######## design 1 ########
==> design_1/congestion.png <==
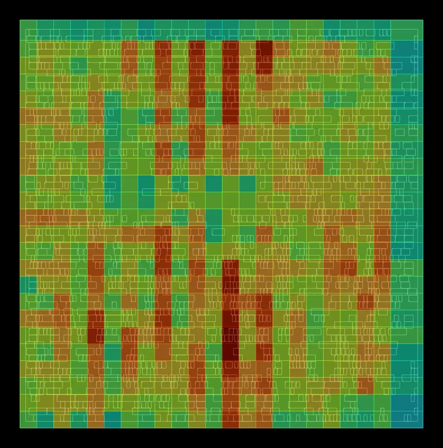
===== config.mk =====
export PLATFORM = sky130hd
export DESIGN_NAME = thor2022_tlb_walker_flat
export DESIGN_NICKNAME = d
export VERILOG_FILES = /design/src/rtl/thor2022_tlb_walker_if.sv /design/src/rtl/thor2022_tlb_walker.sv /design/src/flat_wrapper.sv
export SDC_FILE = /design/constraint.sdc
export NUM_CORES = 1
export LEC_CHECK = 0
export ABC_AREA = 1
export CAP_MARGIN = 20
export CORE_AREA = 2 2 163 165
export CTS_BUF_LIST = sky130_fd_sc_hd__clkbuf_4 sky130_fd_sc_hd__clkbuf_8
export DETAILED_ROUTE_END_ITERATION = 12
export DIE_AREA = 0 0 165 167
export PLACE_DENSITY_LB_ADDON = 0.12
export SYNTH_ARGS = -nofsm -noshare
export SYNTH_HDL_FRONTEND = slang
export SYNTH_SLANG_ARGS = --single-unit

===== constraint.sdc =====
create_clock -name clk_i -period 2.7 [get_ports clk_i]
set_input_delay 0.81 -clock clk_i [delete_from_list [all_inputs] [get_ports clk_i]]
set_output_delay 0.81 -clock clk_i [all_outputs]
set_load 0.05 [all_outputs]

===== src/rtl/thor2022_tlb_walker_if.sv =====
// rtl/thor2022_tlb_walker_if.sv - 128-bit read bus between the TLB walker and memory
//
// cyc : read request, held until ack or watchdog expiry
// adr : byte address of the 16-byte table entry, stable while cyc=1
// ack : read acknowledge, dat valid in the same cycle
// dat : 128-bit read data
interface thor2022_tlb_walker_if;
    logic         cyc;
    logic [31:0]  adr;
    logic         ack;
    logic [127:0] dat;

    modport master (output cyc, output adr, input ack, input dat);
    modport slave  (input cyc, input adr, output ack, output dat);
endinterface


===== src/rtl/thor2022_tlb_walker.sv =====
// rtl/thor2022_tlb_walker.sv - two-level page-table walker that installs TLB entries on a miss
//
// Ports:
//   clk_i, rst_ni          clock, synchronous active-low reset
//   en_i                   walker enable (misses ignored when low)
//   ptbr_i, asid_i         page-table base (16-byte aligned), current ASID
//   tlbmiss_i/_adr_i       miss flag and missing virtual address
//   tlb_rdy_i              TLB can accept a software write
//   m                      128-bit read master bus
//   wrtlb_o/tlbadr_o/tlbdat_o  TLB write port, one-cycle strobe
//   busy_o, done_o         walk in progress, install-complete pulse
//   fault_o/_cause_o/_adr_o    fault pulse, cause (1 PDE, 2 PTE, 3 timeout), va
//
// tlbdat_o layout (128 bits):
//   [127:100] 0  [99:84] access_count  [83] v  [82] m  [81] g  [80:78] rwx
//   [77:62] vpn  [61:54] asid  [53:22] key  [21:19] me  [18:16] mb  [15:0] ppn
module thor2022_tlb_walker #(
    parameter logic [2:0]  WAY    = 3'd0,
    parameter int unsigned SETTLE = 4,
    parameter int unsigned TMO    = 255
) (
    input  logic                         clk_i,
    input  logic                         rst_ni,
    input  logic                         en_i,
    input  logic [31:0]                  ptbr_i,
    input  logic [7:0]                   asid_i,
    input  logic                         tlbmiss_i,
    input  logic [31:0]                  tlbmiss_adr_i,
    input  logic                         tlb_rdy_i,
    thor2022_tlb_walker_if.master        m,
    output logic                         wrtlb_o,
    output logic [15:0]                  tlbadr_o,
    output logic [127:0]                 tlbdat_o,
    output logic                         busy_o,
    output logic                         done_o,
    output logic                         fault_o,
    output logic [1:0]                   fault_cause_o,
    output logic [31:0]                  fault_adr_o
);

    localparam logic [2:0] S_IDLE     = 3'd0;
    localparam logic [2:0] S_RD_PDE   = 3'd1;
    localparam logic [2:0] S_RD_PTE   = 3'd2;
    localparam logic [2:0] S_WAIT_RDY = 3'd3;
    localparam logic [2:0] S_WR_TLB   = 3'd4;
    localparam logic [2:0] S_SETTLE   = 3'd5;
    localparam logic [2:0] S_FAULT    = 3'd6;

    // Last count values; the read times out on the cycle the watchdog would reach TMO.
    localparam logic [7:0] WDOG_LAST   = 8'(TMO - 1);
    localparam logic [7:0] SETTLE_LAST = 8'(SETTLE - 1);

    logic [2:0]   state_q;
    logic [31:0]  va_q;
    logic [19:0]  base_q;
    logic [7:0]   wdog_q;
    logic [7:0]   settle_q;
    logic         cyc_q;
    logic [31:0]  adr_q;
    logic         wrtlb_q;
    logic [15:0]  tlbadr_q;
    logic [127:0] tlbdat_q;
    logic         done_q;
    logic         fault_q;
    logic [1:0]   cause_q;
    logic [31:0]  fault_adr_q;

    always_ff @(posedge clk_i) begin
        if (!rst_ni) begin
            state_q     <= S_IDLE;
            va_q        <= '0;
            base_q      <= '0;
            wdog_q      <= '0;
            settle_q    <= '0;
            cyc_q       <= 1'b0;
            adr_q       <= '0;
            wrtlb_q     <= 1'b0;
            tlbadr_q    <= '0;
            tlbdat_q    <= '0;
            done_q      <= 1'b0;
            fault_q     <= 1'b0;
            cause_q     <= '0;
            fault_adr_q <= '0;
        end else begin
            wrtlb_q <= 1'b0;
            done_q  <= 1'b0;
            fault_q <= 1'b0;
            case (state_q)
                S_IDLE: begin
                    if (en_i && tlbmiss_i) begin
                        va_q    <= tlbmiss_adr_i;
                        cyc_q   <= 1'b1;
                        adr_q   <= ptbr_i + {22'h0, tlbmiss_adr_i[31:26], 4'h0};
                        wdog_q  <= '0;
                        state_q <= S_RD_PDE;
                    end
                end
                S_RD_PDE: begin
                    // An ack in the expiry cycle still wins over the watchdog.
                    if (m.ack) begin
                        cyc_q <= 1'b0;
                        if (!m.dat[0]) begin
                            fault_q     <= 1'b1;
                            cause_q     <= 2'd1;
                            fault_adr_q <= va_q;
                            state_q     <= S_FAULT;
                        end else begin
                            base_q  <= m.dat[31:12];
                            wdog_q  <= '0;
                            state_q <= S_RD_PTE;
                        end
                    end else if (wdog_q == WDOG_LAST) begin
                        cyc_q       <= 1'b0;
                        fault_q     <= 1'b1;
                        cause_q     <= 2'd3;
                        fault_adr_q <= va_q;
                        state_q     <= S_FAULT;
                    end else begin
                        wdog_q <= wdog_q + 8'd1;
                    end
                end
                S_RD_PTE: begin
                    // First cycle here is the mandatory bus gap; the PTE read is issued after it.
                    if (!cyc_q) begin
                        cyc_q <= 1'b1;
                        adr_q <= {base_q, 12'h000} + {18'h0, va_q[25:16], 4'h0};
                    end else if (m.ack) begin
                        cyc_q <= 1'b0;
                        if (!m.dat[0]) begin
                            fault_q     <= 1'b1;
                            cause_q     <= 2'd2;
                            fault_adr_q <= va_q;
                            state_q     <= S_FAULT;
                        end else begin
                            tlbdat_q <= {28'h0, 16'h0, 1'b1, 1'b0, m.dat[4], m.dat[3:1],
                                         va_q[31:16], m.dat[15:8], m.dat[95:64],
                                         m.dat[38:36], m.dat[34:32], m.dat[31:16]};
                            tlbadr_q <= {va_q[25:16], 2'b00, 1'b0, WAY};
                            state_q  <= S_WAIT_RDY;
                        end
                    end else if (wdog_q == WDOG_LAST) begin
                        cyc_q       <= 1'b0;
                        fault_q     <= 1'b1;
                        cause_q     <= 2'd3;
                        fault_adr_q <= va_q;
                        state_q     <= S_FAULT;
                    end else begin
                        wdog_q <= wdog_q + 8'd1;
                    end
                end
                S_WAIT_RDY: begin
                    if (tlb_rdy_i) begin
                        wrtlb_q <= 1'b1;
                        state_q <= S_WR_TLB;
                    end
                end
                S_WR_TLB: begin
                    settle_q <= '0;
                    state_q  <= S_SETTLE;
                end
                S_SETTLE: begin
                    if (settle_q == SETTLE_LAST) begin
                        done_q  <= 1'b1;
                        state_q <= S_IDLE;
                    end else begin
                        settle_q <= settle_q + 8'd1;
                    end
                end
                S_FAULT: begin
                    state_q <= S_IDLE;
                end
                default: begin
                    state_q <= S_IDLE;
                end
            endcase
        end
    end

    assign m.cyc         = cyc_q;
    assign m.adr         = adr_q;
    assign wrtlb_o       = wrtlb_q;
    assign tlbadr_o      = tlbadr_q;
    assign tlbdat_o      = tlbdat_q;
    assign busy_o        = (state_q != S_IDLE);
    assign done_o        = done_q;
    assign fault_o       = fault_q;
    assign fault_cause_o = cause_q;
    assign fault_adr_o   = fault_adr_q;

    // Entry bits the TLB format has no room for, and the ASID (entries carry the PTE's ASID).
    logic unused_bits;
    assign unused_bits = ^{asid_i, m.dat[127:96], m.dat[63:39], m.dat[35], m.dat[7:5]};

endmodule

===== src/flat_wrapper.sv =====
// flat-port wrapper written by rule: the top's interface ports become plain ports
module thor2022_tlb_walker_flat 
#(
    parameter logic [2:0]  WAY    = 3'd0,
    parameter int unsigned SETTLE = 4,
    parameter int unsigned TMO    = 255
)
  (clk_i, rst_ni, en_i, ptbr_i, asid_i, tlbmiss_i, tlbmiss_adr_i, tlb_rdy_i, wrtlb_o, tlbadr_o, tlbdat_o, busy_o, done_o, fault_o, fault_cause_o, fault_adr_o, m_cyc, m_adr, m_ack, m_dat);
  thor2022_tlb_walker_if m_i ();
  input  logic clk_i;
  input  logic rst_ni;
  input  logic en_i;
  input  logic [31:0] ptbr_i;
  input  logic [7:0] asid_i;
  input  logic tlbmiss_i;
  input  logic [31:0] tlbmiss_adr_i;
  input  logic tlb_rdy_i;
  output logic wrtlb_o;
  output logic [15:0] tlbadr_o;
  output logic [127:0] tlbdat_o;
  output logic busy_o;
  output logic done_o;
  output logic fault_o;
  output logic [1:0] fault_cause_o;
  output logic [31:0] fault_adr_o;
  output wire logic [$bits(m_i.cyc)-1:0] m_cyc;
  output wire logic [$bits(m_i.adr)-1:0] m_adr;
  input wire logic [$bits(m_i.ack)-1:0] m_ack;
  input wire logic [$bits(m_i.dat)-1:0] m_dat;
  assign m_cyc = m_i.cyc;
  assign m_adr = m_i.adr;
  assign m_i.ack = m_ack;
  assign m_i.dat = m_dat;
  thor2022_tlb_walker #(.WAY(WAY), .SETTLE(SETTLE), .TMO(TMO)) u_core (.clk_i(clk_i), .rst_ni(rst_ni), .en_i(en_i), .ptbr_i(ptbr_i), .asid_i(asid_i), .tlbmiss_i(tlbmiss_i), .tlbmiss_adr_i(tlbmiss_adr_i), .tlb_rdy_i(tlb_rdy_i), .m(m_i), .wrtlb_o(wrtlb_o), .tlbadr_o(tlbadr_o), .tlbdat_o(tlbdat_o), .busy_o(busy_o), .done_o(done_o), .fault_o(fault_o), .fault_cause_o(fault_cause_o), .fault_adr_o(fault_adr_o));
endmodule

==> ci_impl_report.md <==
### Flow metrics

| Metric | Value |
|---|---|
| Setup crit end kind | output pin |
| Worst setup path start | u_core.m.adr[14] |
| CORE AREA | between 0.02 and 0.03 mm^2 |
| Fin area | between 0.01 and 0.015 mm^2 |
| Hold worst-path end | u_core.fault_adr_o[3] |
| Die height | 167 um |
| CP bufs+invs | 1 |
| Synth Flop Type | dfxtp_1 |
| Status | completed |
| Flop and latch count out of synthesis | about 220 |
| Worst hold path cell count | 2 |
| Met1 usage | 28.1% |
| R2r setup slk | 430 ps |
| Synth Area in Compound Gates | approximately 20% |
| Worst slew pin tran | slightly above 600 ps |
| Max-slew violations | 0 |
| Setup Skew | between 20 and 30 ps |
| NumNets Final | roughly 2000 |
| Final ANT Viol Nets | 0 |
| Largest delay share family, worst path | buffers and inverters |
## Picture notes: design_1/congestion.png
GRT Total Usage: 22.3%
met3 GRT Util: 6.67%
met2 Use GR: 36.3%
routed len/inst: 15.0 um

-- cell usage after synthesis, types with 2 or more instances --
library cell / instances
dfxtp_1: 224
nor2_1: 216
o21ai_0: 212
nand2_1: 194
a21oi_1: 153
inv_1: 122
buf_4: 63
nand3_1: 61
clkbuf_1: 39
buf_2: 24
nand4_1: 15
nor3_1: 15
ha_1: 11
xor2_1: 8
a31oi_1: 7
a21oi_2: 6
o21ai_1: 6
inv_2: 5
nand3b_1: 5
xnor2_1: 5
buf_1: 3
nor3_2: 3
or2_2: 3
and3_1: 2
buf_6: 2
fa_1: 2
-- cell type report --
class | instances | share of cell area (%)
Timing Repair Buffer | 350 | 24.3
Clock inverter | 5 | 0.269
Sequential cell | 224 | 31.1
Antenna cell | 2 | 0.0348
Tap cell | 335 | 2.91
Inverter | 128 | 3.34
Multi-Input combinational cell | 986 | 32.3
Clock buffer | 65 | 5.69
-- power breakdown --
| group | internal [mW] | total (mW) | leakage (nW) | switching, mW |
|---|---|---|---|---|
| combinational | 1.43 | 4.46 | 3.71 | 3.04 |
| sequential | 3.82 | 4.12 | 1.82 | 0.299 |
| clock | 1.92 | 3.33 | 0.455 | 1.41 |

######## design 2 ########
==> design_2/flops_by_reg.png <==
The bar under the picture is 20 um long.
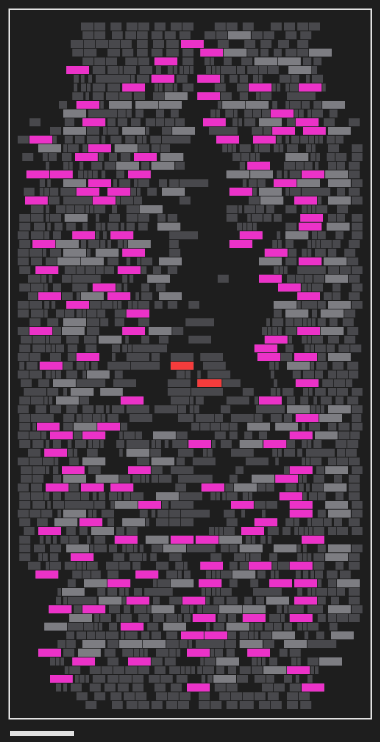
`src/rtl/shift_rows_pipe.sv`:
```
// Pipelined AES ShiftRows (forward or inverse per block) for NB = 4/6/8 columns,
// followed by a two-entry elastic buffer with registered ready.
module shift_rows_pipe #(
    parameter int NB = 4,
    parameter int W  = 32 * NB
) (
    input  logic         i_Clk,
    input  logic         i_Rst,
    input  logic         i_Valid,
    output logic         o_Ready,
    input  logic         i_Mode,
    input  logic [W-1:0] i_Din,
    output logic         o_Valid,
    input  logic         i_Ready,
    output logic [W-1:0] o_Dout,
    output logic         o_Mode,
    output logic [1:0]   o_Occupancy
);
    localparam int NBYTES = 4 * NB;

    if (!(NB == 4 || NB == 6 || NB == 8)) begin : g_bad_nb
        $error("shift_rows_pipe: NB must be 4, 6 or 8");
    end
    if (W != 32 * NB) begin : g_bad_w
        $error("shift_rows_pipe: W must equal 32*NB");
    end

    function automatic int row_off(input int r);
        case (r)
            0:       return 0;
            1:       return 1;
            2:       return (NB == 8) ? 3 : 2;
            default: return (NB == 8) ? 4 : 3;
        endcase
    endfunction

    // Source indices are elaboration constants, so both permutations are wiring only.
    logic [W-1:0] fwd_perm, inv_perm, perm_data;
    for (genvar r = 0; r < 4; r++) begin : g_row
        for (genvar c = 0; c < NB; c++) begin : g_col
            localparam int DST = r + 4 * c;
            localparam int SF  = r + 4 * ((c + row_off(r)) % NB);
            localparam int SI  = r + 4 * ((c + NB - row_off(r)) % NB);
            assign fwd_perm[8*(NBYTES-1-DST) +: 8] = i_Din[8*(NBYTES-1-SF) +: 8];
            assign inv_perm[8*(NBYTES-1-DST) +: 8] = i_Din[8*(NBYTES-1-SI) +: 8];
        end
    end
    assign perm_data = i_Mode ? inv_perm : fwd_perm;

    typedef enum logic [1:0] {
        OCC_EMPTY = 2'd0,
        OCC_ONE   = 2'd1,
        OCC_FULL  = 2'd2
    } occ_e;

    occ_e         occ_q, occ_d;
    logic [W-1:0] m_data_q, m_data_d, s_data_q, s_data_d;
    logic         m_mode_q, m_mode_d, s_mode_q, s_mode_d;
    logic         accept, drain;

    always_ff @(posedge i_Clk) begin
        if (i_Rst) begin
            occ_q    <= OCC_EMPTY;
            m_data_q <= '0;
            m_mode_q <= 1'b0;
            s_data_q <= '0;
            s_mode_q <= 1'b0;
        end else begin
            occ_q    <= occ_d;
            m_data_q <= m_data_d;
            m_mode_q <= m_mode_d;
            s_data_q <= s_data_d;
            s_mode_q <= s_mode_d;
        end
    end

    always_comb begin
        occ_d    = occ_q;
        m_data_d = m_data_q;
        m_mode_d = m_mode_q;
        s_data_d = s_data_q;
        s_mode_d = s_mode_q;
        accept   = i_Valid & o_Ready;
        drain    = o_Valid & i_Ready;
        case (occ_q)
            OCC_EMPTY: begin
                if (accept) begin
                    m_data_d = perm_data;
                    m_mode_d = i_Mode;
                    occ_d    = OCC_ONE;
                end
            end
            OCC_ONE: begin
                if (accept && drain) begin
                    m_data_d = perm_data;
                    m_mode_d = i_Mode;
                end else if (accept) begin
                    s_data_d = perm_data;
                    s_mode_d = i_Mode;
                    occ_d    = OCC_FULL;
                end else if (drain) begin
                    occ_d = OCC_EMPTY;
                end
            end
            OCC_FULL: begin
                if (drain) begin
                    m_data_d = s_data_q;
                    m_mode_d = s_mode_q;
                    occ_d    = OCC_ONE;
                end
            end
            default: occ_d = OCC_EMPTY;
        endcase
    end

    always_comb begin
        o_Valid     = (occ_q != OCC_EMPTY);
        o_Ready     = (occ_q != OCC_FULL);
        o_Occupancy = occ_q;
        o_Dout      = m_data_q;
        o_Mode      = m_mode_q;
    end
endmodule
```
`config.mk`:
```
export PLATFORM = sky130hd
export DESIGN_NAME = shift_rows_pipe
export DESIGN_NICKNAME = d
export VERILOG_FILES = /design/src/rtl/shift_rows_pipe.sv
export SDC_FILE = /design/constraint.sdc
export NUM_CORES = 1
export LEC_CHECK = 0
export CAP_MARGIN = 30
export CORE_ASPECT_RATIO = 2
export CORE_MARGIN = 2
export CORE_UTILIZATION = 50
export CTS_CLUSTER_SIZE = 25
export DETAILED_ROUTE_END_ITERATION = 6
export PLACE_DENSITY = 0.83
export SYNTH_ARGS = -nofsm -noshare
export SYNTH_HDL_FRONTEND = slang
export SYNTH_SLANG_ARGS = --single-unit
```
`constraint.sdc`:
```
create_clock -name i_Clk -period 2.27 [get_ports i_Clk]
set_input_delay 0.681 -clock i_Clk [delete_from_list [all_inputs] [get_ports i_Clk]]
set_output_delay 0.681 -clock i_Clk [all_outputs]
set_load 0.02 [all_outputs]
```
==> ci_impl_report.md <==
### Flow metrics

| Metric | Value |
|---|---|
| Status | completed |
| Final setup fails | 0 |
| Vias in the first global route | slightly above 10000 |
| Clk root buf | clkbuf_16 |
| Synth area leader | dfxtp_1 |
| Net Sw Frac | 26.3% |
| H-tree Lvls | 1 |
| Setup crit end kind | output pin |
| Commonest Layout Cell | dfxtp_1 |
| Power Total | between 10 and 15 mW |
| CORE AREA | 0.0232 mm^2 |
| Met1 wire length | ~13000 um |
| Worst path cell trace | clkdlybuf4s50_1 |
| Fillcell total | between 1500 and 2000 |
| Die area | about 0.025 mm^2 |
| Reg power frac | 44.3% |
| Largest power group | registers |
| Max Cap Viol | 0 |
| Type of origin of the critical path | register |
| Mapped cell area | around 0.012 mm^2 |
| Max-slew violations | 0 |
| GRT Total Usage | 25.6% |
## Picture notes: design_2/flops_by_reg.png
signal	colour	placed flops
s_data_q	magenta	128
o_Occupancy	red	2
not coloured	130
final core occ: 66.7%
Flop area: 0.00521 mm^2
sequential cell area share: 33.6%

==> what timing repair did <==
| action | in CTS | in global routing |
|---|---|---|
| setup endpoints to repair | 4 | 1 |
| resized | 7 | 1 |
| buffers inserted | 0 | 0 |
==> through the flow <==
step	instance area, um^2	util, %
global placement	14700	63.1
floorplan	11800	-
finish	15500	66.7
CTS	15500	66.7
global route	15500	66.7
detailed placement	14700	63.1
==> worst min-delay path, stage by stage (launching register included) <==
cell and delay [ps]:
dfxtp_1 310, nand2_1 50, a21oi_1 50
==> path summary, 6_finish.rpt <==
path | slack, ps | endpoint | start | depth (start not counted)
setup / recovery | 40 | o_Dout[115] | o_Dout[115] | 1
hold / removal | 450 | s_data_q[24] | s_data_q[24] | 2
setup reg to reg | 150 | o_Dout[4] | o_Occupancy[0] | 5
hold reg to reg | 450 | s_data_q[24] | s_data_q[24] | 2
==> cells by family (layout without fill, tap and decap cells) <==
family / count (synthesis) / count (layout) / synth area share (%)
mux: 177 / 177 / 15.5
buf+inv: 145 / 341 / 6.62
simple gates: 336 / 336 / 12.0
other cells: 0 / 2 / 0
compound gates: 345 / 345 / 21.8
flops: 260 / 260 / 44.0

######## design 3 ########
==> design_3/flops_by_reg.png <==
The bar under the picture is 20 um long.
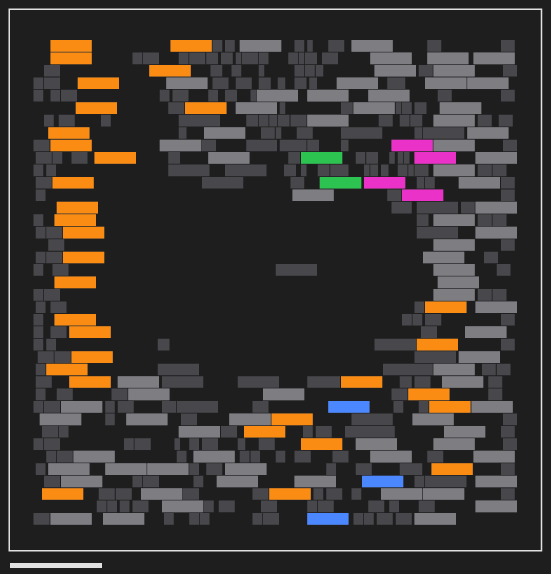
## config.mk

```make
export PLATFORM = sky130hd
export DESIGN_NAME = apb_master_arbiter
export DESIGN_NICKNAME = d
export VERILOG_FILES = /design/src/rtl/apb_master_arbiter.sv
export SDC_FILE = /design/constraint.sdc
export NUM_CORES = 1
export LEC_CHECK = 0
export CELL_PAD_IN_SITES_DETAIL_PLACEMENT = 0
export CELL_PAD_IN_SITES_GLOBAL_PLACEMENT = 1
export CORE_AREA = 5 5 111 113
export DETAILED_ROUTE_END_ITERATION = 6
export DIE_AREA = 0 0 116 118
export DONT_BUFFER_PORTS = 1
export PLACE_DENSITY = 0.82
export SYNTH_ARGS = -nofsm -noshare
export SYNTH_HDL_FRONTEND = slang
export SYNTH_SLANG_ARGS = --single-unit
```

## constraint.sdc

```tcl
create_clock -name PCLK -period 2.3 [get_ports PCLK]
set_clock_uncertainty 0.05 [all_clocks]
set_input_delay 0.46 -clock PCLK [delete_from_list [all_inputs] [get_ports PCLK]]
set_output_delay 0.46 -clock PCLK [all_outputs]
set_load 0.01 [all_outputs]
```

## src/rtl/apb_master_arbiter.sv

```systemverilog
// Round-robin APB master shared by NREQ requesters; accept -> SETUP -> ACCESS..PREADY -> rsp pulse (min 3 cycles).
// Requesters are held off by req_ready (IDLE only); rsp_valid has no backpressure, a PREADY timeout bounds hung slaves.
module apb_master_arbiter #(
  parameter int NREQ           = 2,
  parameter int PDATA_SIZE     = 32,
  parameter int TIMEOUT_CYCLES = 16,
  parameter int IDW            = (NREQ > 1) ? $clog2(NREQ) : 1
) (
  input  logic                         PCLK,
  input  logic                         PRESETn,
  input  logic [NREQ-1:0]              req_valid,
  output logic [NREQ-1:0]              req_ready,
  input  logic [NREQ-1:0]              req_write,
  input  logic [NREQ*PDATA_SIZE-1:0]   req_addr,
  input  logic [NREQ*PDATA_SIZE-1:0]   req_wdata,
  input  logic [NREQ*PDATA_SIZE/8-1:0] req_strb,
  input  logic [NREQ*3-1:0]            req_prot,
  output logic                         rsp_valid,
  output logic [IDW-1:0]               rsp_id,
  output logic [PDATA_SIZE-1:0]        rsp_rdata,
  output logic                         rsp_slverr,
  output logic                         PSEL,
  output logic                         PENABLE,
  output logic                         PWRITE,
  output logic [2:0]                   PPROT,
  output logic [PDATA_SIZE-1:0]        PADDR,
  output logic [PDATA_SIZE-1:0]        PWDATA,
  output logic [PDATA_SIZE/8-1:0]      PSTRB,
  input  logic [PDATA_SIZE-1:0]        PRDATA,
  input  logic                         PREADY,
  input  logic                         PSLVERR
);

  localparam int SW = PDATA_SIZE / 8;
  localparam int TW = (TIMEOUT_CYCLES > 1) ? $clog2(TIMEOUT_CYCLES) : 1;
  localparam logic [TW-1:0] TO_LAST = TW'((TIMEOUT_CYCLES > 0) ? TIMEOUT_CYCLES - 1 : 0);
  localparam logic [IDW-1:0] LAST_ID = IDW'(NREQ - 1);

  typedef enum logic [1:0] {IDLE, SETUP, ACCESS} state_t;

  typedef struct packed {
    logic                  write;
    logic [2:0]            prot;
    logic [PDATA_SIZE-1:0] addr;
    logic [PDATA_SIZE-1:0] wdata;
    logic [SW-1:0]         strb;
  } req_t;

  state_t         state, state_nxt;
  logic [IDW-1:0] ptr;
  logic [IDW-1:0] owner;
  logic [TW-1:0]  to_cnt;
  logic           to_hit;
  logic           grant_vld;
  logic [IDW-1:0] grant_id;
  logic [IDW-1:0] cand;
  logic           accept;
  logic           complete;
  logic           timed_out;
  req_t           req_arr [NREQ];
  req_t           req_sel;

  for (genvar gi = 0; gi < NREQ; gi++) begin : g_unpack
    assign req_arr[gi] = '{
      write: req_write[gi],
      prot:  req_prot[gi*3 +: 3],
      addr:  req_addr[gi*PDATA_SIZE +: PDATA_SIZE],
      wdata: req_wdata[gi*PDATA_SIZE +: PDATA_SIZE],
      strb:  req_strb[gi*SW +: SW]
    };
  end

  // First valid requester at or after the pointer, wrapping.
  always_comb begin
    grant_vld = 1'b0;
    grant_id  = '0;
    cand      = '0;
    for (int i = 0; i < NREQ; i++) begin
      cand = IDW'((int'(ptr) + i) % NREQ);
      if (!grant_vld && req_valid[cand]) begin
        grant_vld = 1'b1;
        grant_id  = cand;
      end
    end
  end

  assign req_sel = req_arr[grant_id];
  assign to_hit  = (TIMEOUT_CYCLES != 0) && (to_cnt == TO_LAST);

  always_ff @(posedge PCLK or negedge PRESETn) begin
    if (!PRESETn) state <= IDLE;
    else          state <= state_nxt;
  end

  always_comb begin
    state_nxt = state;
    req_ready = '0;
    accept    = 1'b0;
    complete  = 1'b0;
    timed_out = 1'b0;
    case (state)
      IDLE: begin
        if (grant_vld) begin
          state_nxt           = SETUP;
          accept              = 1'b1;
          req_ready[grant_id] = 1'b1;
        end
      end
      SETUP: state_nxt = ACCESS;
      ACCESS: begin
        // PREADY on the timeout edge still wins and completes normally.
        if (PREADY) begin
          state_nxt = IDLE;
          complete  = 1'b1;
        end else if (to_hit) begin
          state_nxt = IDLE;
          complete  = 1'b1;
          timed_out = 1'b1;
        end
      end
      default: state_nxt = IDLE;
    endcase
  end

  assign PSEL    = (state != IDLE);
  assign PENABLE = (state == ACCESS);

  always_ff @(posedge PCLK or negedge PRESETn) begin
    if (!PRESETn) begin
      ptr        <= '0;
      owner      <= '0;
      to_cnt     <= '0;
      PWRITE     <= 1'b0;
      PPROT      <= '0;
      PADDR      <= '0;
      PWDATA     <= '0;
      PSTRB      <= '0;
      rsp_valid  <= 1'b0;
      rsp_id     <= '0;
      rsp_rdata  <= '0;
      rsp_slverr <= 1'b0;
    end else begin
      rsp_valid <= 1'b0;
      if (accept) begin
        PWRITE <= req_sel.write;
        PPROT  <= req_sel.prot;
        PADDR  <= req_sel.addr;
        PWDATA <= req_sel.wdata;
        PSTRB  <= req_sel.write ? req_sel.strb : '0;
        owner  <= grant_id;
        ptr    <= (grant_id == LAST_ID) ? '0 : grant_id + 1'b1;
      end
      if (state == ACCESS && state_nxt == ACCESS) to_cnt <= to_cnt + 1'b1;
      else                                        to_cnt <= '0;
      if (complete) begin
        rsp_valid  <= 1'b1;
        rsp_id     <= owner;
        rsp_slverr <= timed_out ? 1'b1 : PSLVERR;
        rsp_rdata  <= (timed_out || PWRITE) ? '0 : PRDATA;
      end
    end
  end

endmodule

```

==> ci_impl_report.md <==
### Flow metrics

| Metric | Value |
|---|---|
| Combinational share of cell area | between 30% and 40% |
| Die Width | 116 um |
| Non-clock buffer count | 9 |
| Failing checks | negative hold slack |
| Final setup fails | 0 |
| ClkCell Share | 10.6% |
| Status | complete, but fails checks |
| Met1 wire length | 4840 um |
| Clk root buf | clkbuf_16 |
| Worst slew pin tran | 490 ps |
| DRT Pass-1 Iters | 4 |
| Top Metal Used | met4 |
| Gr busiest metal | met2 |
| Synth Area in Compound Gates | 22.6% |
| Final Hold Viols | around 120 |
| Hold Slack | -293 ps |
| R2r setup slk | ~540 ps |
| Ys async rst share | 100% |
## Picture notes: design_3/flops_by_reg.png
signal	colour	placed flops
state	green	2
PWDATA	orange	32
to_cnt	magenta	4
PPROT	blue	3
sequential cell area share: 53.0%
final core occ: 48.4%

## cell usage in the layout, fill, tap and decap left out, types with 3 or more instances in the layout
cell,n
nor2_1,3
o211ai_1,4
buf_4,8
a22o_1,32
clkinvlp_4,5
inv_2,5
clkinv_2,4
clkbuf_16,17
nand4_1,4
a221o_1,67
dfrtp_1,115
o21ai_0,5
and3_1,68
nand2_1,5
## flip-flops by register name, summed over array words and instances, names as in the netlist
| name | count |
|---|---|
| PADDR | 32 |
| PWDATA | 32 |
| rsp_rdata | 32 |
| PSTRB | 4 |
| to_cnt | 4 |
| PPROT | 3 |
| state | 2 |
| PWRITE | 1 |
| owner | 1 |
| ptr | 1 |
| rsp_id | 1 |
| rsp_slverr | 1 |
| rsp_valid | 1 |
## power breakdown
group / internal, mW / switching (mW)
Sequential: 2.91 / 1.12
Combinational: 1.07 / 1.04
Clock: 1.62 / 0.930
Total: 5.60 / 3.09
## critical path, cell delays in order (launching register included)
cell,delay [ps]
dfrtp_1,420
nor2_4,190
buf_4,340
and2_1,270
## metrics by stage
stage	instances	setup WS [ps]
final	516	160
after global routing	516	57.9
after CTS	516	148
after detailed placement	484	584
after global placement	484	609
after floorplan	368	687

######## design 4 ########
==> design_4/flops_by_reg.png <==
The bar under the picture is 20 um long.
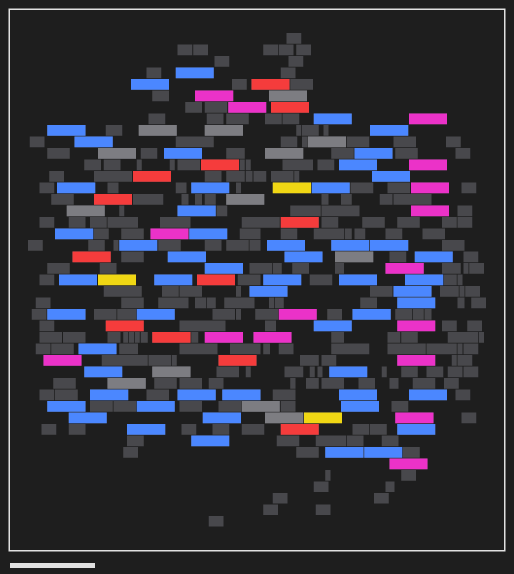
===== config.mk =====
export PLATFORM = sky130hd
export DESIGN_NAME = pipelined_cselect_subtractor
export DESIGN_NICKNAME = d
export VERILOG_FILES = /design/src/rtl/cselect_pkg.sv /design/src/rtl/csel_slice.sv /design/src/rtl/pipelined_cselect_subtractor.sv
export SDC_FILE = /design/constraint.sdc
export NUM_CORES = 1
export LEC_CHECK = 0
export CAP_MARGIN = 20
export CORE_ASPECT_RATIO = 1.1
export CORE_MARGIN = 4
export CORE_UTILIZATION = 35
export CTS_CLUSTER_DIAMETER = 80
export DETAILED_ROUTE_END_ITERATION = 8
export PLACE_DENSITY = 0.62
export SLEW_MARGIN = 20
export SYNTH_ARGS = -nofsm -noshare
export SYNTH_HDL_FRONTEND = slang
export SYNTH_SLANG_ARGS = --single-unit

===== constraint.sdc =====
create_clock -name clk -period 8.9 [get_ports clk]
set_input_delay 1.78 -clock clk [delete_from_list [all_inputs] [get_ports clk]]
set_output_delay 1.78 -clock clk [all_outputs]
set_load 0.02 [all_outputs]

===== src/rtl/cselect_pkg.sv =====
// ---------------------------------------------------------------------------
// cselect_pkg
//
// Shared definitions for the pipelined carry-select subtractor.
//
// Contents:
//   CS_WIDTH     default operand width
//   CS_SLICE     default bits per carry-select slice / pipeline stage
//   NSTAGES      pipeline depth derived from the two defaults
//   stage_t      one pipeline stage register: valid flag, carry into the
//                next slice, skewed operands and the partially resolved diff
//   subOverflow  two's-complement overflow rule for a subtraction
// ---------------------------------------------------------------------------
package cselect_pkg;

  localparam int CS_WIDTH = 16;
  localparam int CS_SLICE = 4;
  localparam int NSTAGES  = CS_WIDTH / CS_SLICE;

  // One stage register.
  // a and b travel down the pipe so that later stages can still see the
  // slices they have not resolved yet. diff fills up one slice per stage,
  // lowest slice first. carry is the carry out of the most recently
  // resolved slice, i.e. the select input for the next stage's slice.
  typedef struct packed {
    logic                valid;
    logic                carry;
    logic [CS_WIDTH-1:0] a;
    logic [CS_WIDTH-1:0] b;
    logic [CS_WIDTH-1:0] diff;
  } stage_t;

  // Overflow of a - b: the operands have different signs and the result
  // sign differs from the minuend sign.
  function automatic logic subOverflow(input logic aMsb,
                                       input logic bMsb,
                                       input logic dMsb);
    return (aMsb != bMsb) && (dMsb != aMsb);
  endfunction

endpackage


===== src/rtl/csel_slice.sv =====
// ---------------------------------------------------------------------------
// csel_slice
//
// Purely combinational SLICE-bit carry-select slice computing a + ~b + cin.
// Both carry-in cases are rippled in parallel; the incoming carry only
// drives the final mux, so the carry path through the slice is one mux.
//
// Ports:
//   i_a     minuend bits of this slice
//   i_b     subtrahend bits of this slice (inverted internally)
//   i_cin   carry into this slice (inverse of the borrow)
//   o_diff  difference bits of this slice
//   o_cout  carry out of this slice
// ---------------------------------------------------------------------------
module csel_slice
  import cselect_pkg::*;
#(
  parameter int SLICE = CS_SLICE
) (
  input  logic [SLICE-1:0] i_a,
  input  logic [SLICE-1:0] i_b,
  input  logic             i_cin,
  output logic [SLICE-1:0] o_diff,
  output logic             o_cout
);

  logic [SLICE-1:0] w_bInv;
  logic [SLICE-1:0] w_sum0;
  logic [SLICE-1:0] w_sum1;
  logic             w_cout0;
  logic             w_cout1;

  // Plain ripple-carry adder; returns {carry out, sum}.
  function automatic logic [SLICE:0] ripple(input logic [SLICE-1:0] a,
                                            input logic [SLICE-1:0] b,
                                            input logic             cin);
    logic [SLICE:0] result;
    logic           carry;
    result = '0;
    carry  = cin;
    for (int i = 0; i < SLICE; i++) begin
      result[i] = a[i] ^ b[i] ^ carry;
      carry     = (a[i] & b[i]) | (carry & (a[i] ^ b[i]));
    end
    result[SLICE] = carry;
    return result;
  endfunction

  assign w_bInv = ~i_b;

  // Precompute both carry-in cases so the late-arriving carry only selects.
  assign {w_cout0, w_sum0} = ripple(i_a, w_bInv, 1'b0);
  assign {w_cout1, w_sum1} = ripple(i_a, w_bInv, 1'b1);

  assign o_diff = i_cin ? w_sum1  : w_sum0;
  assign o_cout = i_cin ? w_cout1 : w_cout0;

endmodule


===== src/rtl/pipelined_cselect_subtractor.sv =====
// ---------------------------------------------------------------------------
// pipelined_cselect_subtractor
//
// Pipelined subtractor computing diff = A - B - Bin (mod 2^WIDTH) as
// A + ~B + ~Bin. The operand is split into N = WIDTH/SLICE carry-select
// slices and stage k of the pipeline resolves slice k, selecting on the
// carry registered by stage k-1. A result appears N rising edges after it
// is accepted (the accepting edge counts as the first).
//
// Flow control is a valid/ready handshake with one global stall: when the
// output holds a valid result that the consumer does not take, every stage
// holds. in_ready is purely a function of out_valid and out_ready.
//
// Ports:
//   clk        clock, rising edge
//   reset      asynchronous active-high reset, empties the pipeline
//   in_valid   A/B/Bin carry a valid operand set
//   in_ready   pipeline can accept an operand set this cycle
//   A, B, Bin  minuend, subtrahend, borrow in
//   out_valid  diff/Bout/ovf carry a valid result
//   out_ready  consumer takes the result this cycle
//   diff       A - B - Bin modulo 2^WIDTH
//   Bout       unsigned borrow out
//   ovf        two's-complement overflow
//
// stage_t is sized from the package defaults, so WIDTH and SLICE are
// changed by editing cselect_pkg rather than by overriding them here.
// ---------------------------------------------------------------------------
module pipelined_cselect_subtractor
  import cselect_pkg::*;
#(
  parameter int WIDTH = CS_WIDTH,
  parameter int SLICE = CS_SLICE
) (
  input  logic             clk,
  input  logic             reset,
  input  logic             in_valid,
  output logic             in_ready,
  input  logic [WIDTH-1:0] A,
  input  logic [WIDTH-1:0] B,
  input  logic             Bin,
  output logic             out_valid,
  input  logic             out_ready,
  output logic [WIDTH-1:0] diff,
  output logic             Bout,
  output logic             ovf
);

  localparam int N   = NSTAGES;
  localparam int MSB = WIDTH - 1;

  stage_t           r_stage     [N];
  stage_t           w_next      [N];
  logic [SLICE-1:0] w_sliceDiff [N];
  logic             w_sliceCout [N];
  logic             w_stall;

  // One carry-select slice per stage. Stage 0 works straight from the
  // input ports with carry-in ~Bin; later stages take the skewed operand
  // bits and the carry registered by the previous stage.
  for (genvar k = 0; k < N; k++) begin : g_slice
    logic [SLICE-1:0] w_a;
    logic [SLICE-1:0] w_b;
    logic             w_cin;

    if (k == 0) begin : g_first
      assign w_a   = A[SLICE-1:0];
      assign w_b   = B[SLICE-1:0];
      assign w_cin = ~Bin;
    end else begin : g_rest
      assign w_a   = r_stage[k-1].a[k*SLICE +: SLICE];
      assign w_b   = r_stage[k-1].b[k*SLICE +: SLICE];
      assign w_cin = r_stage[k-1].carry;
    end

    csel_slice #(
      .SLICE (SLICE)
    ) u_slice (
      .i_a    (w_a),
      .i_b    (w_b),
      .i_cin  (w_cin),
      .o_diff (w_sliceDiff[k]),
      .o_cout (w_sliceCout[k])
    );
  end

  // Global stall: the only place the pipe can block is the output stage.
  assign w_stall  = r_stage[N-1].valid & ~out_ready;
  assign in_ready = ~w_stall;

  // Next contents of every stage. Stage 0 captures the new operands (its
  // valid bit is in_valid, so an idle cycle becomes a bubble); each later
  // stage inherits its predecessor and fills in its own diff slice and
  // carry. Bubbles move exactly like real entries, just with valid = 0.
  always_comb begin
    w_next[0]                   = '0;
    w_next[0].valid             = in_valid;
    w_next[0].carry             = w_sliceCout[0];
    w_next[0].a                 = A;
    w_next[0].b                 = B;
    w_next[0].diff[SLICE-1:0]   = w_sliceDiff[0];
    for (int k = 1; k < N; k++) begin
      w_next[k]                         = r_stage[k-1];
      w_next[k].carry                   = w_sliceCout[k];
      w_next[k].diff[k*SLICE +: SLICE]  = w_sliceDiff[k];
    end
  end

  // Stage registers: cleared by reset, frozen as a whole during a stall,
  // otherwise every stage advances by one.
  always_ff @(posedge clk or posedge reset) begin
    if (reset) begin
      for (int k = 0; k < N; k++) begin
        r_stage[k] <= '0;
      end
    end else if (!w_stall) begin
      for (int k = 0; k < N; k++) begin
        r_stage[k] <= w_next[k];
      end
    end
  end

  // Outputs come only from the last stage register. The raw carry of an
  // empty stage is 0, which would read as a borrow, so Bout is qualified
  // with the valid bit to keep it low after reset.
  assign out_valid = r_stage[N-1].valid;
  assign diff      = r_stage[N-1].diff;
  assign Bout      = r_stage[N-1].valid & ~r_stage[N-1].carry;
  assign ovf       = subOverflow(r_stage[N-1].a[MSB],
                                 r_stage[N-1].b[MSB],
                                 r_stage[N-1].diff[MSB]);

endmodule


==> ci_impl_report.md <==
### Flow metrics

| Metric | Value |
|---|---|
| Status | completed |
| Worst EP arrival | roughly 4500 ps |
| Setup TNS | 0 ps |
| Max Cap Viol | 0 |
| Initial antenna violation count | 0 |
| Inserted Diodes | 0 |
| Synth Area in Compound Gates | between 1 and 1.5% |
| Die area | around 0.015 mm^2 |
| Drt initial violations | about 62 |
| Synth Flop Type | dfrtp_1 |
| N_taps | between 150 and 200 |
| I/O pin count | roughly 57 |
| Clock sink count | approximately 100 |
| CP most frequent cell | clkdlybuf4s50_1 |
| Flop and latch count out of synthesis | 98 |
| Net Sw Frac | approximately 30% |
| Max incr delay on CP | 670 ps |
| Final ANT Viol Nets | 0 |
| Slowest CP cell | clkdlybuf4s50_1 |
| Vias in the first global route | around 2400 |
| Ys async rst share | 100% |
| Post-CTS Hold Buffers | 0 |
About design_4/flops_by_reg.png:
signal	colour	placed flops
diff	magenta	16
g_slice.w_b	red	12
r_stage	blue	54
g_slice.w_cin	yellow	3

-- kinds of logic after synthesis --
group,Yosys count
flip-flops,98
multiplexers,91
buffers and inverters,56
adder cells (fa/ha/maj),20
AND/OR/NAND/NOR,15
AND-OR/OR-AND,11
XOR/XNOR,4
-- flip-flops by register name, indices dropped and copies added, names as in the netlist --
name           cells
g_slice.w_b       12
g_slice.w_cin      3
g_slice.w_a       12
r_stage           54
diff              16
out_valid          1
-- placed cells by master (no fill, tap or decap), types with 2 or more instances in the layout --
cell	Yosys	layout
nand2_1	4	4
bufinv_16	0	2
inv_6	0	2
clkdlybuf4s50_1	0	56
clkbuf_16	0	9
nor3b_1	7	7
dfrtp_1	98	98
inv_1	27	26
ha_1	8	8
nand2b_1	2	2
xor2_1	3	3
a21oi_1	7	7
clkinvlp_4	0	2
fa_1	12	12
inv_4	1	2
mux2_4	51	51
o21ai_0	3	3
mux2_2	39	39
-- layer usage --
layer	vias to the layer above	track usage, %
met5	-	0
met4	0	3.44
met3	9	3.21
met2	43	17.1
met1	1168	13.6
li1	1045	-

######## design 5 ########
==> design_5/congestion.png <==
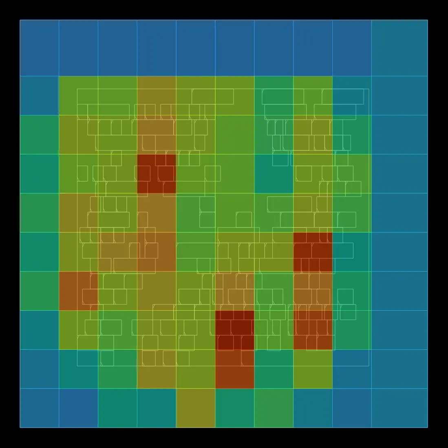
==> design_5/io_fan.png <==
The bar under the picture is 20 um long.
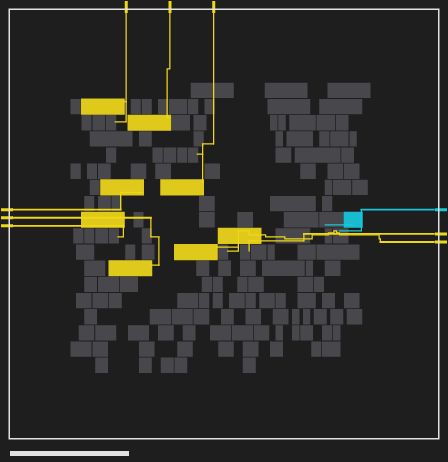
### config.mk
export PLATFORM = sky130hd
export DESIGN_NAME = uart_tx_arbiter
export DESIGN_NICKNAME = d
export VERILOG_FILES = /design/src/rtl/uart_tx_arbiter.sv
export SDC_FILE = /design/constraint.sdc
export NUM_CORES = 1
export LEC_CHECK = 0
export ABC_AREA = 0
export CORE_MARGIN = 10
export CORE_UTILIZATION = 45
export DETAILED_ROUTE_END_ITERATION = 16
export DONT_BUFFER_PORTS = 1
export PLACE_DENSITY = 0.59
export SLEW_MARGIN = 20
export SYNTH_ARGS = -nofsm -noshare
export SYNTH_HDL_FRONTEND = slang
export SYNTH_SLANG_ARGS = --single-unit
### constraint.sdc
create_clock -name clk -period 2.05 [get_ports clk]
set_input_delay 0.41 -clock clk [delete_from_list [all_inputs] [get_ports clk]]
set_output_delay 0.41 -clock clk [all_outputs]
set_load 0.01 [all_outputs]
### src/rtl/uart_tx_arbiter.sv
// uart_tx_arbiter: round-robin arbiter feeding bytes and frame config from NREQ requesters to one UART transmitter.
module uart_tx_arbiter #(
  parameter int NREQ      = 4,
  parameter int BUSY_WAIT = 4
) (
  input  logic                      clk,
  input  logic                      rst_n,
  input  logic [NREQ-1:0]           req_valid,
  input  logic [8*NREQ-1:0]         req_data,
  input  logic [NREQ-1:0]           req_two_stop,
  input  logic [NREQ-1:0]           req_odd_parity,
  output logic [NREQ-1:0]           req_ready,
  input  logic                      tx_busy,
  output logic                      tx_en,
  output logic [7:0]                tx_data,
  output logic                      tx_two_stop,
  output logic                      tx_odd_parity,
  output logic [$clog2(NREQ)-1:0]   grant_id,
  output logic                      active,
  input  logic                      err_clr,
  output logic                      err_timeout
);
  localparam int IW = $clog2(NREQ);
  localparam int CW = $clog2(BUSY_WAIT + 1);
  typedef enum logic [1:0] {IDLE, START, WAIT_ACK, WAIT_DONE} state_t;
  state_t        r_state, w_next;
  logic [IW-1:0] r_grant, w_sel;
  logic [CW-1:0] r_cnt;
  logic [7:0]    r_data;
  logic          r_two, r_odd, r_err;
  logic          w_accept, w_timeout;
  // Descending scan so the nearest requester after the last grant wins; offset NREQ wraps to the last grantee itself.
  always_comb begin
    w_sel = r_grant;
    for (int k = NREQ; k >= 1; k--)
      if (req_valid[r_grant + IW'(k)]) w_sel = r_grant + IW'(k);
  end
  always_comb begin
    w_next    = r_state;
    w_accept  = 1'b0;
    w_timeout = 1'b0;
    case (r_state)
      IDLE: begin
        w_accept = !tx_busy && |req_valid;
        w_next   = w_accept ? START : IDLE;
      end
      START:     w_next = WAIT_ACK;
      WAIT_ACK: begin
        w_timeout = !tx_busy && (r_cnt + CW'(1) == CW'(BUSY_WAIT));
        w_next    = tx_busy ? WAIT_DONE : (w_timeout ? IDLE : WAIT_ACK);
      end
      WAIT_DONE: w_next = tx_busy ? WAIT_DONE : IDLE;
      default:   w_next = IDLE;
    endcase
  end
  always_ff @(posedge clk)
    r_state <= !rst_n ? IDLE : w_next;
  always_ff @(posedge clk) begin
    if (!rst_n) begin
      r_data  <= '0;
      r_two   <= 1'b0;
      r_odd   <= 1'b0;
      r_grant <= IW'(NREQ - 1);
      r_cnt   <= '0;
      r_err   <= 1'b0;
    end else begin
      if (w_accept) begin
        r_data  <= req_data[8*w_sel +: 8];
        r_two   <= req_two_stop[w_sel];
        r_odd   <= req_odd_parity[w_sel];
        r_grant <= w_sel;
      end
      r_cnt <= (r_state == WAIT_ACK) ? r_cnt + CW'(1) : '0;
      r_err <= w_timeout | (r_err & ~err_clr);
    end
  end
  assign req_ready     = (w_accept && rst_n) ? NREQ'(1) << w_sel : '0;
  assign tx_en         = r_state == START;
  assign active        = r_state != IDLE;
  assign tx_data       = r_data;
  assign tx_two_stop   = r_two;
  assign tx_odd_parity = r_odd;
  assign grant_id      = r_grant;
  assign err_timeout   = r_err;
endmodule
==> ci_impl_report.md <==
### Flow metrics

| Metric | Value |
|---|---|
| Setup Skew | between 9 and 10 ps |
| Top cells by area | dfxtp_1 30%, nand3_1 13%, nand4_1 10% |
| Status | complete, but fails checks |
| Final setup fails | 4 |
| Worst EP arrival | approximately 1800 ps |
| Sequential cell area share | 27.3% |
| Initial antenna violation count | 0 |
| CTS buffer count | 3 |
| Failing checks | negative setup slack |
| Vias in the first global route | 1130 |
| Met1 wire length | between 1000 and 1500 um |
| Post_cts resized | 5 |
| Hold Slack | about 210 ps |
| Cells after Synth | 154 |
| Worst Setup Slack, final | -181 ps |
| Mapped cell area | 0.00122 mm^2 |
| Dpl hpwl | about 3000 um |
| Largest net degree at the start of global routing | 20 |
| Die height | ~70 um |
| Number of cells on the worst reg-to-reg path | 7 |
About design_5/congestion.png:
gr busiest metal: met2
routed len/inst: 20.2 um
GRT Total Usage: 13.6%

About design_5/io_fan.png:
port	colour	bits	direction	edge	end cells	buffers	wire
active	cyan	1	output	east	1	0	24.1 um
tx_data	yellow	8	output	3 west, 3 north, 2 east	8	0	232 um
I/O pin count: 67
I/O Buffers: 0

==> critical path: stages (launching register included) <==
cell,delay (ps)
dfxtp_2,330
or2_4,270
or4_4,510
o21ba_4,270
and2_4,160
==> power breakdown <==
part           internal [mW]  total, mW  leakage (nW)  switching (mW)
sequential             0.388      0.431         0.148          0.0423
clock                 0.0682      0.170        0.0138           0.101
combinational          0.113      0.255         0.374           0.142
==> flip-flops by register name, summed over array words and instances, names as in the netlist <==
signal         cells
tx_data            8
r_cnt              3
grant_id           2
r_state            2
err_timeout        1
tx_odd_parity      1
tx_two_stop        1
==> metrics by stage <==
stage / std cells / TNS, ps / total power, mW
2_1_floorplan: 154 / 0 / 0.621
3_3_place_gp: 180 / 0 / 0.678
3_5_place_dp: 180 / 0 / 0.686
4_1_cts: 186 / -690 / 0.868
5_1_grt: 186 / -884 / 0.913
6_report: 186 / -600 / 0.855
==> cells by family after synthesis <==
group	synth area share [%]
adder cells (fa/ha/maj)	2.06
flip-flops	29.6
XOR/XNOR	0.720
buffers and inverters	6.78
AND/OR/NAND/NOR	37.2
AND-OR/OR-AND	23.6

######## design 6 ########
==> design_6/logic_types.png <==
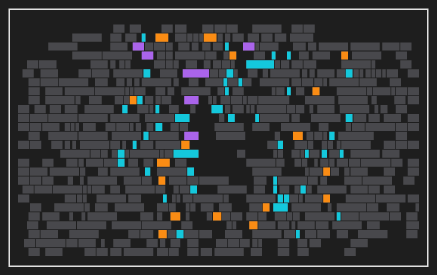
==> design_6/flops_by_reg.png <==
The bar under the picture is 50 um long.
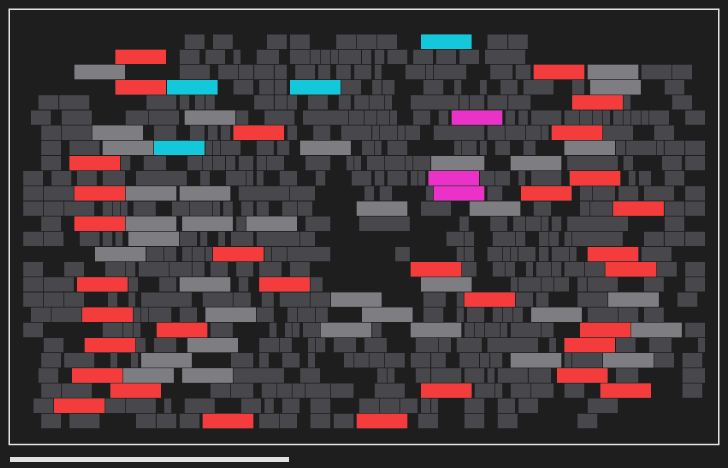
==> design_6/io_fan.png <==
The bar under the picture is 50 um long.
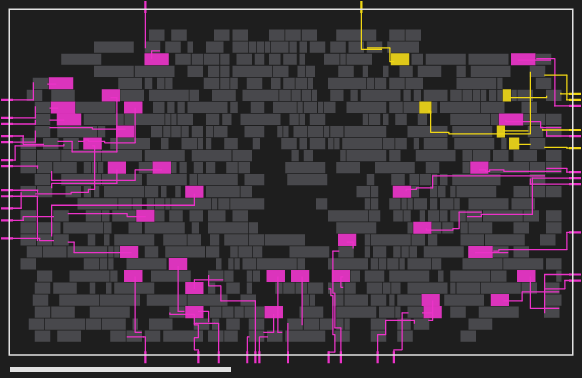
[src/rtl/exc_pkg.sv]
// Shared constants, enums and lookup tables for the ARM7 exception entry sequencer.
// Used by exc_prio_enc and exc_entry_seq.
package exc_pkg;

  localparam logic [4:0] MODE_USR = 5'b10000;
  localparam logic [4:0] MODE_FIQ = 5'b10001;
  localparam logic [4:0] MODE_IRQ = 5'b10010;
  localparam logic [4:0] MODE_SVC = 5'b10011;
  localparam logic [4:0] MODE_ABT = 5'b10111;
  localparam logic [4:0] MODE_UND = 5'b11011;

  localparam logic [2:0] DR_R14  = 3'd0;
  localparam logic [2:0] DR_PC   = 3'd1;
  localparam logic [2:0] DR_CPSR = 3'd2;
  localparam logic [2:0] DR_SPSR = 3'd3;

  // Bit positions of the sticky pulse-request register
  localparam int NPEND      = 4;
  localparam int PEND_DABT  = 0;
  localparam int PEND_PABT  = 1;
  localparam int PEND_UNDEF = 2;
  localparam int PEND_SWI   = 3;

  typedef enum logic [2:0] {EXC_NONE, DABT, FIQ, IRQ, PABT, UNDEF, SWI} exc_e;

  typedef enum logic [2:0] {IDLE, SAVE_SPSR, WRITE_LR, SET_CPSR, LOAD_PC, ACK} state_e;

  function automatic logic [31:0] lr_ofs(input exc_e e);
    case (e)
      DABT:             lr_ofs = 32'd8;
      FIQ, IRQ, PABT:   lr_ofs = 32'd4;
      default:          lr_ofs = 32'd0;
    endcase
  endfunction

  function automatic logic [31:0] vec_ofs(input exc_e e);
    case (e)
      UNDEF:   vec_ofs = 32'h04;
      SWI:     vec_ofs = 32'h08;
      PABT:    vec_ofs = 32'h0C;
      DABT:    vec_ofs = 32'h10;
      IRQ:     vec_ofs = 32'h18;
      FIQ:     vec_ofs = 32'h1C;
      default: vec_ofs = 32'h00;
    endcase
  endfunction

  function automatic logic [4:0] target_mode(input exc_e e);
    case (e)
      FIQ:        target_mode = MODE_FIQ;
      IRQ:        target_mode = MODE_IRQ;
      SWI:        target_mode = MODE_SVC;
      DABT, PABT: target_mode = MODE_ABT;
      UNDEF:      target_mode = MODE_UND;
      default:    target_mode = MODE_USR;
    endcase
  endfunction

  // One-hot sticky bit owned by a pulse-type exception (zero for fiq/irq)
  function automatic logic [NPEND-1:0] pend_mask(input exc_e e);
    pend_mask = '0;
    case (e)
      DABT:    pend_mask[PEND_DABT]  = 1'b1;
      PABT:    pend_mask[PEND_PABT]  = 1'b1;
      UNDEF:   pend_mask[PEND_UNDEF] = 1'b1;
      SWI:     pend_mask[PEND_SWI]   = 1'b1;
      default: pend_mask = '0;
    endcase
  endfunction

endpackage

[src/rtl/exc_prio_enc.sv]
// Combinational masking and fixed-priority encode of pending exceptions.
// Priority: dabt > fiq > irq > pabt > undef > swi.
module exc_prio_enc
  import exc_pkg::*;
(
  input  logic [NPEND-1:0] pend,
  input  logic             fiq,
  input  logic             irq,
  input  logic             f_mask,
  input  logic             i_mask,
  output exc_e             winner
);

  always_comb begin
    winner = EXC_NONE;
    if (pend[PEND_DABT])       winner = DABT;
    else if (fiq && !f_mask)   winner = FIQ;
    else if (irq && !i_mask)   winner = IRQ;
    else if (pend[PEND_PABT])  winner = PABT;
    else if (pend[PEND_UNDEF]) winner = UNDEF;
    else if (pend[PEND_SWI])   winner = SWI;
  end

endmodule

[src/rtl/exc_entry_seq.sv]
// ARM7 exception entry sequencer: captures the winning exception at an instruction
// boundary, then writes SPSR, R14, CPSR and PC through the reg bank. EXC_HIVEC_EN selects high vectors.
module exc_entry_seq
  import exc_pkg::*;
#(
  parameter logic [31:0] VEC_BASE = 32'h0000_0000
)
(
  input  logic        clk,
  input  logic        reset_n,
  input  logic        instr_boundary,
  input  logic        fiq,
  input  logic        irq,
  input  logic        dabt_req,
  input  logic        pabt_req,
  input  logic        undef_req,
  input  logic        swi_req,
  input  logic [31:0] cpsr_in,
  input  logic [31:0] pc_in,
  output logic        busy,
  output logic        exc_ack,
  output logic        LD_reg,
  output logic [2:0]  DRMUX,
  output logic [4:0]  M,
  output logic [31:0] wr_data
);

`ifdef EXC_HIVEC_EN
  localparam bit HIVEC = 1'b1;
`else
  localparam bit HIVEC = 1'b0;
`endif
  localparam logic [31:0] BASE = HIVEC ? 32'hFFFF_0000 : VEC_BASE;

  state_e           state_reg, state_next;
  exc_e             exc_reg;
  logic [31:0]      cpsr_cap_reg;
  logic [31:0]      pc_cap_reg;
  logic [NPEND-1:0] pend_reg, pend_next;

  logic [NPEND-1:0] pulse, pend_eff, clr;
  exc_e             winner;
  logic             capture;
  logic [4:0]       tmode;

  assign pulse    = {swi_req, undef_req, pabt_req, dabt_req};
  assign pend_eff = pend_reg | pulse;

  exc_prio_enc u_prio (
    .pend   (pend_eff),
    .fiq    (fiq),
    .irq    (irq),
    .f_mask (cpsr_in[6]),
    .i_mask (cpsr_in[7]),
    .winner (winner)
  );

  assign capture = (state_reg == IDLE) && instr_boundary && (winner != EXC_NONE);
  assign clr     = capture ? pend_mask(winner) : '0;

  // A captured bit survives only if it was already pending and a fresh pulse
  // lands in the same cycle; a pulse that is itself being serviced is consumed.
  for (genvar gi = 0; gi < NPEND; gi++) begin : g_pend
    assign pend_next[gi] = clr[gi] ? (pend_reg[gi] & pulse[gi]) : pend_eff[gi];
  end

  always_ff @(posedge clk or negedge reset_n) begin
    if (!reset_n) begin
      state_reg    <= IDLE;
      pend_reg     <= '0;
      exc_reg      <= EXC_NONE;
      cpsr_cap_reg <= '0;
      pc_cap_reg   <= '0;
    end else begin
      state_reg <= state_next;
      pend_reg  <= pend_next;
      if (capture) begin
        exc_reg      <= winner;
        cpsr_cap_reg <= cpsr_in;
        pc_cap_reg   <= pc_in;
      end
    end
  end

  assign tmode = target_mode(exc_reg);

  always_comb begin
    state_next = state_reg;
    busy       = 1'b1;
    exc_ack    = 1'b0;
    LD_reg     = 1'b0;
    DRMUX      = DR_R14;
    M          = tmode;
    wr_data    = '0;
    case (state_reg)
      IDLE: begin
        busy = 1'b0;
        M    = cpsr_in[4:0];
        if (capture) state_next = SAVE_SPSR;
      end
      SAVE_SPSR: begin
        LD_reg     = 1'b1;
        DRMUX      = DR_SPSR;
        wr_data    = cpsr_cap_reg;
        state_next = WRITE_LR;
      end
      WRITE_LR: begin
        LD_reg     = 1'b1;
        DRMUX      = DR_R14;
        wr_data    = pc_cap_reg + lr_ofs(exc_reg);
        state_next = SET_CPSR;
      end
      SET_CPSR: begin
        LD_reg     = 1'b1;
        DRMUX      = DR_CPSR;
        wr_data    = {cpsr_cap_reg[31:8], 1'b1,
                      (exc_reg == FIQ) | cpsr_cap_reg[6], 1'b0, tmode};
        state_next = LOAD_PC;
      end
      LOAD_PC: begin
        LD_reg     = 1'b1;
        DRMUX      = DR_PC;
        wr_data    = BASE + vec_ofs(exc_reg);
        state_next = ACK;
      end
      ACK: begin
        exc_ack    = 1'b1;
        state_next = IDLE;
      end
      default: begin
        busy       = 1'b0;
        M          = cpsr_in[4:0];
        state_next = IDLE;
      end
    endcase
  end

endmodule

[config.mk]
export PLATFORM = sky130hd
export DESIGN_NAME = exc_entry_seq
export DESIGN_NICKNAME = d
export VERILOG_FILES = /design/src/rtl/exc_pkg.sv /design/src/rtl/exc_prio_enc.sv /design/src/rtl/exc_entry_seq.sv
export SDC_FILE = /design/constraint.sdc
export NUM_CORES = 1
export LEC_CHECK = 0
export CAP_MARGIN = 20
export CORE_ASPECT_RATIO = 0.6
export CORE_MARGIN = 2
export CORE_UTILIZATION = 50
export DETAILED_ROUTE_END_ITERATION = 12
export PLACE_DENSITY = 0.79
export SLEW_MARGIN = 25
export SYNTH_ARGS = -nofsm -noshare
export SYNTH_HDL_FRONTEND = slang
export SYNTH_SLANG_ARGS = --single-unit
[constraint.sdc]
create_clock -name clk -period 4.1 [get_ports clk]
set_input_delay 0.615 -clock clk [delete_from_list [all_inputs] [get_ports clk]]
set_output_delay 0.615 -clock clk [all_outputs]
set_load 0.02 [all_outputs]
==> ci_impl_report.md <==
### Flow metrics

| Metric | Value |
|---|---|
| Area delta synth->final | 33.0% |
| Largest net degree at the start of global routing | between 70 and 80 |
| DR DRC count | 0 |
| Non-clock inverters | 11 |
| Non-clock buffers, area share | roughly a fifth |
| Max incr delay on CP | 670 ps |
| Status | completed |
| Clock sink count | 74 |
| Most common logic cells in the final layout | 109 x clkdlybuf4s50_1, 73 x dfrtp_1, 39 x mux2_4 |
| FFs & Latches | ~74 |
| Die Width | 127 um |
| Via density | between 5 and 6 |
| Leakage | approximately 2.6 nW |
| Worst Setup Slack, final | 204 ps |
| Comb power frac | between 50% and 60% |
| Yosys stat area | 0.00453 mm^2 |
| FF-to-FF End | pc_cap_reg[29] |
## Picture notes: design_6/logic_types.png
family	colour	cells
NOR gates	cyan	44
adder and majority cells	purple	6
AND and OR gates	orange	17
combinational share of cell area: 40.8%
Commonest Layout Cell: clkdlybuf4s50_1

## Picture notes: design_6/flops_by_reg.png
signal	colour	placed flops
state_reg	magenta	3
pend_reg	cyan	4
cpsr_cap_reg	red	32
not coloured	35

## Picture notes: design_6/io_fan.png
port	colour	bits	direction	edge	end cells	buffers	wire
pc_in	magenta	32	input	12 west, 11 south, 8 east, 1 north	32	32	826 um
M	yellow	5	output	4 east, 1 north	5	5	108 um
I/O pin count: 116
I/O Buffers: 114

layer usage:
layer	GRT usage, %	wire, um
met5	0	0
met4	6.37	89
met3	7.10	1040
met1	38.6	5770
met2	35.8	5320
metrics by stage:
stage / cells / util (%)
floorplan: 420 / -
global placement: 629 / 66.0
detailed placement: 629 / 66.0
CTS: 645 / 69.5
global route: 645 / 69.7
finish: 645 / 69.7
cell usage after synthesis (7+ instances only):
cell type  count  area [um^2]
nand4_1        7         43.8
xnor2_1       11         96.3
nor2_1        18         67.6
mux2_2        28          315
nand2_1       38          143
dfrtp_1       74         1850
inv_1         10         37.5
nand3_1       22          110
nor3_1        11         55.1
o21ai_0       18         90.1
clkbuf_1      16         60.1
a21oi_1       15         75.1
mux2_4        39          586
kinds of logic after synthesis:
| logic type | Yosys count | share of synthesized area (%) |
|---|---|---|
| AOI/OAI and AO/OA | 79 | 12.4 |
| xor gates and xnor gates | 13 | 2.51 |
| adders and majority gates | 6 | 1.66 |
| buffers and inverters | 39 | 5.33 |
| DFF | 74 | 40.8 |
| muxes | 69 | 20.3 |
| other | 1 | 0.0827 |
| and+or+nand+nor | 139 | 16.9 |

######## design 7 ########
<file path="config.mk">
export PLATFORM = sky130hd
export DESIGN_NAME = alu_arbiter_flat
export DESIGN_NICKNAME = d
export VERILOG_FILES = /design/src/rtl/alu_arbiter_if.sv /design/src/rtl/alu_arbiter.sv /design/src/flat_wrapper.sv
export SDC_FILE = /design/constraint.sdc
export NUM_CORES = 1
export LEC_CHECK = 0
export CORE_ASPECT_RATIO = 1.2
export CORE_MARGIN = 8
export CORE_UTILIZATION = 37
export CTS_CLUSTER_DIAMETER = 80
export DETAILED_ROUTE_END_ITERATION = 8
export PLACE_DENSITY = 0.8
export SLEW_MARGIN = 25
export SYNTH_ARGS = -nofsm -noshare
export SYNTH_HDL_FRONTEND = slang
export SYNTH_SLANG_ARGS = --single-unit
</file>
<file path="constraint.sdc">
create_clock -name clk -period 3.5 [get_ports clk]
set_input_delay 0.35 -clock clk [delete_from_list [all_inputs] [get_ports clk]]
set_output_delay 0.35 -clock clk [all_outputs]
set_load 0.005 [all_outputs]
</file>
<file path="src/rtl/alu_arbiter_if.sv">
// Requester-side bus of the shared ALU arbiter: two op request channels and
// one response channel whose valid bits name the owning requester.
interface alu_arbiter_if #(
    parameter int WIDTH = 32
);
    logic [1:0]         req_valid;
    logic [1:0]         req_ready;
    logic [2*WIDTH-1:0] req_a;
    logic [2*WIDTH-1:0] req_b;
    logic [5:0]         req_op;
    logic [1:0]         rsp_valid;
    logic [1:0]         rsp_ready;
    logic [WIDTH-1:0]   rsp_result;
    logic               rsp_carryout;
    logic               rsp_zero;
    logic               rsp_overflow;

    modport master (
        output req_valid, req_a, req_b, req_op, rsp_ready,
        input  req_ready, rsp_valid, rsp_result, rsp_carryout, rsp_zero, rsp_overflow
    );

    modport slave (
        input  req_valid, req_a, req_b, req_op, rsp_ready,
        output req_ready, rsp_valid, rsp_result, rsp_carryout, rsp_zero, rsp_overflow
    );
endinterface

</file>
<file path="src/rtl/alu_arbiter.sv">
// Shares one combinational ALU between two requesters: arbitrate, latch operands,
// capture result and flags one cycle later, hold the response until consumed.
module alu_arbiter #(
    parameter int WIDTH     = 32,
    parameter bit FIXED_PRI = 1'b0
) (
    input  logic             clk,
    input  logic             reset,
    alu_arbiter_if.slave     bus,
    output logic [WIDTH-1:0] alu_a,
    output logic [WIDTH-1:0] alu_b,
    output logic [2:0]       alu_control,
    input  logic [WIDTH-1:0] alu_result,
    input  logic             alu_carryout,
    input  logic             alu_zero,
    input  logic             alu_overflow,
    output logic             busy
);

    typedef enum logic [1:0] {
        ST_IDLE  = 2'd0,
        ST_ISSUE = 2'd1,
        ST_RESP  = 2'd2
    } state_t;

    state_t           state_q, state_d;
    logic             owner_q, owner_d;
    logic             last_grant_q, last_grant_d;
    logic [WIDTH-1:0] alu_a_q, alu_a_d;
    logic [WIDTH-1:0] alu_b_q, alu_b_d;
    logic [2:0]       alu_ctl_q, alu_ctl_d;
    logic [WIDTH-1:0] rsp_result_q, rsp_result_d;
    logic             rsp_carry_q, rsp_carry_d;
    logic             rsp_zero_q, rsp_zero_d;
    logic             rsp_ovf_q, rsp_ovf_d;
    logic [1:0]       rsp_valid_q, rsp_valid_d;
    logic             busy_q, busy_d;

    logic             grant_s;
    logic [1:0]       req_ready_s;
    logic             accept_s;
    logic             rsp_hs_s;
    logic [WIDTH-1:0] sel_a_s;
    logic [WIDTH-1:0] sel_b_s;
    logic [2:0]       sel_op_s;

    // Grant selection: sole requester wins; a tie goes to req0 or alternates
    always_comb begin
        grant_s = 1'b0;
        case (bus.req_valid)
            2'b01:   grant_s = 1'b0;
            2'b10:   grant_s = 1'b1;
            2'b11: begin
                if (FIXED_PRI) begin
                    grant_s = 1'b0;
                end else begin
                    grant_s = ~last_grant_q;
                end
            end
            default: grant_s = 1'b0;
        endcase
    end

    // Accept handshake and operand mux for the granted requester
    always_comb begin
        req_ready_s = 2'b00;
        if ((state_q == ST_IDLE) && bus.req_valid[grant_s]) begin
            req_ready_s = grant_s ? 2'b10 : 2'b01;
        end else begin
            req_ready_s = 2'b00;
        end
        accept_s = |req_ready_s;
        rsp_hs_s = (state_q == ST_RESP) && bus.rsp_ready[owner_q];
        if (grant_s) begin
            sel_a_s  = bus.req_a[2*WIDTH-1:WIDTH];
            sel_b_s  = bus.req_b[2*WIDTH-1:WIDTH];
            sel_op_s = bus.req_op[5:3];
        end else begin
            sel_a_s  = bus.req_a[WIDTH-1:0];
            sel_b_s  = bus.req_b[WIDTH-1:0];
            sel_op_s = bus.req_op[2:0];
        end
    end

    // Next-state logic; ALU inputs only change on an accept so the ALU never sees glitches
    always_comb begin
        state_d      = state_q;
        owner_d      = owner_q;
        last_grant_d = last_grant_q;
        alu_a_d      = alu_a_q;
        alu_b_d      = alu_b_q;
        alu_ctl_d    = alu_ctl_q;
        rsp_result_d = rsp_result_q;
        rsp_carry_d  = rsp_carry_q;
        rsp_zero_d   = rsp_zero_q;
        rsp_ovf_d    = rsp_ovf_q;
        rsp_valid_d  = rsp_valid_q;
        busy_d       = busy_q;
        case (state_q)
            ST_IDLE: begin
                if (accept_s) begin
                    state_d      = ST_ISSUE;
                    owner_d      = grant_s;
                    last_grant_d = grant_s;
                    alu_a_d      = sel_a_s;
                    alu_b_d      = sel_b_s;
                    alu_ctl_d    = sel_op_s;
                    busy_d       = 1'b1;
                end else begin
                    state_d = ST_IDLE;
                end
            end
            ST_ISSUE: begin
                state_d      = ST_RESP;
                rsp_result_d = alu_result;
                rsp_carry_d  = alu_carryout;
                rsp_zero_d   = alu_zero;
                rsp_ovf_d    = alu_overflow;
                rsp_valid_d  = owner_q ? 2'b10 : 2'b01;
            end
            ST_RESP: begin
                if (rsp_hs_s) begin
                    state_d     = ST_IDLE;
                    rsp_valid_d = 2'b00;
                    busy_d      = 1'b0;
                end else begin
                    state_d = ST_RESP;
                end
            end
            default: begin
                state_d     = ST_IDLE;
                rsp_valid_d = 2'b00;
                busy_d      = 1'b0;
            end
        endcase
    end

    // State and datapath registers; last_grant resets to 1 so req0 wins the first tie
    always_ff @(posedge clk or posedge reset) begin
        if (reset) begin
            state_q      <= ST_IDLE;
            owner_q      <= 1'b0;
            last_grant_q <= 1'b1;
            alu_a_q      <= {WIDTH{1'b0}};
            alu_b_q      <= {WIDTH{1'b0}};
            alu_ctl_q    <= 3'b000;
            rsp_result_q <= {WIDTH{1'b0}};
            rsp_carry_q  <= 1'b0;
            rsp_zero_q   <= 1'b0;
            rsp_ovf_q    <= 1'b0;
            rsp_valid_q  <= 2'b00;
            busy_q       <= 1'b0;
        end else begin
            state_q      <= state_d;
            owner_q      <= owner_d;
            last_grant_q <= last_grant_d;
            alu_a_q      <= alu_a_d;
            alu_b_q      <= alu_b_d;
            alu_ctl_q    <= alu_ctl_d;
            rsp_result_q <= rsp_result_d;
            rsp_carry_q  <= rsp_carry_d;
            rsp_zero_q   <= rsp_zero_d;
            rsp_ovf_q    <= rsp_ovf_d;
            rsp_valid_q  <= rsp_valid_d;
            busy_q       <= busy_d;
        end
    end

    assign bus.req_ready    = req_ready_s;
    assign bus.rsp_valid    = rsp_valid_q;
    assign bus.rsp_result   = rsp_result_q;
    assign bus.rsp_carryout = rsp_carry_q;
    assign bus.rsp_zero     = rsp_zero_q;
    assign bus.rsp_overflow = rsp_ovf_q;
    assign alu_a            = alu_a_q;
    assign alu_b            = alu_b_q;
    assign alu_control      = alu_ctl_q;
    assign busy             = busy_q;

endmodule
</file>
<file path="src/flat_wrapper.sv">
// flat-port wrapper written by rule: the top's interface ports become plain ports
module alu_arbiter_flat 
#(
    parameter int WIDTH     = 32,
    parameter bit FIXED_PRI = 1'b0
)
  (clk, reset, alu_a, alu_b, alu_control, alu_result, alu_carryout, alu_zero, alu_overflow, busy, bus_req_valid, bus_req_a, bus_req_b, bus_req_op, bus_rsp_ready, bus_req_ready, bus_rsp_valid, bus_rsp_result, bus_rsp_carryout, bus_rsp_zero, bus_rsp_overflow);
  alu_arbiter_if #(.WIDTH(WIDTH)) bus_i ();
  input  logic clk;
  input  logic reset;
  output logic [WIDTH-1:0] alu_a;
  output logic [WIDTH-1:0] alu_b;
  output logic [2:0] alu_control;
  input  logic [WIDTH-1:0] alu_result;
  input  logic alu_carryout;
  input  logic alu_zero;
  input  logic alu_overflow;
  output logic busy;
  input wire logic [$bits(bus_i.req_valid)-1:0] bus_req_valid;
  input wire logic [$bits(bus_i.req_a)-1:0] bus_req_a;
  input wire logic [$bits(bus_i.req_b)-1:0] bus_req_b;
  input wire logic [$bits(bus_i.req_op)-1:0] bus_req_op;
  input wire logic [$bits(bus_i.rsp_ready)-1:0] bus_rsp_ready;
  output wire logic [$bits(bus_i.req_ready)-1:0] bus_req_ready;
  output wire logic [$bits(bus_i.rsp_valid)-1:0] bus_rsp_valid;
  output wire logic [$bits(bus_i.rsp_result)-1:0] bus_rsp_result;
  output wire logic [$bits(bus_i.rsp_carryout)-1:0] bus_rsp_carryout;
  output wire logic [$bits(bus_i.rsp_zero)-1:0] bus_rsp_zero;
  output wire logic [$bits(bus_i.rsp_overflow)-1:0] bus_rsp_overflow;
  assign bus_i.req_valid = bus_req_valid;
  assign bus_i.req_a = bus_req_a;
  assign bus_i.req_b = bus_req_b;
  assign bus_i.req_op = bus_req_op;
  assign bus_i.rsp_ready = bus_rsp_ready;
  assign bus_req_ready = bus_i.req_ready;
  assign bus_rsp_valid = bus_i.rsp_valid;
  assign bus_rsp_result = bus_i.rsp_result;
  assign bus_rsp_carryout = bus_i.rsp_carryout;
  assign bus_rsp_zero = bus_i.rsp_zero;
  assign bus_rsp_overflow = bus_i.rsp_overflow;
  alu_arbiter #(.WIDTH(WIDTH), .FIXED_PRI(FIXED_PRI)) u_core (.clk(clk), .reset(reset), .bus(bus_i), .alu_a(alu_a), .alu_b(alu_b), .alu_control(alu_control), .alu_result(alu_result), .alu_carryout(alu_carryout), .alu_zero(alu_zero), .alu_overflow(alu_overflow), .busy(busy));
endmodule
</file>
==> ci_impl_report.md <==
### Flow metrics

| Metric | Value |
|---|---|
| Met3 GRT Util | under 10% |
| Yosys top cell by instances | dfrtp_1 |
| Slowest CP cell | clkdlybuf4s50_1 |
| Cells after Synth | about 340 |
| Routability cong. | 0.751 |
| Clk root buf | clkbuf_16 |
| Layout cells sized above 1 | approximately 10% |
| Status | completed |
| Worst path cell trace | nand2b_1 -> and3_2 -> clkdlybuf4s50_1 |
| Max-slew violations | 0 |
| Met2 WL | approximately 8300 um |
| Comb area leader | AND-OR/OR-AND gates |
| Max Cap Viol | 0 |
| Fillcell total | around 1000 |
| Via count | around 4100 |
| Largest delay share family, worst path | simple AND/OR/NAND/NOR gates |
| Setup bufs post-CTS | 0 |
| DRT Pass-1 Iters | 4 |
[final cells by class]
cell class / count / area [um^2] / area share [%]
multi-input combinational: 193 / 1720 / 21.9
tap: 164 / 205 / 2.62
inverter: 3 / 13.8 / 0.175
sequential: 109 / 2730 / 34.8
clock inverter: 5 / 58.8 / 0.749
clock buffer: 11 / 243 / 3.09
timing repair buffer: 286 / 2880 / 36.6
[cell families after synthesis]
group / after synthesis
AND/OR/NAND/NOR: 14
AND-OR/OR-AND: 144
buffers and inverters: 38
flip-flops: 109
multiplexers: 35
[worst paths after layout]
path,start,end,slack [ps],cells after the start
setup / recovery,u_core.last_grant_q,bus_req_ready[0],950,3
hold / removal,reset,u_core.bus.rsp_result[10],430,2
setup reg to reg,u_core.last_grant_q,u_core.alu_a[31],1390,4
hold reg to reg,u_core.state_q[1],u_core.busy,500,1
max in group asynchronous,reset,u_core.last_grant_q,2270,3
min in group clk,u_core.state_q[1],u_core.busy,500,1
[power by group]
| part | total, mW | internal [mW] | switching, mW |
|---|---|---|---|
| combinational | 3.25 | 2.06 | 1.19 |
| sequential | 2.26 | 1.89 | 0.362 |
| clock | 1.03 | 0.577 | 0.454 |
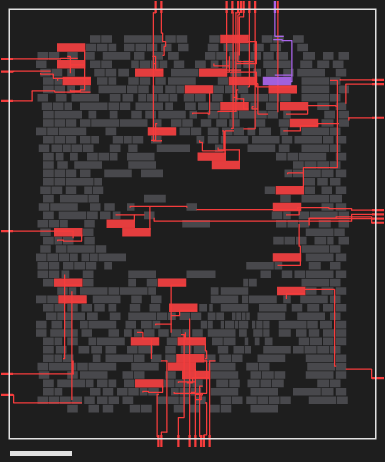
(design_7/io_fan.png)
The bar under the picture is 20 um long.
port	colour	bits	direction	edge	end cells	buffers	wire
bus_rsp_carryout	purple	1	output	north	1	1	36.6 um
alu_a	red	32	output	10 north, 8 south, 8 east, 6 west	32	32	1470 um
I/O Buffers: 281
I/O pin count: 282

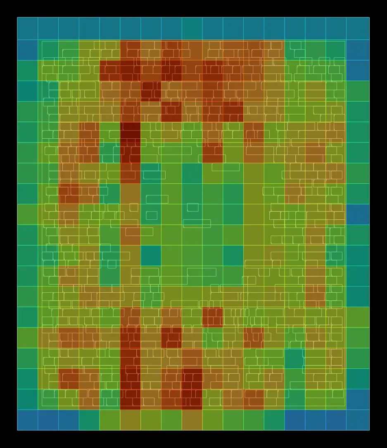
(design_7/congestion.png)
gr busiest metal: met2
met1 usage: 21.4%
routed len/inst: 21.2 um
met2 Use GR: 34.6%


######## design 8 ########
===== src/rtl/mux_arb_pkg.sv =====
// Shared constants for the N-to-1 streaming multiplexer.
// Latency: none (constants only).
// Backpressure: not applicable.
package mux_arb_pkg;

    // Arbitration mode encoding for the mode input
    localparam logic MODE_FIXED = 1'b0;
    localparam logic MODE_RR    = 1'b1;

    // Default geometry: the 8-to-1, 4-bit mux this block replaces
    localparam int DEF_N_CH  = 8;
    localparam int DEF_WIDTH = 4;

    // Width of the optional accepted-transfer counter
    localparam int CNT_W = 16;

endpackage


===== src/rtl/mux_arb_nto1_rr_pick.sv =====
// Rotating-priority picker: first asserted request at or after start, wrapping.
// Latency: combinational.
// Backpressure: none; the caller decides whether the grant is consumed.
module rr_pick #(
    parameter int N     = 8,
    parameter int IDX_W = $clog2(N)
) (
    input  logic [N-1:0]     req,
    input  logic [IDX_W-1:0] start,
    output logic             grant_valid,
    output logic [IDX_W-1:0] grant_idx
);

    // One extra bit so start + offset cannot overflow before the wrap
    localparam logic [IDX_W:0] N_W = (IDX_W + 1)'(N);

    logic [IDX_W:0] cand;

    // Walk start, start+1, ... modulo N and keep the first requesting channel
    always_comb begin
        grant_valid = 1'b0;
        grant_idx   = '0;
        cand        = '0;
        for (int i = 0; i < N; i++) begin
            cand = {1'b0, start} + (IDX_W + 1)'(i);
            if (cand >= N_W) begin
                cand = cand - N_W;
            end
            if (!grant_valid && req[cand[IDX_W-1:0]]) begin
                grant_valid = 1'b1;
                grant_idx   = cand[IDX_W-1:0];
            end
        end
    end

endmodule


===== src/rtl/mux_arb_nto1.sv =====
// N-to-1 valid/ready stream mux, fixed-select or round-robin, one-entry output register.
// Latency: 1 cycle from input transfer to out_valid; one word per cycle sustained.
// Backpressure: while out_valid & ~out_ready the output is frozen and every in_ready is 0.
// Optional macro MUX_ARB_STATS_EN adds the 16-bit out_count transfer counter port.
module mux_arb_nto1
    import mux_arb_pkg::*;
#(
    parameter int N_CH  = DEF_N_CH,
    parameter int WIDTH = DEF_WIDTH,
    parameter int SEL_W = $clog2(N_CH)
) (
    input  logic                    clk,
    input  logic                    rst,
    input  logic [N_CH*WIDTH-1:0]   in_data,
    input  logic [N_CH-1:0]         in_valid,
    output logic [N_CH-1:0]         in_ready,
    input  logic                    mode,
    input  logic [SEL_W-1:0]        sel,
    output logic [WIDTH-1:0]        out_data,
    output logic [SEL_W-1:0]        out_ch,
    output logic                    out_valid,
    input  logic                    out_ready
`ifdef MUX_ARB_STATS_EN
    ,
    output logic [CNT_W-1:0]        out_count
`endif
);

    localparam logic [SEL_W:0]   N_CH_W  = (SEL_W + 1)'(N_CH);
    localparam logic [SEL_W-1:0] LAST_CH = SEL_W'(N_CH - 1);

    logic             can_load;
    logic             fix_valid;
    logic             rr_valid;
    logic [SEL_W-1:0] rr_idx;
    logic             grant_valid;
    logic [SEL_W-1:0] grant_idx;
    logic             xfer;
    logic [SEL_W-1:0] ptr;

    // Output register can take a word if empty or being drained this cycle
    assign can_load = ~out_valid | out_ready;

    rr_pick #(
        .N     (N_CH),
        .IDX_W (SEL_W)
    ) u_rr_pick (
        .req         (in_valid),
        .start       (ptr),
        .grant_valid (rr_valid),
        .grant_idx   (rr_idx)
    );

    // Mode mux: a sel beyond the last channel simply never grants
    always_comb begin
        fix_valid = ({1'b0, sel} < N_CH_W) && in_valid[sel];
        if (mode == MODE_RR) begin
            grant_valid = rr_valid;
            grant_idx   = rr_idx;
        end else begin
            grant_valid = fix_valid;
            grant_idx   = sel;
        end
    end

    // A grant only becomes a transfer when the output can load and reset is low
    assign xfer = grant_valid & can_load & ~rst;

    // Ready is one-hot on the granted channel, zero otherwise
    always_comb begin
        in_ready = '0;
        if (xfer) begin
            in_ready[grant_idx] = 1'b1;
        end
    end

    // Output register and pointer: load on transfer, otherwise drain when accepted
    always_ff @(posedge clk) begin
        if (rst) begin
            out_valid <= 1'b0;
            out_data  <= '0;
            out_ch    <= '0;
            ptr       <= '0;
        end else if (xfer) begin
            out_valid <= 1'b1;
            out_data  <= in_data[int'(grant_idx) * WIDTH +: WIDTH];
            out_ch    <= grant_idx;
            ptr       <= (grant_idx == LAST_CH) ? '0 : grant_idx + 1'b1;
        end else if (out_ready) begin
            out_valid <= 1'b0;
        end
    end

`ifdef MUX_ARB_STATS_EN
    // Accepted-transfer counter, wraps naturally at 16 bits
    always_ff @(posedge clk) begin
        if (rst) begin
            out_count <= '0;
        end else if (xfer) begin
            out_count <= out_count + 1'b1;
        end
    end
`endif

endmodule


===== config.mk =====
export PLATFORM = sky130hd
export DESIGN_NAME = mux_arb_nto1
export DESIGN_NICKNAME = d
export VERILOG_FILES = /design/src/rtl/mux_arb_pkg.sv /design/src/rtl/mux_arb_nto1_rr_pick.sv /design/src/rtl/mux_arb_nto1.sv
export SDC_FILE = /design/constraint.sdc
export NUM_CORES = 1
export LEC_CHECK = 0
export ABC_CLOCK_PERIOD_IN_PS = 11300
export CORE_MARGIN = 3
export CORE_UTILIZATION = 30
export CTS_BUF_LIST = sky130_fd_sc_hd__clkbuf_8
export DETAILED_ROUTE_END_ITERATION = 7
export SYNTH_ARGS = -nofsm -noshare
export SYNTH_HDL_FRONTEND = slang
export SYNTH_SLANG_ARGS = --single-unit

===== constraint.sdc =====
create_clock -name clk -period 11.3 [get_ports clk]
set_clock_uncertainty 0.15 [all_clocks]
set_input_delay 2.26 -clock clk [delete_from_list [all_inputs] [get_ports clk]]
set_output_delay 2.26 -clock clk [all_outputs]
set_load 0.005 [all_outputs]

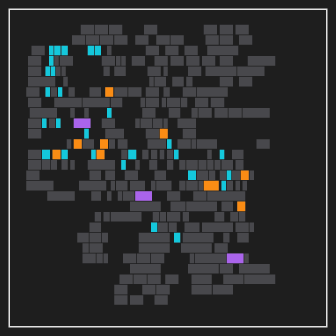
(design_8/logic_types.png)
family	colour	cells
adder and majority cells	purple	3
AND and OR gates	orange	9
NOR gates	cyan	27

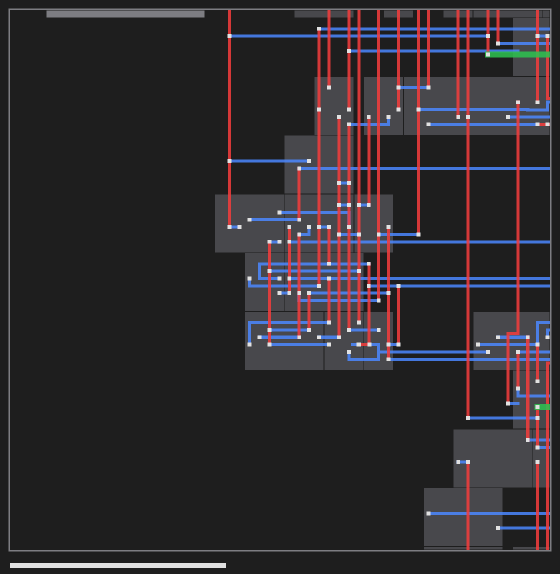
(design_8/detail.png)
The bar under the picture is 10 um long. Region (8, 8) to (33, 33) um. Cells in grey, sequential cells in the stronger grey; small squares are vias.
layer	colour
metal 3	green
metal 1	blue
metal 2	red
cells with their middle in the window	15
most frequent	nand3_1 (4), mux2i_1 (3), clkdlybuf4s50_1 (2)
sequential cells in the window	0

==> ci_impl_report.md <==
### Flow metrics

| Metric | Value |
|---|---|
| I/O Buffers | around 62 |
| Most common logic cells in the final layout | 62 x clkdlybuf4s50_1, 25 x nand2_1, 17 x nor2_1, 17 x a21oi_1, 16 x mux4_2 |
| CP most frequent cell | clkdlybuf4s50_1 |
| Max Cap Viol | 0 |
| I/O pin count | 63 |
| Total combinational power | 256 uW |
| Final setup fails | 0 |
| TritonCTS clock tree | built |
| Gr busiest metal | met2 |
| Worst rel slew slack | 50.8% |
| Leakage | 0.856 nW |
| Final core occ | 43.8% |
| Clock latency (worst-skew pair) | roughly 240 ps |
| Cells after Synth | about 210 |
| Met2 WL | ~2900 um |
| Met3 GRT Util | between 2 and 2.5% |
| Via count | 1889 |
| DRT Pass-1 Iters | 4 |
| Number of cells on the worst reg-to-reg path | 11 |
| Maximum VDD drop | between 0.00009 and 0.0001 V |
| Net Sw Frac | a little under half |
| Clock Power Share | 11.6% |
| Status | completed |
| Setup crit end kind | output pin |
| DR DRC count | 0 |
| CORE AREA | approximately 0.0056 mm^2 |
[area by class of cell]
cell class	count	area, um^2
fill	587	3150
tap	72	90.1
sequential	11	220
multi-input combinational	175	1440
inverter	8	30.0
clock buffer	3	41.3
timing repair buffer	63	628
clock inverter	1	5.00
[worst reg2reg max path: cells and delay by family, from the launching register on]
family	cells	cell delay, ps
mux	3	1260
compound gates	3	1100
fa+ha+maj	1	810
flops	1	640
simple gates	2	530
buf+inv	2	510
[path summary, 6_finish.rpt]
| kind | from | endpoint | slack, ps |
|---|---|---|---|
| max | in_valid[7] | in_ready[3] | 2880 |
| min | out_ch[1] | out_ch[1] | 330 |
| max reg2reg | ptr[1] | out_data[0] | 6190 |
| min reg2reg | out_ch[1] | out_ch[1] | 330 |
[cell usage after synthesis, drive strengths merged (2+ instances only)]
library cell   n
nor3           7
o32a           2
a32oi          2
o211ai         2
clkbuf         6
mux2i         12
nand3          7
inv            8
ha             3
nor2b          2
o21ai          8
or2            2
o32ai          2
xnor2          3
and3           2
a21oi         17
buf            8
o221ai         3
a311o          2
or3            2
mux4          16
nor2          17
nand2         25
and2           3
a221oi         4
nand2b         5
a221o          3
dfxtp         11
o2111ai        2
mux2           6

######## design 9 ########
==> design_9/logic_types.png <==
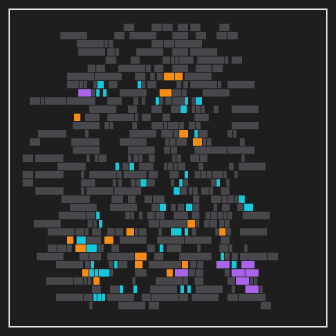
==> design_9/detail.png <==
The bar under the picture is 10 um long. Region (14, 14) to (39, 39) um. Cells in grey, sequential cells in the stronger grey; small squares are vias.
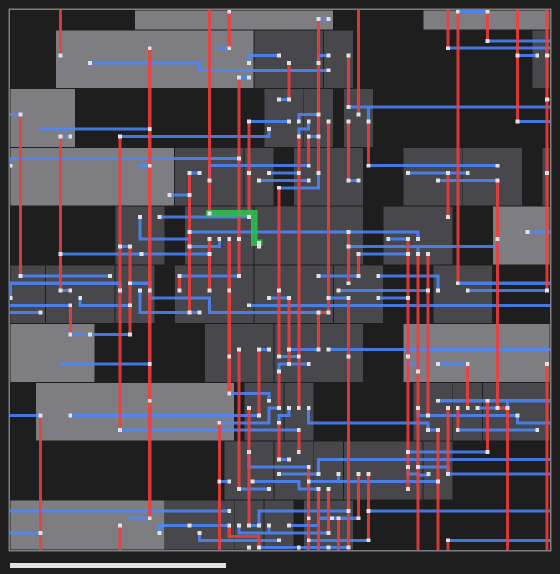
`src/rtl/keypad_scan_ctrl.sv`:
```
// 4x4 keypad column scanner with row synchronizer, scan-level debounce
// and a one-entry ready/valid press/release event buffer.
module keypad_scan_ctrl #(
   parameter int scan_cycles_p    = 50000,
   parameter int debounce_scans_p = 4
) (
   input  logic       clk_i,
   input  logic       reset_i,
   input  logic [3:0] kpyd_row_i,
   output logic [3:0] kpyd_col_o,
   output logic       valid_o,
   input  logic       ready_i,
   output logic [3:0] key_code_o,
   output logic       key_down_o,
   output logic       held_valid_o,
   output logic [3:0] held_key_o,
   output logic       overrun_o
);

   localparam int cw_lp = $clog2(scan_cycles_p);
   localparam logic [cw_lp-1:0] last_lp = cw_lp'(scan_cycles_p - 1);
   localparam logic [3:0] dmax_lp = 4'(debounce_scans_p);

   typedef enum logic [1:0] {
      COL0,
      COL1,
      COL2,
      COL3
   } state_t;

   state_t           state_q, state_d;
   logic [cw_lp-1:0] cnt_q;
   logic [3:0]       row_s1_q, row_s2_q;
   logic [15:0]      snap_q, snap_d;
   logic             prev_v_q, stab_v_q;
   logic [3:0]       prev_k_q, stab_k_q, dcnt_q;
   logic             dwell_end, scan_done;
   logic             cand_v, same, differs, evt;
   logic [3:0]       cand_k, dcnt_d;
   logic [3:0]       col;

   always_comb begin
      state_d   = state_q;
      col       = 4'b1110;
      dwell_end = (cnt_q == last_lp);
      unique case (state_q)
         COL0: begin
            col = 4'b1110;
            if (dwell_end) state_d = COL1;
         end
         COL1: begin
            col = 4'b1101;
            if (dwell_end) state_d = COL2;
         end
         COL2: begin
            col = 4'b1011;
            if (dwell_end) state_d = COL3;
         end
         COL3: begin
            col = 4'b0111;
            if (dwell_end) state_d = COL0;
         end
      endcase
   end

   assign kpyd_col_o = col;
   assign scan_done  = dwell_end && (state_q == COL3);

   // Snapshot bit index is {row, col}, i.e. row*4 + col.
   always_comb begin
      snap_d = snap_q;
      if (dwell_end) begin
         for (int r = 0; r < 4; r++) begin
            snap_d[{2'(r), state_q}] = ~row_s2_q[r];
         end
      end
   end

   // Descending sweep leaves the lowest set index in cand_k.
   always_comb begin
      cand_v = |snap_d;
      cand_k = 4'd0;
      for (int i = 15; i >= 0; i--) begin
         if (snap_d[i]) cand_k = 4'(i);
      end
   end

   always_comb begin
      same    = (cand_v == prev_v_q) &&
                (!cand_v || cand_k == prev_k_q);
      differs = (cand_v != stab_v_q) ||
                (cand_v && cand_k != stab_k_q);
      if (!same)
         dcnt_d = 4'd1;
      else if (dcnt_q >= dmax_lp)
         dcnt_d = dmax_lp;
      else
         dcnt_d = dcnt_q + 4'd1;
      evt = scan_done && (dcnt_d == dmax_lp) && differs;
   end

   always_ff @(posedge clk_i or posedge reset_i) begin
      if (reset_i) begin
         state_q    <= COL0;
         cnt_q      <= '0;
         row_s1_q   <= 4'hF;
         row_s2_q   <= 4'hF;
         snap_q     <= '0;
         prev_v_q   <= 1'b0;
         prev_k_q   <= 4'd0;
         dcnt_q     <= 4'd0;
         stab_v_q   <= 1'b0;
         stab_k_q   <= 4'd0;
         valid_o    <= 1'b0;
         key_code_o <= 4'd0;
         key_down_o <= 1'b0;
         overrun_o  <= 1'b0;
      end else begin
         row_s1_q <= kpyd_row_i;
         row_s2_q <= row_s1_q;
         state_q  <= state_d;
         cnt_q    <= dwell_end ? '0 : cnt_q + 1'b1;
         snap_q   <= snap_d;
         if (scan_done) begin
            prev_v_q <= cand_v;
            prev_k_q <= cand_k;
            dcnt_q   <= dcnt_d;
         end
         if (evt) begin
            stab_v_q <= cand_v;
            if (cand_v) stab_k_q <= cand_k;
         end
         // A release reports the key that was held before it.
         if (evt && (!valid_o || ready_i)) begin
            valid_o    <= 1'b1;
            key_code_o <= cand_v ? cand_k : stab_k_q;
            key_down_o <= cand_v;
         end else if (evt) begin
            overrun_o <= 1'b1;
         end else if (valid_o && ready_i) begin
            valid_o <= 1'b0;
         end
      end
   end

   assign held_valid_o = stab_v_q;
   assign held_key_o   = stab_k_q;

endmodule

```
`config.mk`:
```
export PLATFORM = sky130hd
export DESIGN_NAME = keypad_scan_ctrl
export DESIGN_NICKNAME = d
export VERILOG_FILES = /design/src/rtl/keypad_scan_ctrl.sv
export SDC_FILE = /design/constraint.sdc
export NUM_CORES = 1
export LEC_CHECK = 0
export ABC_AREA = 0
export CORE_MARGIN = 4
export CORE_UTILIZATION = 36
export CTS_CLUSTER_SIZE = 10
export DETAILED_ROUTE_END_ITERATION = 6
export SYNTH_ARGS = -nofsm -noshare
export SYNTH_HDL_FRONTEND = slang
export SYNTH_SLANG_ARGS = --single-unit
```
`constraint.sdc`:
```
create_clock -name clk_i -period 4.4 [get_ports clk_i]
set_input_delay 1.32 -clock clk_i [delete_from_list [all_inputs] [get_ports clk_i]]
set_output_delay 1.32 -clock clk_i [all_outputs]
set_load 0.02 [all_outputs]
```
==> ci_impl_report.md <==
### Flow metrics

| Metric | Value |
|---|---|
| Initial antenna violation count | 0 |
| Combinational share of cell area | slightly above 40% |
| ClkCell Share | 5.72% |
| Status | completed |
| Most common logic cells in the final layout | 55 x dfrtp_1, 35 x nand2_1, 29 x o21ai_0 |
| Clock Power Share | between 40% and 50% |
| Setup bufs post-CTS | 0 |
| Vias in the first global route | 2510 |
| Reg2reg start | cnt_q[10] |
| Number of cells on the worst reg-to-reg path | 10 |
| Top cells by area | dfrtp_1 41%, dfstp_2 6.2%, o21ai_0 4.3% |
| Total net switching power | around 230 uW |
| Reg power frac | 49.4% |
| Setup Skew | between 8 and 9 ps |
| Met1 usage | slightly above 20% |
| Via count | approximately 2600 |
| Largest net degree at the start of global routing | ~64 |
| Hold_sp | row_s1_q[1] |
| And+or+nand+nor area frac | between 10% and 20% |
| Fillcell total | 873 |
| I/O Buffers | 22 |
## Picture notes: design_9/logic_types.png
family	colour	cells
adder and majority cells	purple	8
NOR gates	cyan	41
AND and OR gates	orange	18

## Picture notes: design_9/detail.png
layer	colour
metal 3	green
metal 1	blue
metal 2	red
cells with their middle in the window	42
sequential cells in the window	5
most frequent	nor2_1 (5), nand2_1 (5), dfrtp_1 (5)
netlist names of flops here include	cnt_q (5)

-- through the flow --
stage	area, um^2	util [%]
after CTS	3960	43.0
final	3960	43.0
after global routing	3960	43.0
after detailed placement	3730	40.6
after global placement	3730	40.6
after floorplan	3390	-
-- worst reg2reg max path: stages, from the launching register on --
cell	delay [ps]
dfrtp_1	410
or4b_1	560
or4_1	590
mux2i_1	280
o221ai_1	140
o211ai_1	300
a31oi_4	180
xnor2_1	160
or4_4	540
and4b_1	300
mux2_4	330
-- flip-flops by register name, summed over array words and instances, names as in the netlist --
signal	count
cnt_q	16
dcnt_q	4
held_key_o	4
held_valid_o	1
key_code_o	4
key_down_o	1
overrun_o	1
prev_k_q	4
prev_v_q	1
row_s1_q	4
row_s2_q	4
snap_q	16
state_q	2
valid_o	1
-- power by group through the flow --
stage          combinational, mW  clock [mW]  sequential [mW]
2_1_floorplan            0.00957           0            0.599
3_3_place_gp              0.0199           0            0.601
3_5_place_dp              0.0200           0            0.602
4_1_cts                   0.0199       0.604            0.591
5_1_grt                   0.0219       0.632            0.592
6_report                  0.0188       0.587            0.592

######## design 10 ########
`src/rtl/dm_arbiter_if.sv`:
```
// Bus bundle between the two memory requesters, the data-memory arbiter and the data memory.
// The slave modport is the arbiter's view; master is the requester/memory side.
interface dm_arbiter_if #(
    parameter int unsigned ADDR_W = 10
);
    logic              m0_req;
    logic              m0_we;
    logic [ADDR_W-1:0] m0_addr;
    logic [31:0]       m0_wdata;
    logic              m0_ack;
    logic [31:0]       m0_rdata;

    logic              m1_req;
    logic              m1_we;
    logic [ADDR_W-1:0] m1_addr;
    logic [31:0]       m1_wdata;
    logic              m1_ack;
    logic [31:0]       m1_rdata;
    logic              m1_lock;

    logic [ADDR_W-1:0] dm_addr;
    logic [31:0]       dm_din;
    logic              dm_we;
    logic [31:0]       dm_dout;

    modport slave (
        input  m0_req, m0_we, m0_addr, m0_wdata,
        output m0_ack, m0_rdata,
        input  m1_req, m1_we, m1_addr, m1_wdata, m1_lock,
        output m1_ack, m1_rdata,
        output dm_addr, dm_din, dm_we,
        input  dm_dout
    );

    modport master (
        output m0_req, m0_we, m0_addr, m0_wdata,
        input  m0_ack, m0_rdata,
        output m1_req, m1_we, m1_addr, m1_wdata, m1_lock,
        input  m1_ack, m1_rdata,
        input  dm_addr, dm_din, dm_we,
        output dm_dout
    );
endinterface

```
`src/rtl/dm_arbiter.sv`:
```
// Round-robin arbiter sharing a single-port data memory between the CPU (port 0) and a
// DMA/debug loader (port 1), with a bounded burst lock for port 1.
module dm_arbiter #(
    parameter int unsigned ADDR_W   = 10,
    parameter int unsigned MAX_LOCK = 4
) (
    input logic         clk_i,
    input logic         rst_ni,
    dm_arbiter_if.slave bus
);
    typedef enum logic [1:0] {StIdle, StAccess, StResp} state_e;

    localparam logic [3:0] MaxLockCnt = 4'(MAX_LOCK);

    state_e            state_q;
    logic              gnt_q;
    logic              last_gnt_q;
    logic [3:0]        lock_cnt_q;
    logic              m0_ack_q;
    logic              m1_ack_q;
    logic [31:0]       m0_rdata_q;
    logic [31:0]       m1_rdata_q;
    logic [ADDR_W-1:0] addr_hold_q;
    logic [31:0]       din_hold_q;

    logic              lock_active;
    logic              any_req;
    logic              gnt_d;
    logic              sel_we;
    logic [ADDR_W-1:0] sel_addr;
    logic [31:0]       sel_wdata;
    logic              in_access;

    always_comb begin
        lock_active = last_gnt_q && bus.m1_lock && (lock_cnt_q < MaxLockCnt);
        any_req     = bus.m0_req || bus.m1_req;
        if (bus.m0_req && bus.m1_req) begin
            gnt_d = lock_active ? 1'b1 : ~last_gnt_q;
        end else begin
            gnt_d = bus.m1_req;
        end
        sel_we    = gnt_q ? bus.m1_we    : bus.m0_we;
        sel_addr  = gnt_q ? bus.m1_addr  : bus.m0_addr;
        sel_wdata = gnt_q ? bus.m1_wdata : bus.m0_wdata;
    end

    // Combinational off the state register so an asynchronous reset kills dm_we at once.
    assign in_access    = (state_q == StAccess);
    assign bus.dm_we    = in_access && sel_we;
    assign bus.dm_addr  = in_access ? sel_addr  : addr_hold_q;
    assign bus.dm_din   = in_access ? sel_wdata : din_hold_q;
    assign bus.m0_ack   = m0_ack_q;
    assign bus.m1_ack   = m1_ack_q;
    assign bus.m0_rdata = m0_rdata_q;
    assign bus.m1_rdata = m1_rdata_q;

    always_ff @(posedge clk_i or negedge rst_ni) begin
        if (!rst_ni) begin
            state_q     <= StIdle;
            gnt_q       <= 1'b0;
            last_gnt_q  <= 1'b1;
            lock_cnt_q  <= '0;
            m0_ack_q    <= 1'b0;
            m1_ack_q    <= 1'b0;
            m0_rdata_q  <= '0;
            m1_rdata_q  <= '0;
            addr_hold_q <= '0;
            din_hold_q  <= '0;
        end else begin
            m0_ack_q <= 1'b0;
            m1_ack_q <= 1'b0;
            unique case (state_q)
                StIdle: begin
                    if (!bus.m1_lock) begin
                        lock_cnt_q <= '0;
                    end
                    if (any_req) begin
                        state_q <= StAccess;
                        gnt_q   <= gnt_d;
                        if (!gnt_d) begin
                            lock_cnt_q <= '0;
                        end else if (bus.m0_req && bus.m1_lock) begin
                            lock_cnt_q <= lock_cnt_q + 4'd1;
                        end
                    end
                end
                StAccess: begin
                    state_q     <= StResp;
                    last_gnt_q  <= gnt_q;
                    addr_hold_q <= sel_addr;
                    din_hold_q  <= sel_wdata;
                    if (gnt_q) begin
                        m1_ack_q <= 1'b1;
                        if (!sel_we) m1_rdata_q <= bus.dm_dout;
                    end else begin
                        m0_ack_q <= 1'b1;
                        if (!sel_we) m0_rdata_q <= bus.dm_dout;
                    end
                end
                StResp: begin
                    state_q <= StIdle;
                end
                default: begin
                    state_q <= StIdle;
                end
            endcase
        end
    end
endmodule

```
`src/flat_wrapper.sv`:
```
// flat-port wrapper written by rule: the top's interface ports become plain ports
module dm_arbiter_flat 
#(
    parameter int unsigned ADDR_W   = 10,
    parameter int unsigned MAX_LOCK = 4
)
  (clk_i, rst_ni, bus_m0_req, bus_m0_we, bus_m0_addr, bus_m0_wdata, bus_m0_ack, bus_m0_rdata, bus_m1_req, bus_m1_we, bus_m1_addr, bus_m1_wdata, bus_m1_lock, bus_m1_ack, bus_m1_rdata, bus_dm_addr, bus_dm_din, bus_dm_we, bus_dm_dout);
  dm_arbiter_if #(.ADDR_W(ADDR_W)) bus_i ();
  input logic clk_i;
  input logic rst_ni;
  input wire logic [$bits(bus_i.m0_req)-1:0] bus_m0_req;
  input wire logic [$bits(bus_i.m0_we)-1:0] bus_m0_we;
  input wire logic [$bits(bus_i.m0_addr)-1:0] bus_m0_addr;
  input wire logic [$bits(bus_i.m0_wdata)-1:0] bus_m0_wdata;
  output wire logic [$bits(bus_i.m0_ack)-1:0] bus_m0_ack;
  output wire logic [$bits(bus_i.m0_rdata)-1:0] bus_m0_rdata;
  input wire logic [$bits(bus_i.m1_req)-1:0] bus_m1_req;
  input wire logic [$bits(bus_i.m1_we)-1:0] bus_m1_we;
  input wire logic [$bits(bus_i.m1_addr)-1:0] bus_m1_addr;
  input wire logic [$bits(bus_i.m1_wdata)-1:0] bus_m1_wdata;
  input wire logic [$bits(bus_i.m1_lock)-1:0] bus_m1_lock;
  output wire logic [$bits(bus_i.m1_ack)-1:0] bus_m1_ack;
  output wire logic [$bits(bus_i.m1_rdata)-1:0] bus_m1_rdata;
  output wire logic [$bits(bus_i.dm_addr)-1:0] bus_dm_addr;
  output wire logic [$bits(bus_i.dm_din)-1:0] bus_dm_din;
  output wire logic [$bits(bus_i.dm_we)-1:0] bus_dm_we;
  input wire logic [$bits(bus_i.dm_dout)-1:0] bus_dm_dout;
  assign bus_i.m0_req = bus_m0_req;
  assign bus_i.m0_we = bus_m0_we;
  assign bus_i.m0_addr = bus_m0_addr;
  assign bus_i.m0_wdata = bus_m0_wdata;
  assign bus_m0_ack = bus_i.m0_ack;
  assign bus_m0_rdata = bus_i.m0_rdata;
  assign bus_i.m1_req = bus_m1_req;
  assign bus_i.m1_we = bus_m1_we;
  assign bus_i.m1_addr = bus_m1_addr;
  assign bus_i.m1_wdata = bus_m1_wdata;
  assign bus_i.m1_lock = bus_m1_lock;
  assign bus_m1_ack = bus_i.m1_ack;
  assign bus_m1_rdata = bus_i.m1_rdata;
  assign bus_dm_addr = bus_i.dm_addr;
  assign bus_dm_din = bus_i.dm_din;
  assign bus_dm_we = bus_i.dm_we;
  assign bus_i.dm_dout = bus_dm_dout;
  dm_arbiter #(.ADDR_W(ADDR_W), .MAX_LOCK(MAX_LOCK)) u_core (.clk_i(clk_i), .rst_ni(rst_ni), .bus(bus_i));
endmodule
```
`config.mk`:
```
export PLATFORM = sky130hd
export DESIGN_NAME = dm_arbiter_flat
export DESIGN_NICKNAME = d
export VERILOG_FILES = /design/src/rtl/dm_arbiter_if.sv /design/src/rtl/dm_arbiter.sv /design/src/flat_wrapper.sv
export SDC_FILE = /design/constraint.sdc
export NUM_CORES = 1
export LEC_CHECK = 0
export CAP_MARGIN = 25
export CORE_UTILIZATION = 38
export CTS_BUF_LIST = sky130_fd_sc_hd__clkbuf_4
export CTS_CLUSTER_DIAMETER = 60
export DETAILED_ROUTE_END_ITERATION = 12
export PLACE_DENSITY_LB_ADDON = 0.08
export RECOVER_POWER = 100
export SYNTH_ARGS = -nofsm -noshare
export SYNTH_HDL_FRONTEND = slang
export SYNTH_SLANG_ARGS = --single-unit
```
`constraint.sdc`:
```
create_clock -name clk_i -period 1.6 [get_ports clk_i]
set_input_delay 0.4 -clock clk_i [delete_from_list [all_inputs] [get_ports clk_i]]
set_output_delay 0.4 -clock clk_i [all_outputs]
set_load 0.01 [all_outputs]
```
==> ci_impl_report.md <==
### Flow metrics

| Metric | Value |
|---|---|
| Seq/Total Area, Yosys | roughly three fifths |
| DRT Pass-1 Iters | 4 |
| Hold Slack | ~480 ps |
| Top Metal Used | met4 |
| Met1 wire length | about 6300 um |
| Met2 Use GR | approximately two fifths |
| Final setup fails | 107 |
| Status | complete, but fails checks |
| Cell Type Count | 27 |
| ClkCell Share | under 10% |
| Largest power group | combinational logic |
| Synthesized-area fraction occupied by adder cells | less than 1% |
| First-pass GRT wire length | 23500 um |
| Fin area | a little under 0.009 mm^2 |
| Leakage | 4.12 nW |
| Cycle use final | 133% |
| DR DRC count | 0 |
| Highest Clock Rate | 0.471 GHz |
| Comb area leader | multiplexers |
| Net Sw Frac | about a third |
| H-tree Lvls | 4 |
| Failing checks | negative setup slack |
| Synth Flop Type | dfrtp_1 |
| Synth area leader | dfrtp_1 |
| Comb power frac | slightly below 60% |
| CP bufs+invs | 3 |
| Yosys stat area | about 0.0048 mm^2 |
| Worst Setup Slack, final | -524 ps |
| Setup crit end kind | output pin |
| Die height | between 100 and 150 um |
-- layout by cell type (no fill, tap or decap), types with 14 or more instances in the layout --
master and n:
buf_2 31, clkdlybuf4s15_1 29, mux2i_1 31, clkbuf_4 21, o21ai_2 30, clkdlybuf4s50_1 121, buf_4 38, dfrtp_1 113
buf_6 26, nand2_1 32, mux2_4 64, clkbuf_2 36, buf_12 14
-- cells by family after synthesis --
| family | after synthesis |
|---|---|
| AND-OR/OR-AND | 53 |
| adder cells (fa/ha/maj) | 1 |
| buffers and inverters | 23 |
| multiplexers | 109 |
| AND/OR/NAND/NOR | 62 |
| flip-flops | 116 |
-- worst paths after layout --
path | start | to | slack (ps) | cells after the start
max in group asynchronous | rst_ni | u_core.gnt_q | 90 | 3
min in group asynchronous | rst_ni | u_core.bus.m0_rdata[26] | 760 | 3
min reg2reg | u_core.din_hold_q[19] | u_core.din_hold_q[19] | 480 | 2
max reg2reg | u_core.gnt_q | u_core.bus.m0_rdata[6] | -380 | 10
max | u_core.state_q[0] | bus_dm_din[25] | -520 | 6
min | u_core.din_hold_q[19] | u_core.din_hold_q[19] | 480 | 2
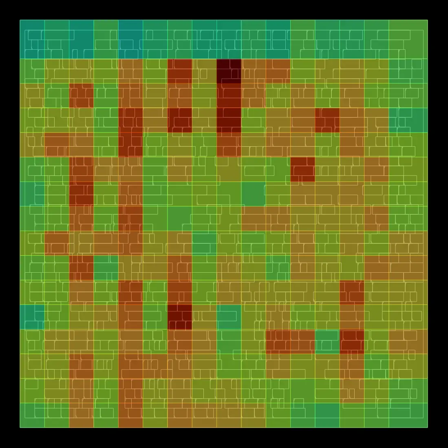
(design_10/congestion.png)
met1 usage: 27.6%
routed len/inst: 18.6 um

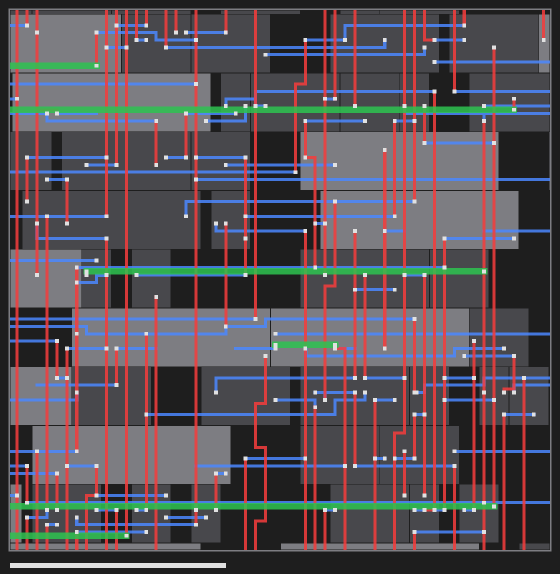
(design_10/detail.png)
The bar under the picture is 10 um long. Region (16, 16) to (41, 41) um. Cells in grey, sequential cells in the stronger grey; small squares are vias.
layer	colour
metal 1	blue
metal 3	green
metal 2	red
sequential cells in the window	7
netlist names of flops here include	u_core.din_hold_q (7)
cells with their middle in the window	40
most frequent	dfrtp_1 (7), nand2_1 (6), clkdlybuf4s50_1 (5)


######## design 11 ########
[config.mk]
export PLATFORM = sky130hd
export DESIGN_NAME = alu_reservation_station
export DESIGN_NICKNAME = d
export VERILOG_FILES = /design/src/rtl/alu_reservation_station_pkg.sv /design/src/rtl/alu_reservation_station_rs_priority_select.sv /design/src/rtl/alu_reservation_station.sv
export SDC_FILE = /design/constraint.sdc
export NUM_CORES = 2
export LEC_CHECK = 0
export ABC_AREA = 1
export CAP_MARGIN = 10
export CORE_MARGIN = 2
export CORE_UTILIZATION = 30
export CTS_BUF_LIST = sky130_fd_sc_hd__clkbuf_8
export DETAILED_ROUTE_END_ITERATION = 8
export PLACE_DENSITY = 0.55
export SLEW_MARGIN = 20
export SYNTH_ARGS = -nofsm -noshare
export SYNTH_HDL_FRONTEND = slang
export SYNTH_HIERARCHICAL = 1
export SYNTH_SLANG_ARGS = --single-unit
[constraint.sdc]
create_clock -name clk -period 2.05 [get_ports clk]
set_input_delay 0.205 -clock clk [delete_from_list [all_inputs] [get_ports clk]]
set_output_delay 0.205 -clock clk [all_outputs]
set_load 0.02 [all_outputs]
[src/rtl/alu_reservation_station_pkg.sv]
// Shared types for the ALU reservation station: widths, ALU control word and
// the per-entry record held in each station slot.
package alu_reservation_station_pkg;

  localparam int PHYSICAL_REG_NUM_WIDTH = 6;
  localparam int REG_VAL_WIDTH          = 32;
  localparam int INST_ADDR_WIDTH        = 32;
  localparam int ROB_SIZE_WIDTH         = 5;

  typedef enum logic [3:0] {
    ALU_ADD = 4'd0,
    ALU_SUB = 4'd1,
    ALU_AND = 4'd2,
    ALU_OR  = 4'd3,
    ALU_XOR = 4'd4,
    ALU_SLL = 4'd5,
    ALU_SRL = 4'd6,
    ALU_SLT = 4'd7
  } alu_op_t;

  typedef struct packed {
    alu_op_t alu_op;
    logic    alu_src;   // 1: second operand is the immediate
  } control_t;

  typedef enum logic [1:0] {
    RS_FREE    = 2'd0,
    RS_WAITING = 2'd1,
    RS_READY   = 2'd2
  } rs_state_t;

  typedef struct packed {
    rs_state_t                         state;
    logic [PHYSICAL_REG_NUM_WIDTH-1:0] src1_tag;
    logic [PHYSICAL_REG_NUM_WIDTH-1:0] src2_tag;
    logic                              src1_rdy;
    logic                              src2_rdy;
    logic [REG_VAL_WIDTH-1:0]          src1_val;
    logic [REG_VAL_WIDTH-1:0]          src2_val;
    logic [PHYSICAL_REG_NUM_WIDTH-1:0] dst_reg;
    control_t                          control;
    logic [REG_VAL_WIDTH-1:0]          immediate;
    logic [INST_ADDR_WIDTH-1:0]        pc;
    logic [ROB_SIZE_WIDTH-1:0]         rob_tag;
  } rs_entry_t;

endpackage

[src/rtl/alu_reservation_station_rs_priority_select.sv]
// Lowest-index picker: returns one-hot grant, its binary index and an any flag.
module rs_priority_select #(
  parameter int N     = 4,
  parameter int IDX_W = $clog2(N)
) (
  input  logic [N-1:0]     req,
  output logic [N-1:0]     onehot,
  output logic [IDX_W-1:0] idx,
  output logic             any
);

  always_comb begin
    onehot = '0;
    idx    = '0;
    any    = |req;
    // Walk downward so the lowest set bit is the last (winning) assignment.
    for (int i = N - 1; i >= 0; i--) begin
      if (req[i]) begin
        onehot    = '0;
        onehot[i] = 1'b1;
        idx       = IDX_W'(i);
      end
    end
  end

endmodule

[src/rtl/alu_reservation_station.sv]
// ALU reservation station: holds dispatched ops until both operands arrive via
// dispatch or CDB snoop, then issues one op at a time to a single ALU.
module alu_reservation_station
  import alu_reservation_station_pkg::*;
#(
  parameter int RS_DEPTH       = 4,
  parameter int RS_DEPTH_WIDTH = $clog2(RS_DEPTH)
) (
  input  logic                              clk,
  input  logic                              reset,
  input  logic                              disp_valid,
  input  logic [PHYSICAL_REG_NUM_WIDTH-1:0] disp_src1_tag,
  input  logic [PHYSICAL_REG_NUM_WIDTH-1:0] disp_src2_tag,
  input  logic                              disp_src1_rdy,
  input  logic                              disp_src2_rdy,
  input  logic [REG_VAL_WIDTH-1:0]          disp_src1_val,
  input  logic [REG_VAL_WIDTH-1:0]          disp_src2_val,
  input  logic [PHYSICAL_REG_NUM_WIDTH-1:0] disp_dst_reg_addr,
  input  control_t                          disp_control,
  input  logic [REG_VAL_WIDTH-1:0]          disp_immediate,
  input  logic [INST_ADDR_WIDTH-1:0]        disp_pc,
  input  logic [ROB_SIZE_WIDTH-1:0]         disp_rob_tag,
  output logic                              disp_ready,
  input  logic                              cdb_valid,
  input  logic [PHYSICAL_REG_NUM_WIDTH-1:0] cdb_addr,
  input  logic [REG_VAL_WIDTH-1:0]          cdb_val,
  input  logic                              flush,
  output logic                              rs_valid,
  output logic [REG_VAL_WIDTH-1:0]          src_reg1_val,
  output logic [REG_VAL_WIDTH-1:0]          src_reg2_val,
  output logic [PHYSICAL_REG_NUM_WIDTH-1:0] dst_reg_addr,
  output control_t                          control,
  output logic [REG_VAL_WIDTH-1:0]          immediate,
  output logic [INST_ADDR_WIDTH-1:0]        pc_in,
  output logic [ROB_SIZE_WIDTH-1:0]         new_inst_tag_in,
  input  logic                              alu_ready
);

  rs_entry_t ent     [RS_DEPTH];
  rs_entry_t ent_nxt [RS_DEPTH];
  rs_entry_t iss_q;
  rs_entry_t new_ent;

  logic [RS_DEPTH-1:0]       free_vec, ready_vec;
  logic [RS_DEPTH-1:0]       alloc_oh, issue_oh;
  logic [RS_DEPTH_WIDTH-1:0] alloc_idx, issue_idx;
  logic                      any_free, any_ready;
  logic                      do_disp, do_issue;
  logic                      unused_sel;

  always_comb begin
    for (int i = 0; i < RS_DEPTH; i++) begin
      free_vec[i]  = (ent[i].state == RS_FREE);
      ready_vec[i] = (ent[i].state == RS_READY);
    end
  end

  rs_priority_select #(.N(RS_DEPTH), .IDX_W(RS_DEPTH_WIDTH)) u_alloc_sel (
    .req    (free_vec),
    .onehot (alloc_oh),
    .idx    (alloc_idx),
    .any    (any_free)
  );

  rs_priority_select #(.N(RS_DEPTH), .IDX_W(RS_DEPTH_WIDTH)) u_issue_sel (
    .req    (ready_vec),
    .onehot (issue_oh),
    .idx    (issue_idx),
    .any    (any_ready)
  );

  assign unused_sel = ^alloc_oh;

  assign disp_ready = any_free;
  assign do_disp    = disp_valid && any_free && !flush;
  // rs_valid in the term keeps alu_ready out of a same-cycle loop and spaces issues.
  assign do_issue   = alu_ready && !rs_valid && !flush && any_ready;

  // Incoming entry with same-cycle CDB bypass applied to pending operands.
  always_comb begin
    new_ent           = '0;
    new_ent.src1_tag  = disp_src1_tag;
    new_ent.src2_tag  = disp_src2_tag;
    new_ent.src1_rdy  = disp_src1_rdy;
    new_ent.src2_rdy  = disp_src2_rdy;
    new_ent.src1_val  = disp_src1_val;
    new_ent.src2_val  = disp_src2_val;
    new_ent.dst_reg   = disp_dst_reg_addr;
    new_ent.control   = disp_control;
    new_ent.immediate = disp_immediate;
    new_ent.pc        = disp_pc;
    new_ent.rob_tag   = disp_rob_tag;
    if (cdb_valid && !disp_src1_rdy && (cdb_addr == disp_src1_tag)) begin
      new_ent.src1_rdy = 1'b1;
      new_ent.src1_val = cdb_val;
    end
    if (cdb_valid && !disp_src2_rdy && (cdb_addr == disp_src2_tag)) begin
      new_ent.src2_rdy = 1'b1;
      new_ent.src2_val = cdb_val;
    end
    new_ent.state = (new_ent.src1_rdy && new_ent.src2_rdy) ? RS_READY : RS_WAITING;
  end

  always_comb begin
    for (int i = 0; i < RS_DEPTH; i++) begin
      ent_nxt[i] = ent[i];
      if (ent[i].state == RS_WAITING && cdb_valid) begin
        if (!ent[i].src1_rdy && ent[i].src1_tag == cdb_addr) begin
          ent_nxt[i].src1_rdy = 1'b1;
          ent_nxt[i].src1_val = cdb_val;
        end
        if (!ent[i].src2_rdy && ent[i].src2_tag == cdb_addr) begin
          ent_nxt[i].src2_rdy = 1'b1;
          ent_nxt[i].src2_val = cdb_val;
        end
        if (ent_nxt[i].src1_rdy && ent_nxt[i].src2_rdy)
          ent_nxt[i].state = RS_READY;
      end
      if (do_issue && issue_oh[i])
        ent_nxt[i].state = RS_FREE;
      if (do_disp && alloc_idx == RS_DEPTH_WIDTH'(i))
        ent_nxt[i] = new_ent;
      if (flush)
        ent_nxt[i].state = RS_FREE;
    end
  end

  always_ff @(posedge clk or negedge reset) begin
    if (!reset) begin
      for (int i = 0; i < RS_DEPTH; i++) ent[i] <= '0;
      iss_q    <= '0;
      rs_valid <= 1'b0;
    end else begin
      for (int i = 0; i < RS_DEPTH; i++) ent[i] <= ent_nxt[i];
      rs_valid <= do_issue;
      if (do_issue) iss_q <= ent[issue_idx];
    end
  end

  assign src_reg1_val    = iss_q.src1_val;
  assign src_reg2_val    = iss_q.src2_val;
  assign dst_reg_addr    = iss_q.dst_reg;
  assign control         = iss_q.control;
  assign immediate       = iss_q.immediate;
  assign pc_in           = iss_q.pc;
  assign new_inst_tag_in = iss_q.rob_tag;

endmodule
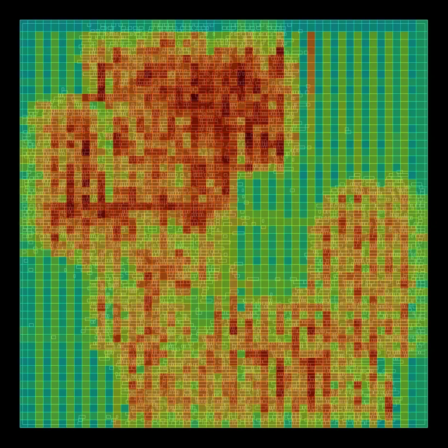
(design_11/congestion.png)
met1 usage: 31.5%
final core occ: 43.0%
met2 Use GR: 36.4%

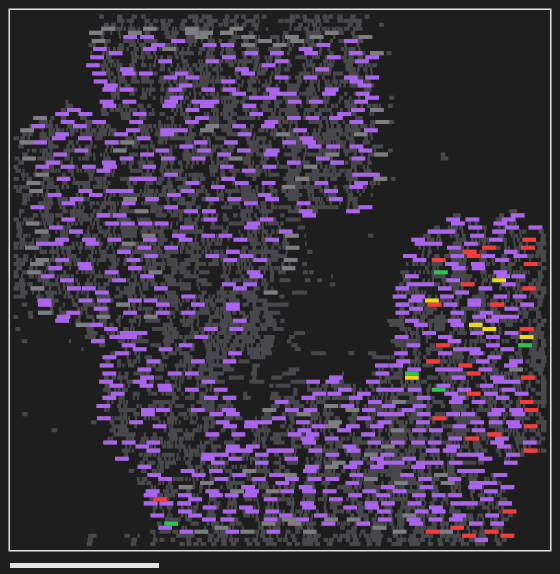
(design_11/flops_by_reg.png)
The bar under the picture is 100 um long.
signal	colour	placed flops
immediate	red	32
control	green	5
dst_reg_addr	yellow	6
ent	purple	640
not coloured	102

-- cell usage in the layout, fill, tap and decap left out, types with 8 or more instances in the layout --
cell type / instances
a31oi_1: 146
o21ai_2: 58
inv_2: 22
buf_4: 209
nand3_2: 56
o21ai_0: 446
nand4_1: 59
clkbuf_16: 51
nand2_1: 676
buf_12: 133
nand2_2: 42
nand3_1: 814
nor2_1: 827
clkinv_2: 8
inv_1: 310
clkbuf_8: 178
nand2_4: 74
dlygate4sd2_1: 144
buf_16: 55
clkdlybuf4s50_1: 201
dlygate4sd3_1: 54
buf_6: 43
dfrtp_1: 785
o211ai_2: 29
nand3_4: 8
nor2_2: 31
o21ai_1: 162
nor2_4: 11
buf_8: 11
-- final cells by class --
type / count / area (um^2)
multi-input combinational: 3463 / 17300
inverter: 291 / 1200
clock buffer: 178 / 2450
clock inverter: 73 / 397
timing repair inverter: 2 / 38.8
antenna: 6 / 15.0
sequential: 785 / 19600
timing repair buffer: 904 / 11600
fill: 12500 / 72600
tap: 1662 / 2080
-- flip-flops by register name, summed over array words and instances (netlist names) --
register and count:
dst_reg_addr 6, new_inst_tag_in 5, immediate 32, control 5, src_reg1_val 32, src_reg2_val 32, rs_valid 1, pc_in 32
ent 640
==> ci_impl_report.md <==
### Flow metrics

| Metric | Value |
|---|---|
| Status | complete, but fails checks |
| Failing checks | negative setup slack |
| Worst setup path start | ent[318] |
| Setup TNS | -127 ps |
| Pre-CTS WS | -217 ps |
| Power Clock | 15.1 mW |
| Hold worst-path end | ent[509] |
| Routability cong. | ~0.85 |
| Total combinational power | between 20 and 25 mW |
| FF-to-FF End | src_reg1_val[12] |
| Number of cells on the worst reg-to-reg path | 11 |
| NumNets Final | 5792 |
| CP bufs+invs | 4 |
| Synth warn | 6 |
| Setup Skew | 52.4 ps |
| Worst Path Max Fanout | 6 |
| Layout cells sized above 1 | a little under a fifth |
| Synth Area per Inst | 7.84 um^2 |
| CTS clock-pin slew for the worst setup and hold paths | around 60 ps |
| Worst Setup Slack, final | -30.1 ps |
| Final setup fails | 8 |
| Die area | between 0.1 and 0.15 mm^2 |


==> gallery <==
Logic cells by family.
shot_01.png
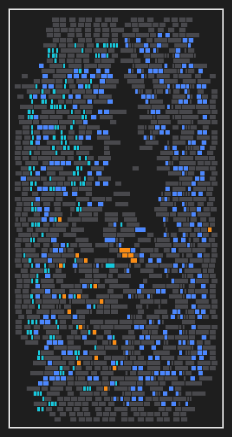
shot_02.png
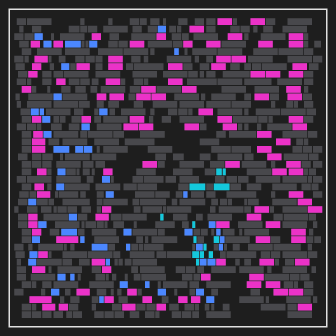
shot_03.png
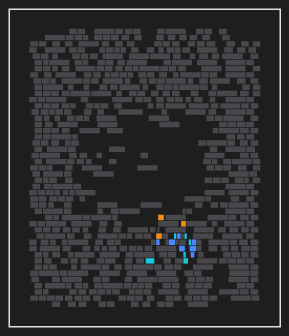
shot_04.png
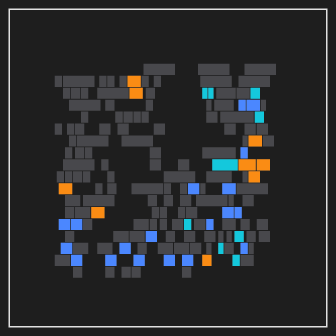
shot_05.png
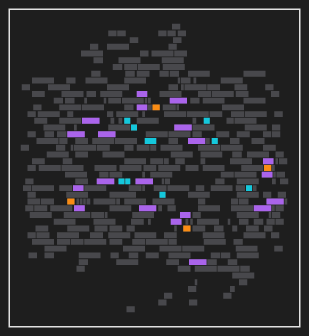
shot_06.png
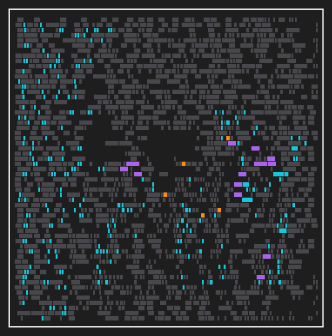
For design 5, see shot_04.png.
For design 10, see shot_02.png.
For design 2, see shot_01.png.
For design 1, see shot_06.png.
For design 4, see shot_05.png.
For design 7, see shot_03.png.

Key to shot_02.png:
family	colour	cells
NOR gates	cyan	13
inverting AOI/OAI gates	blue	51
multiplexers	magenta	109


==> gallery <==
Track usage over the die.
picture 1
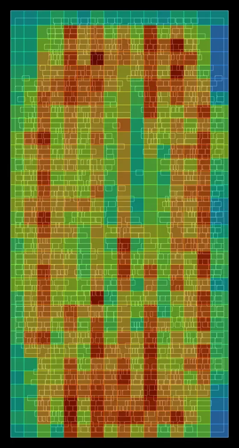
picture 2
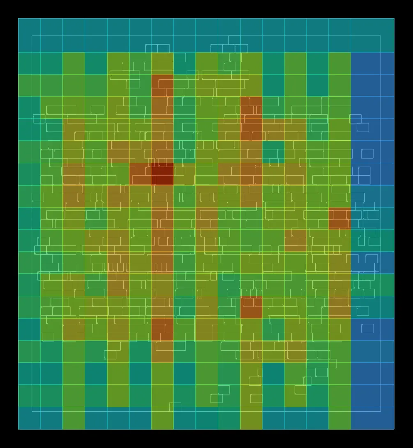
picture 3
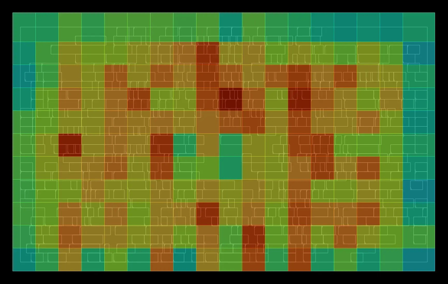
picture 4
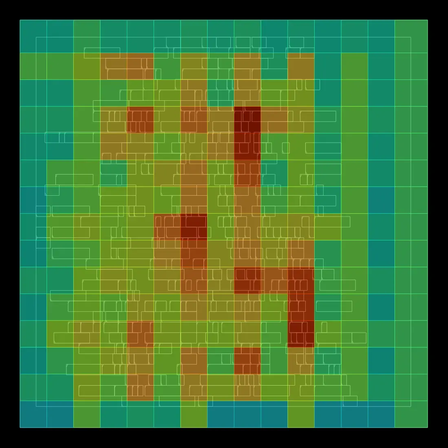
picture 5
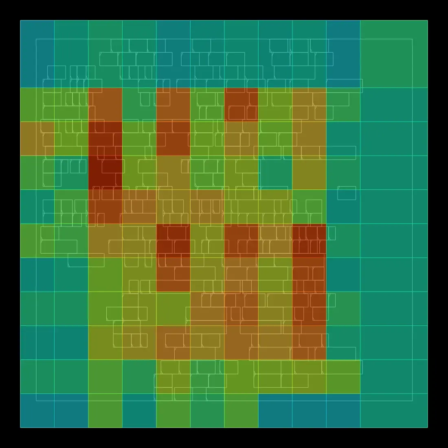
picture 6
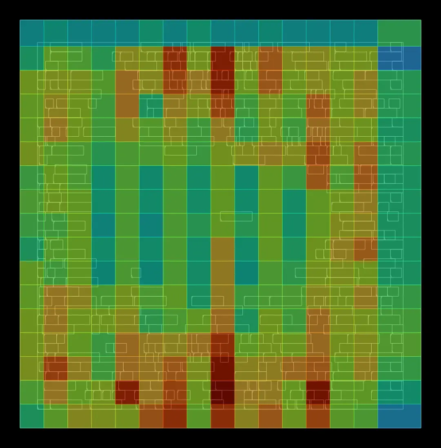
Of these, lowest track usage: picture 2
design 9: picture 4
design 3: picture 6
design 6: picture 3
design 8: picture 5
design 2: picture 1
design 4: picture 2

No activity file was given, so power comes from the tool's default toggle rates.
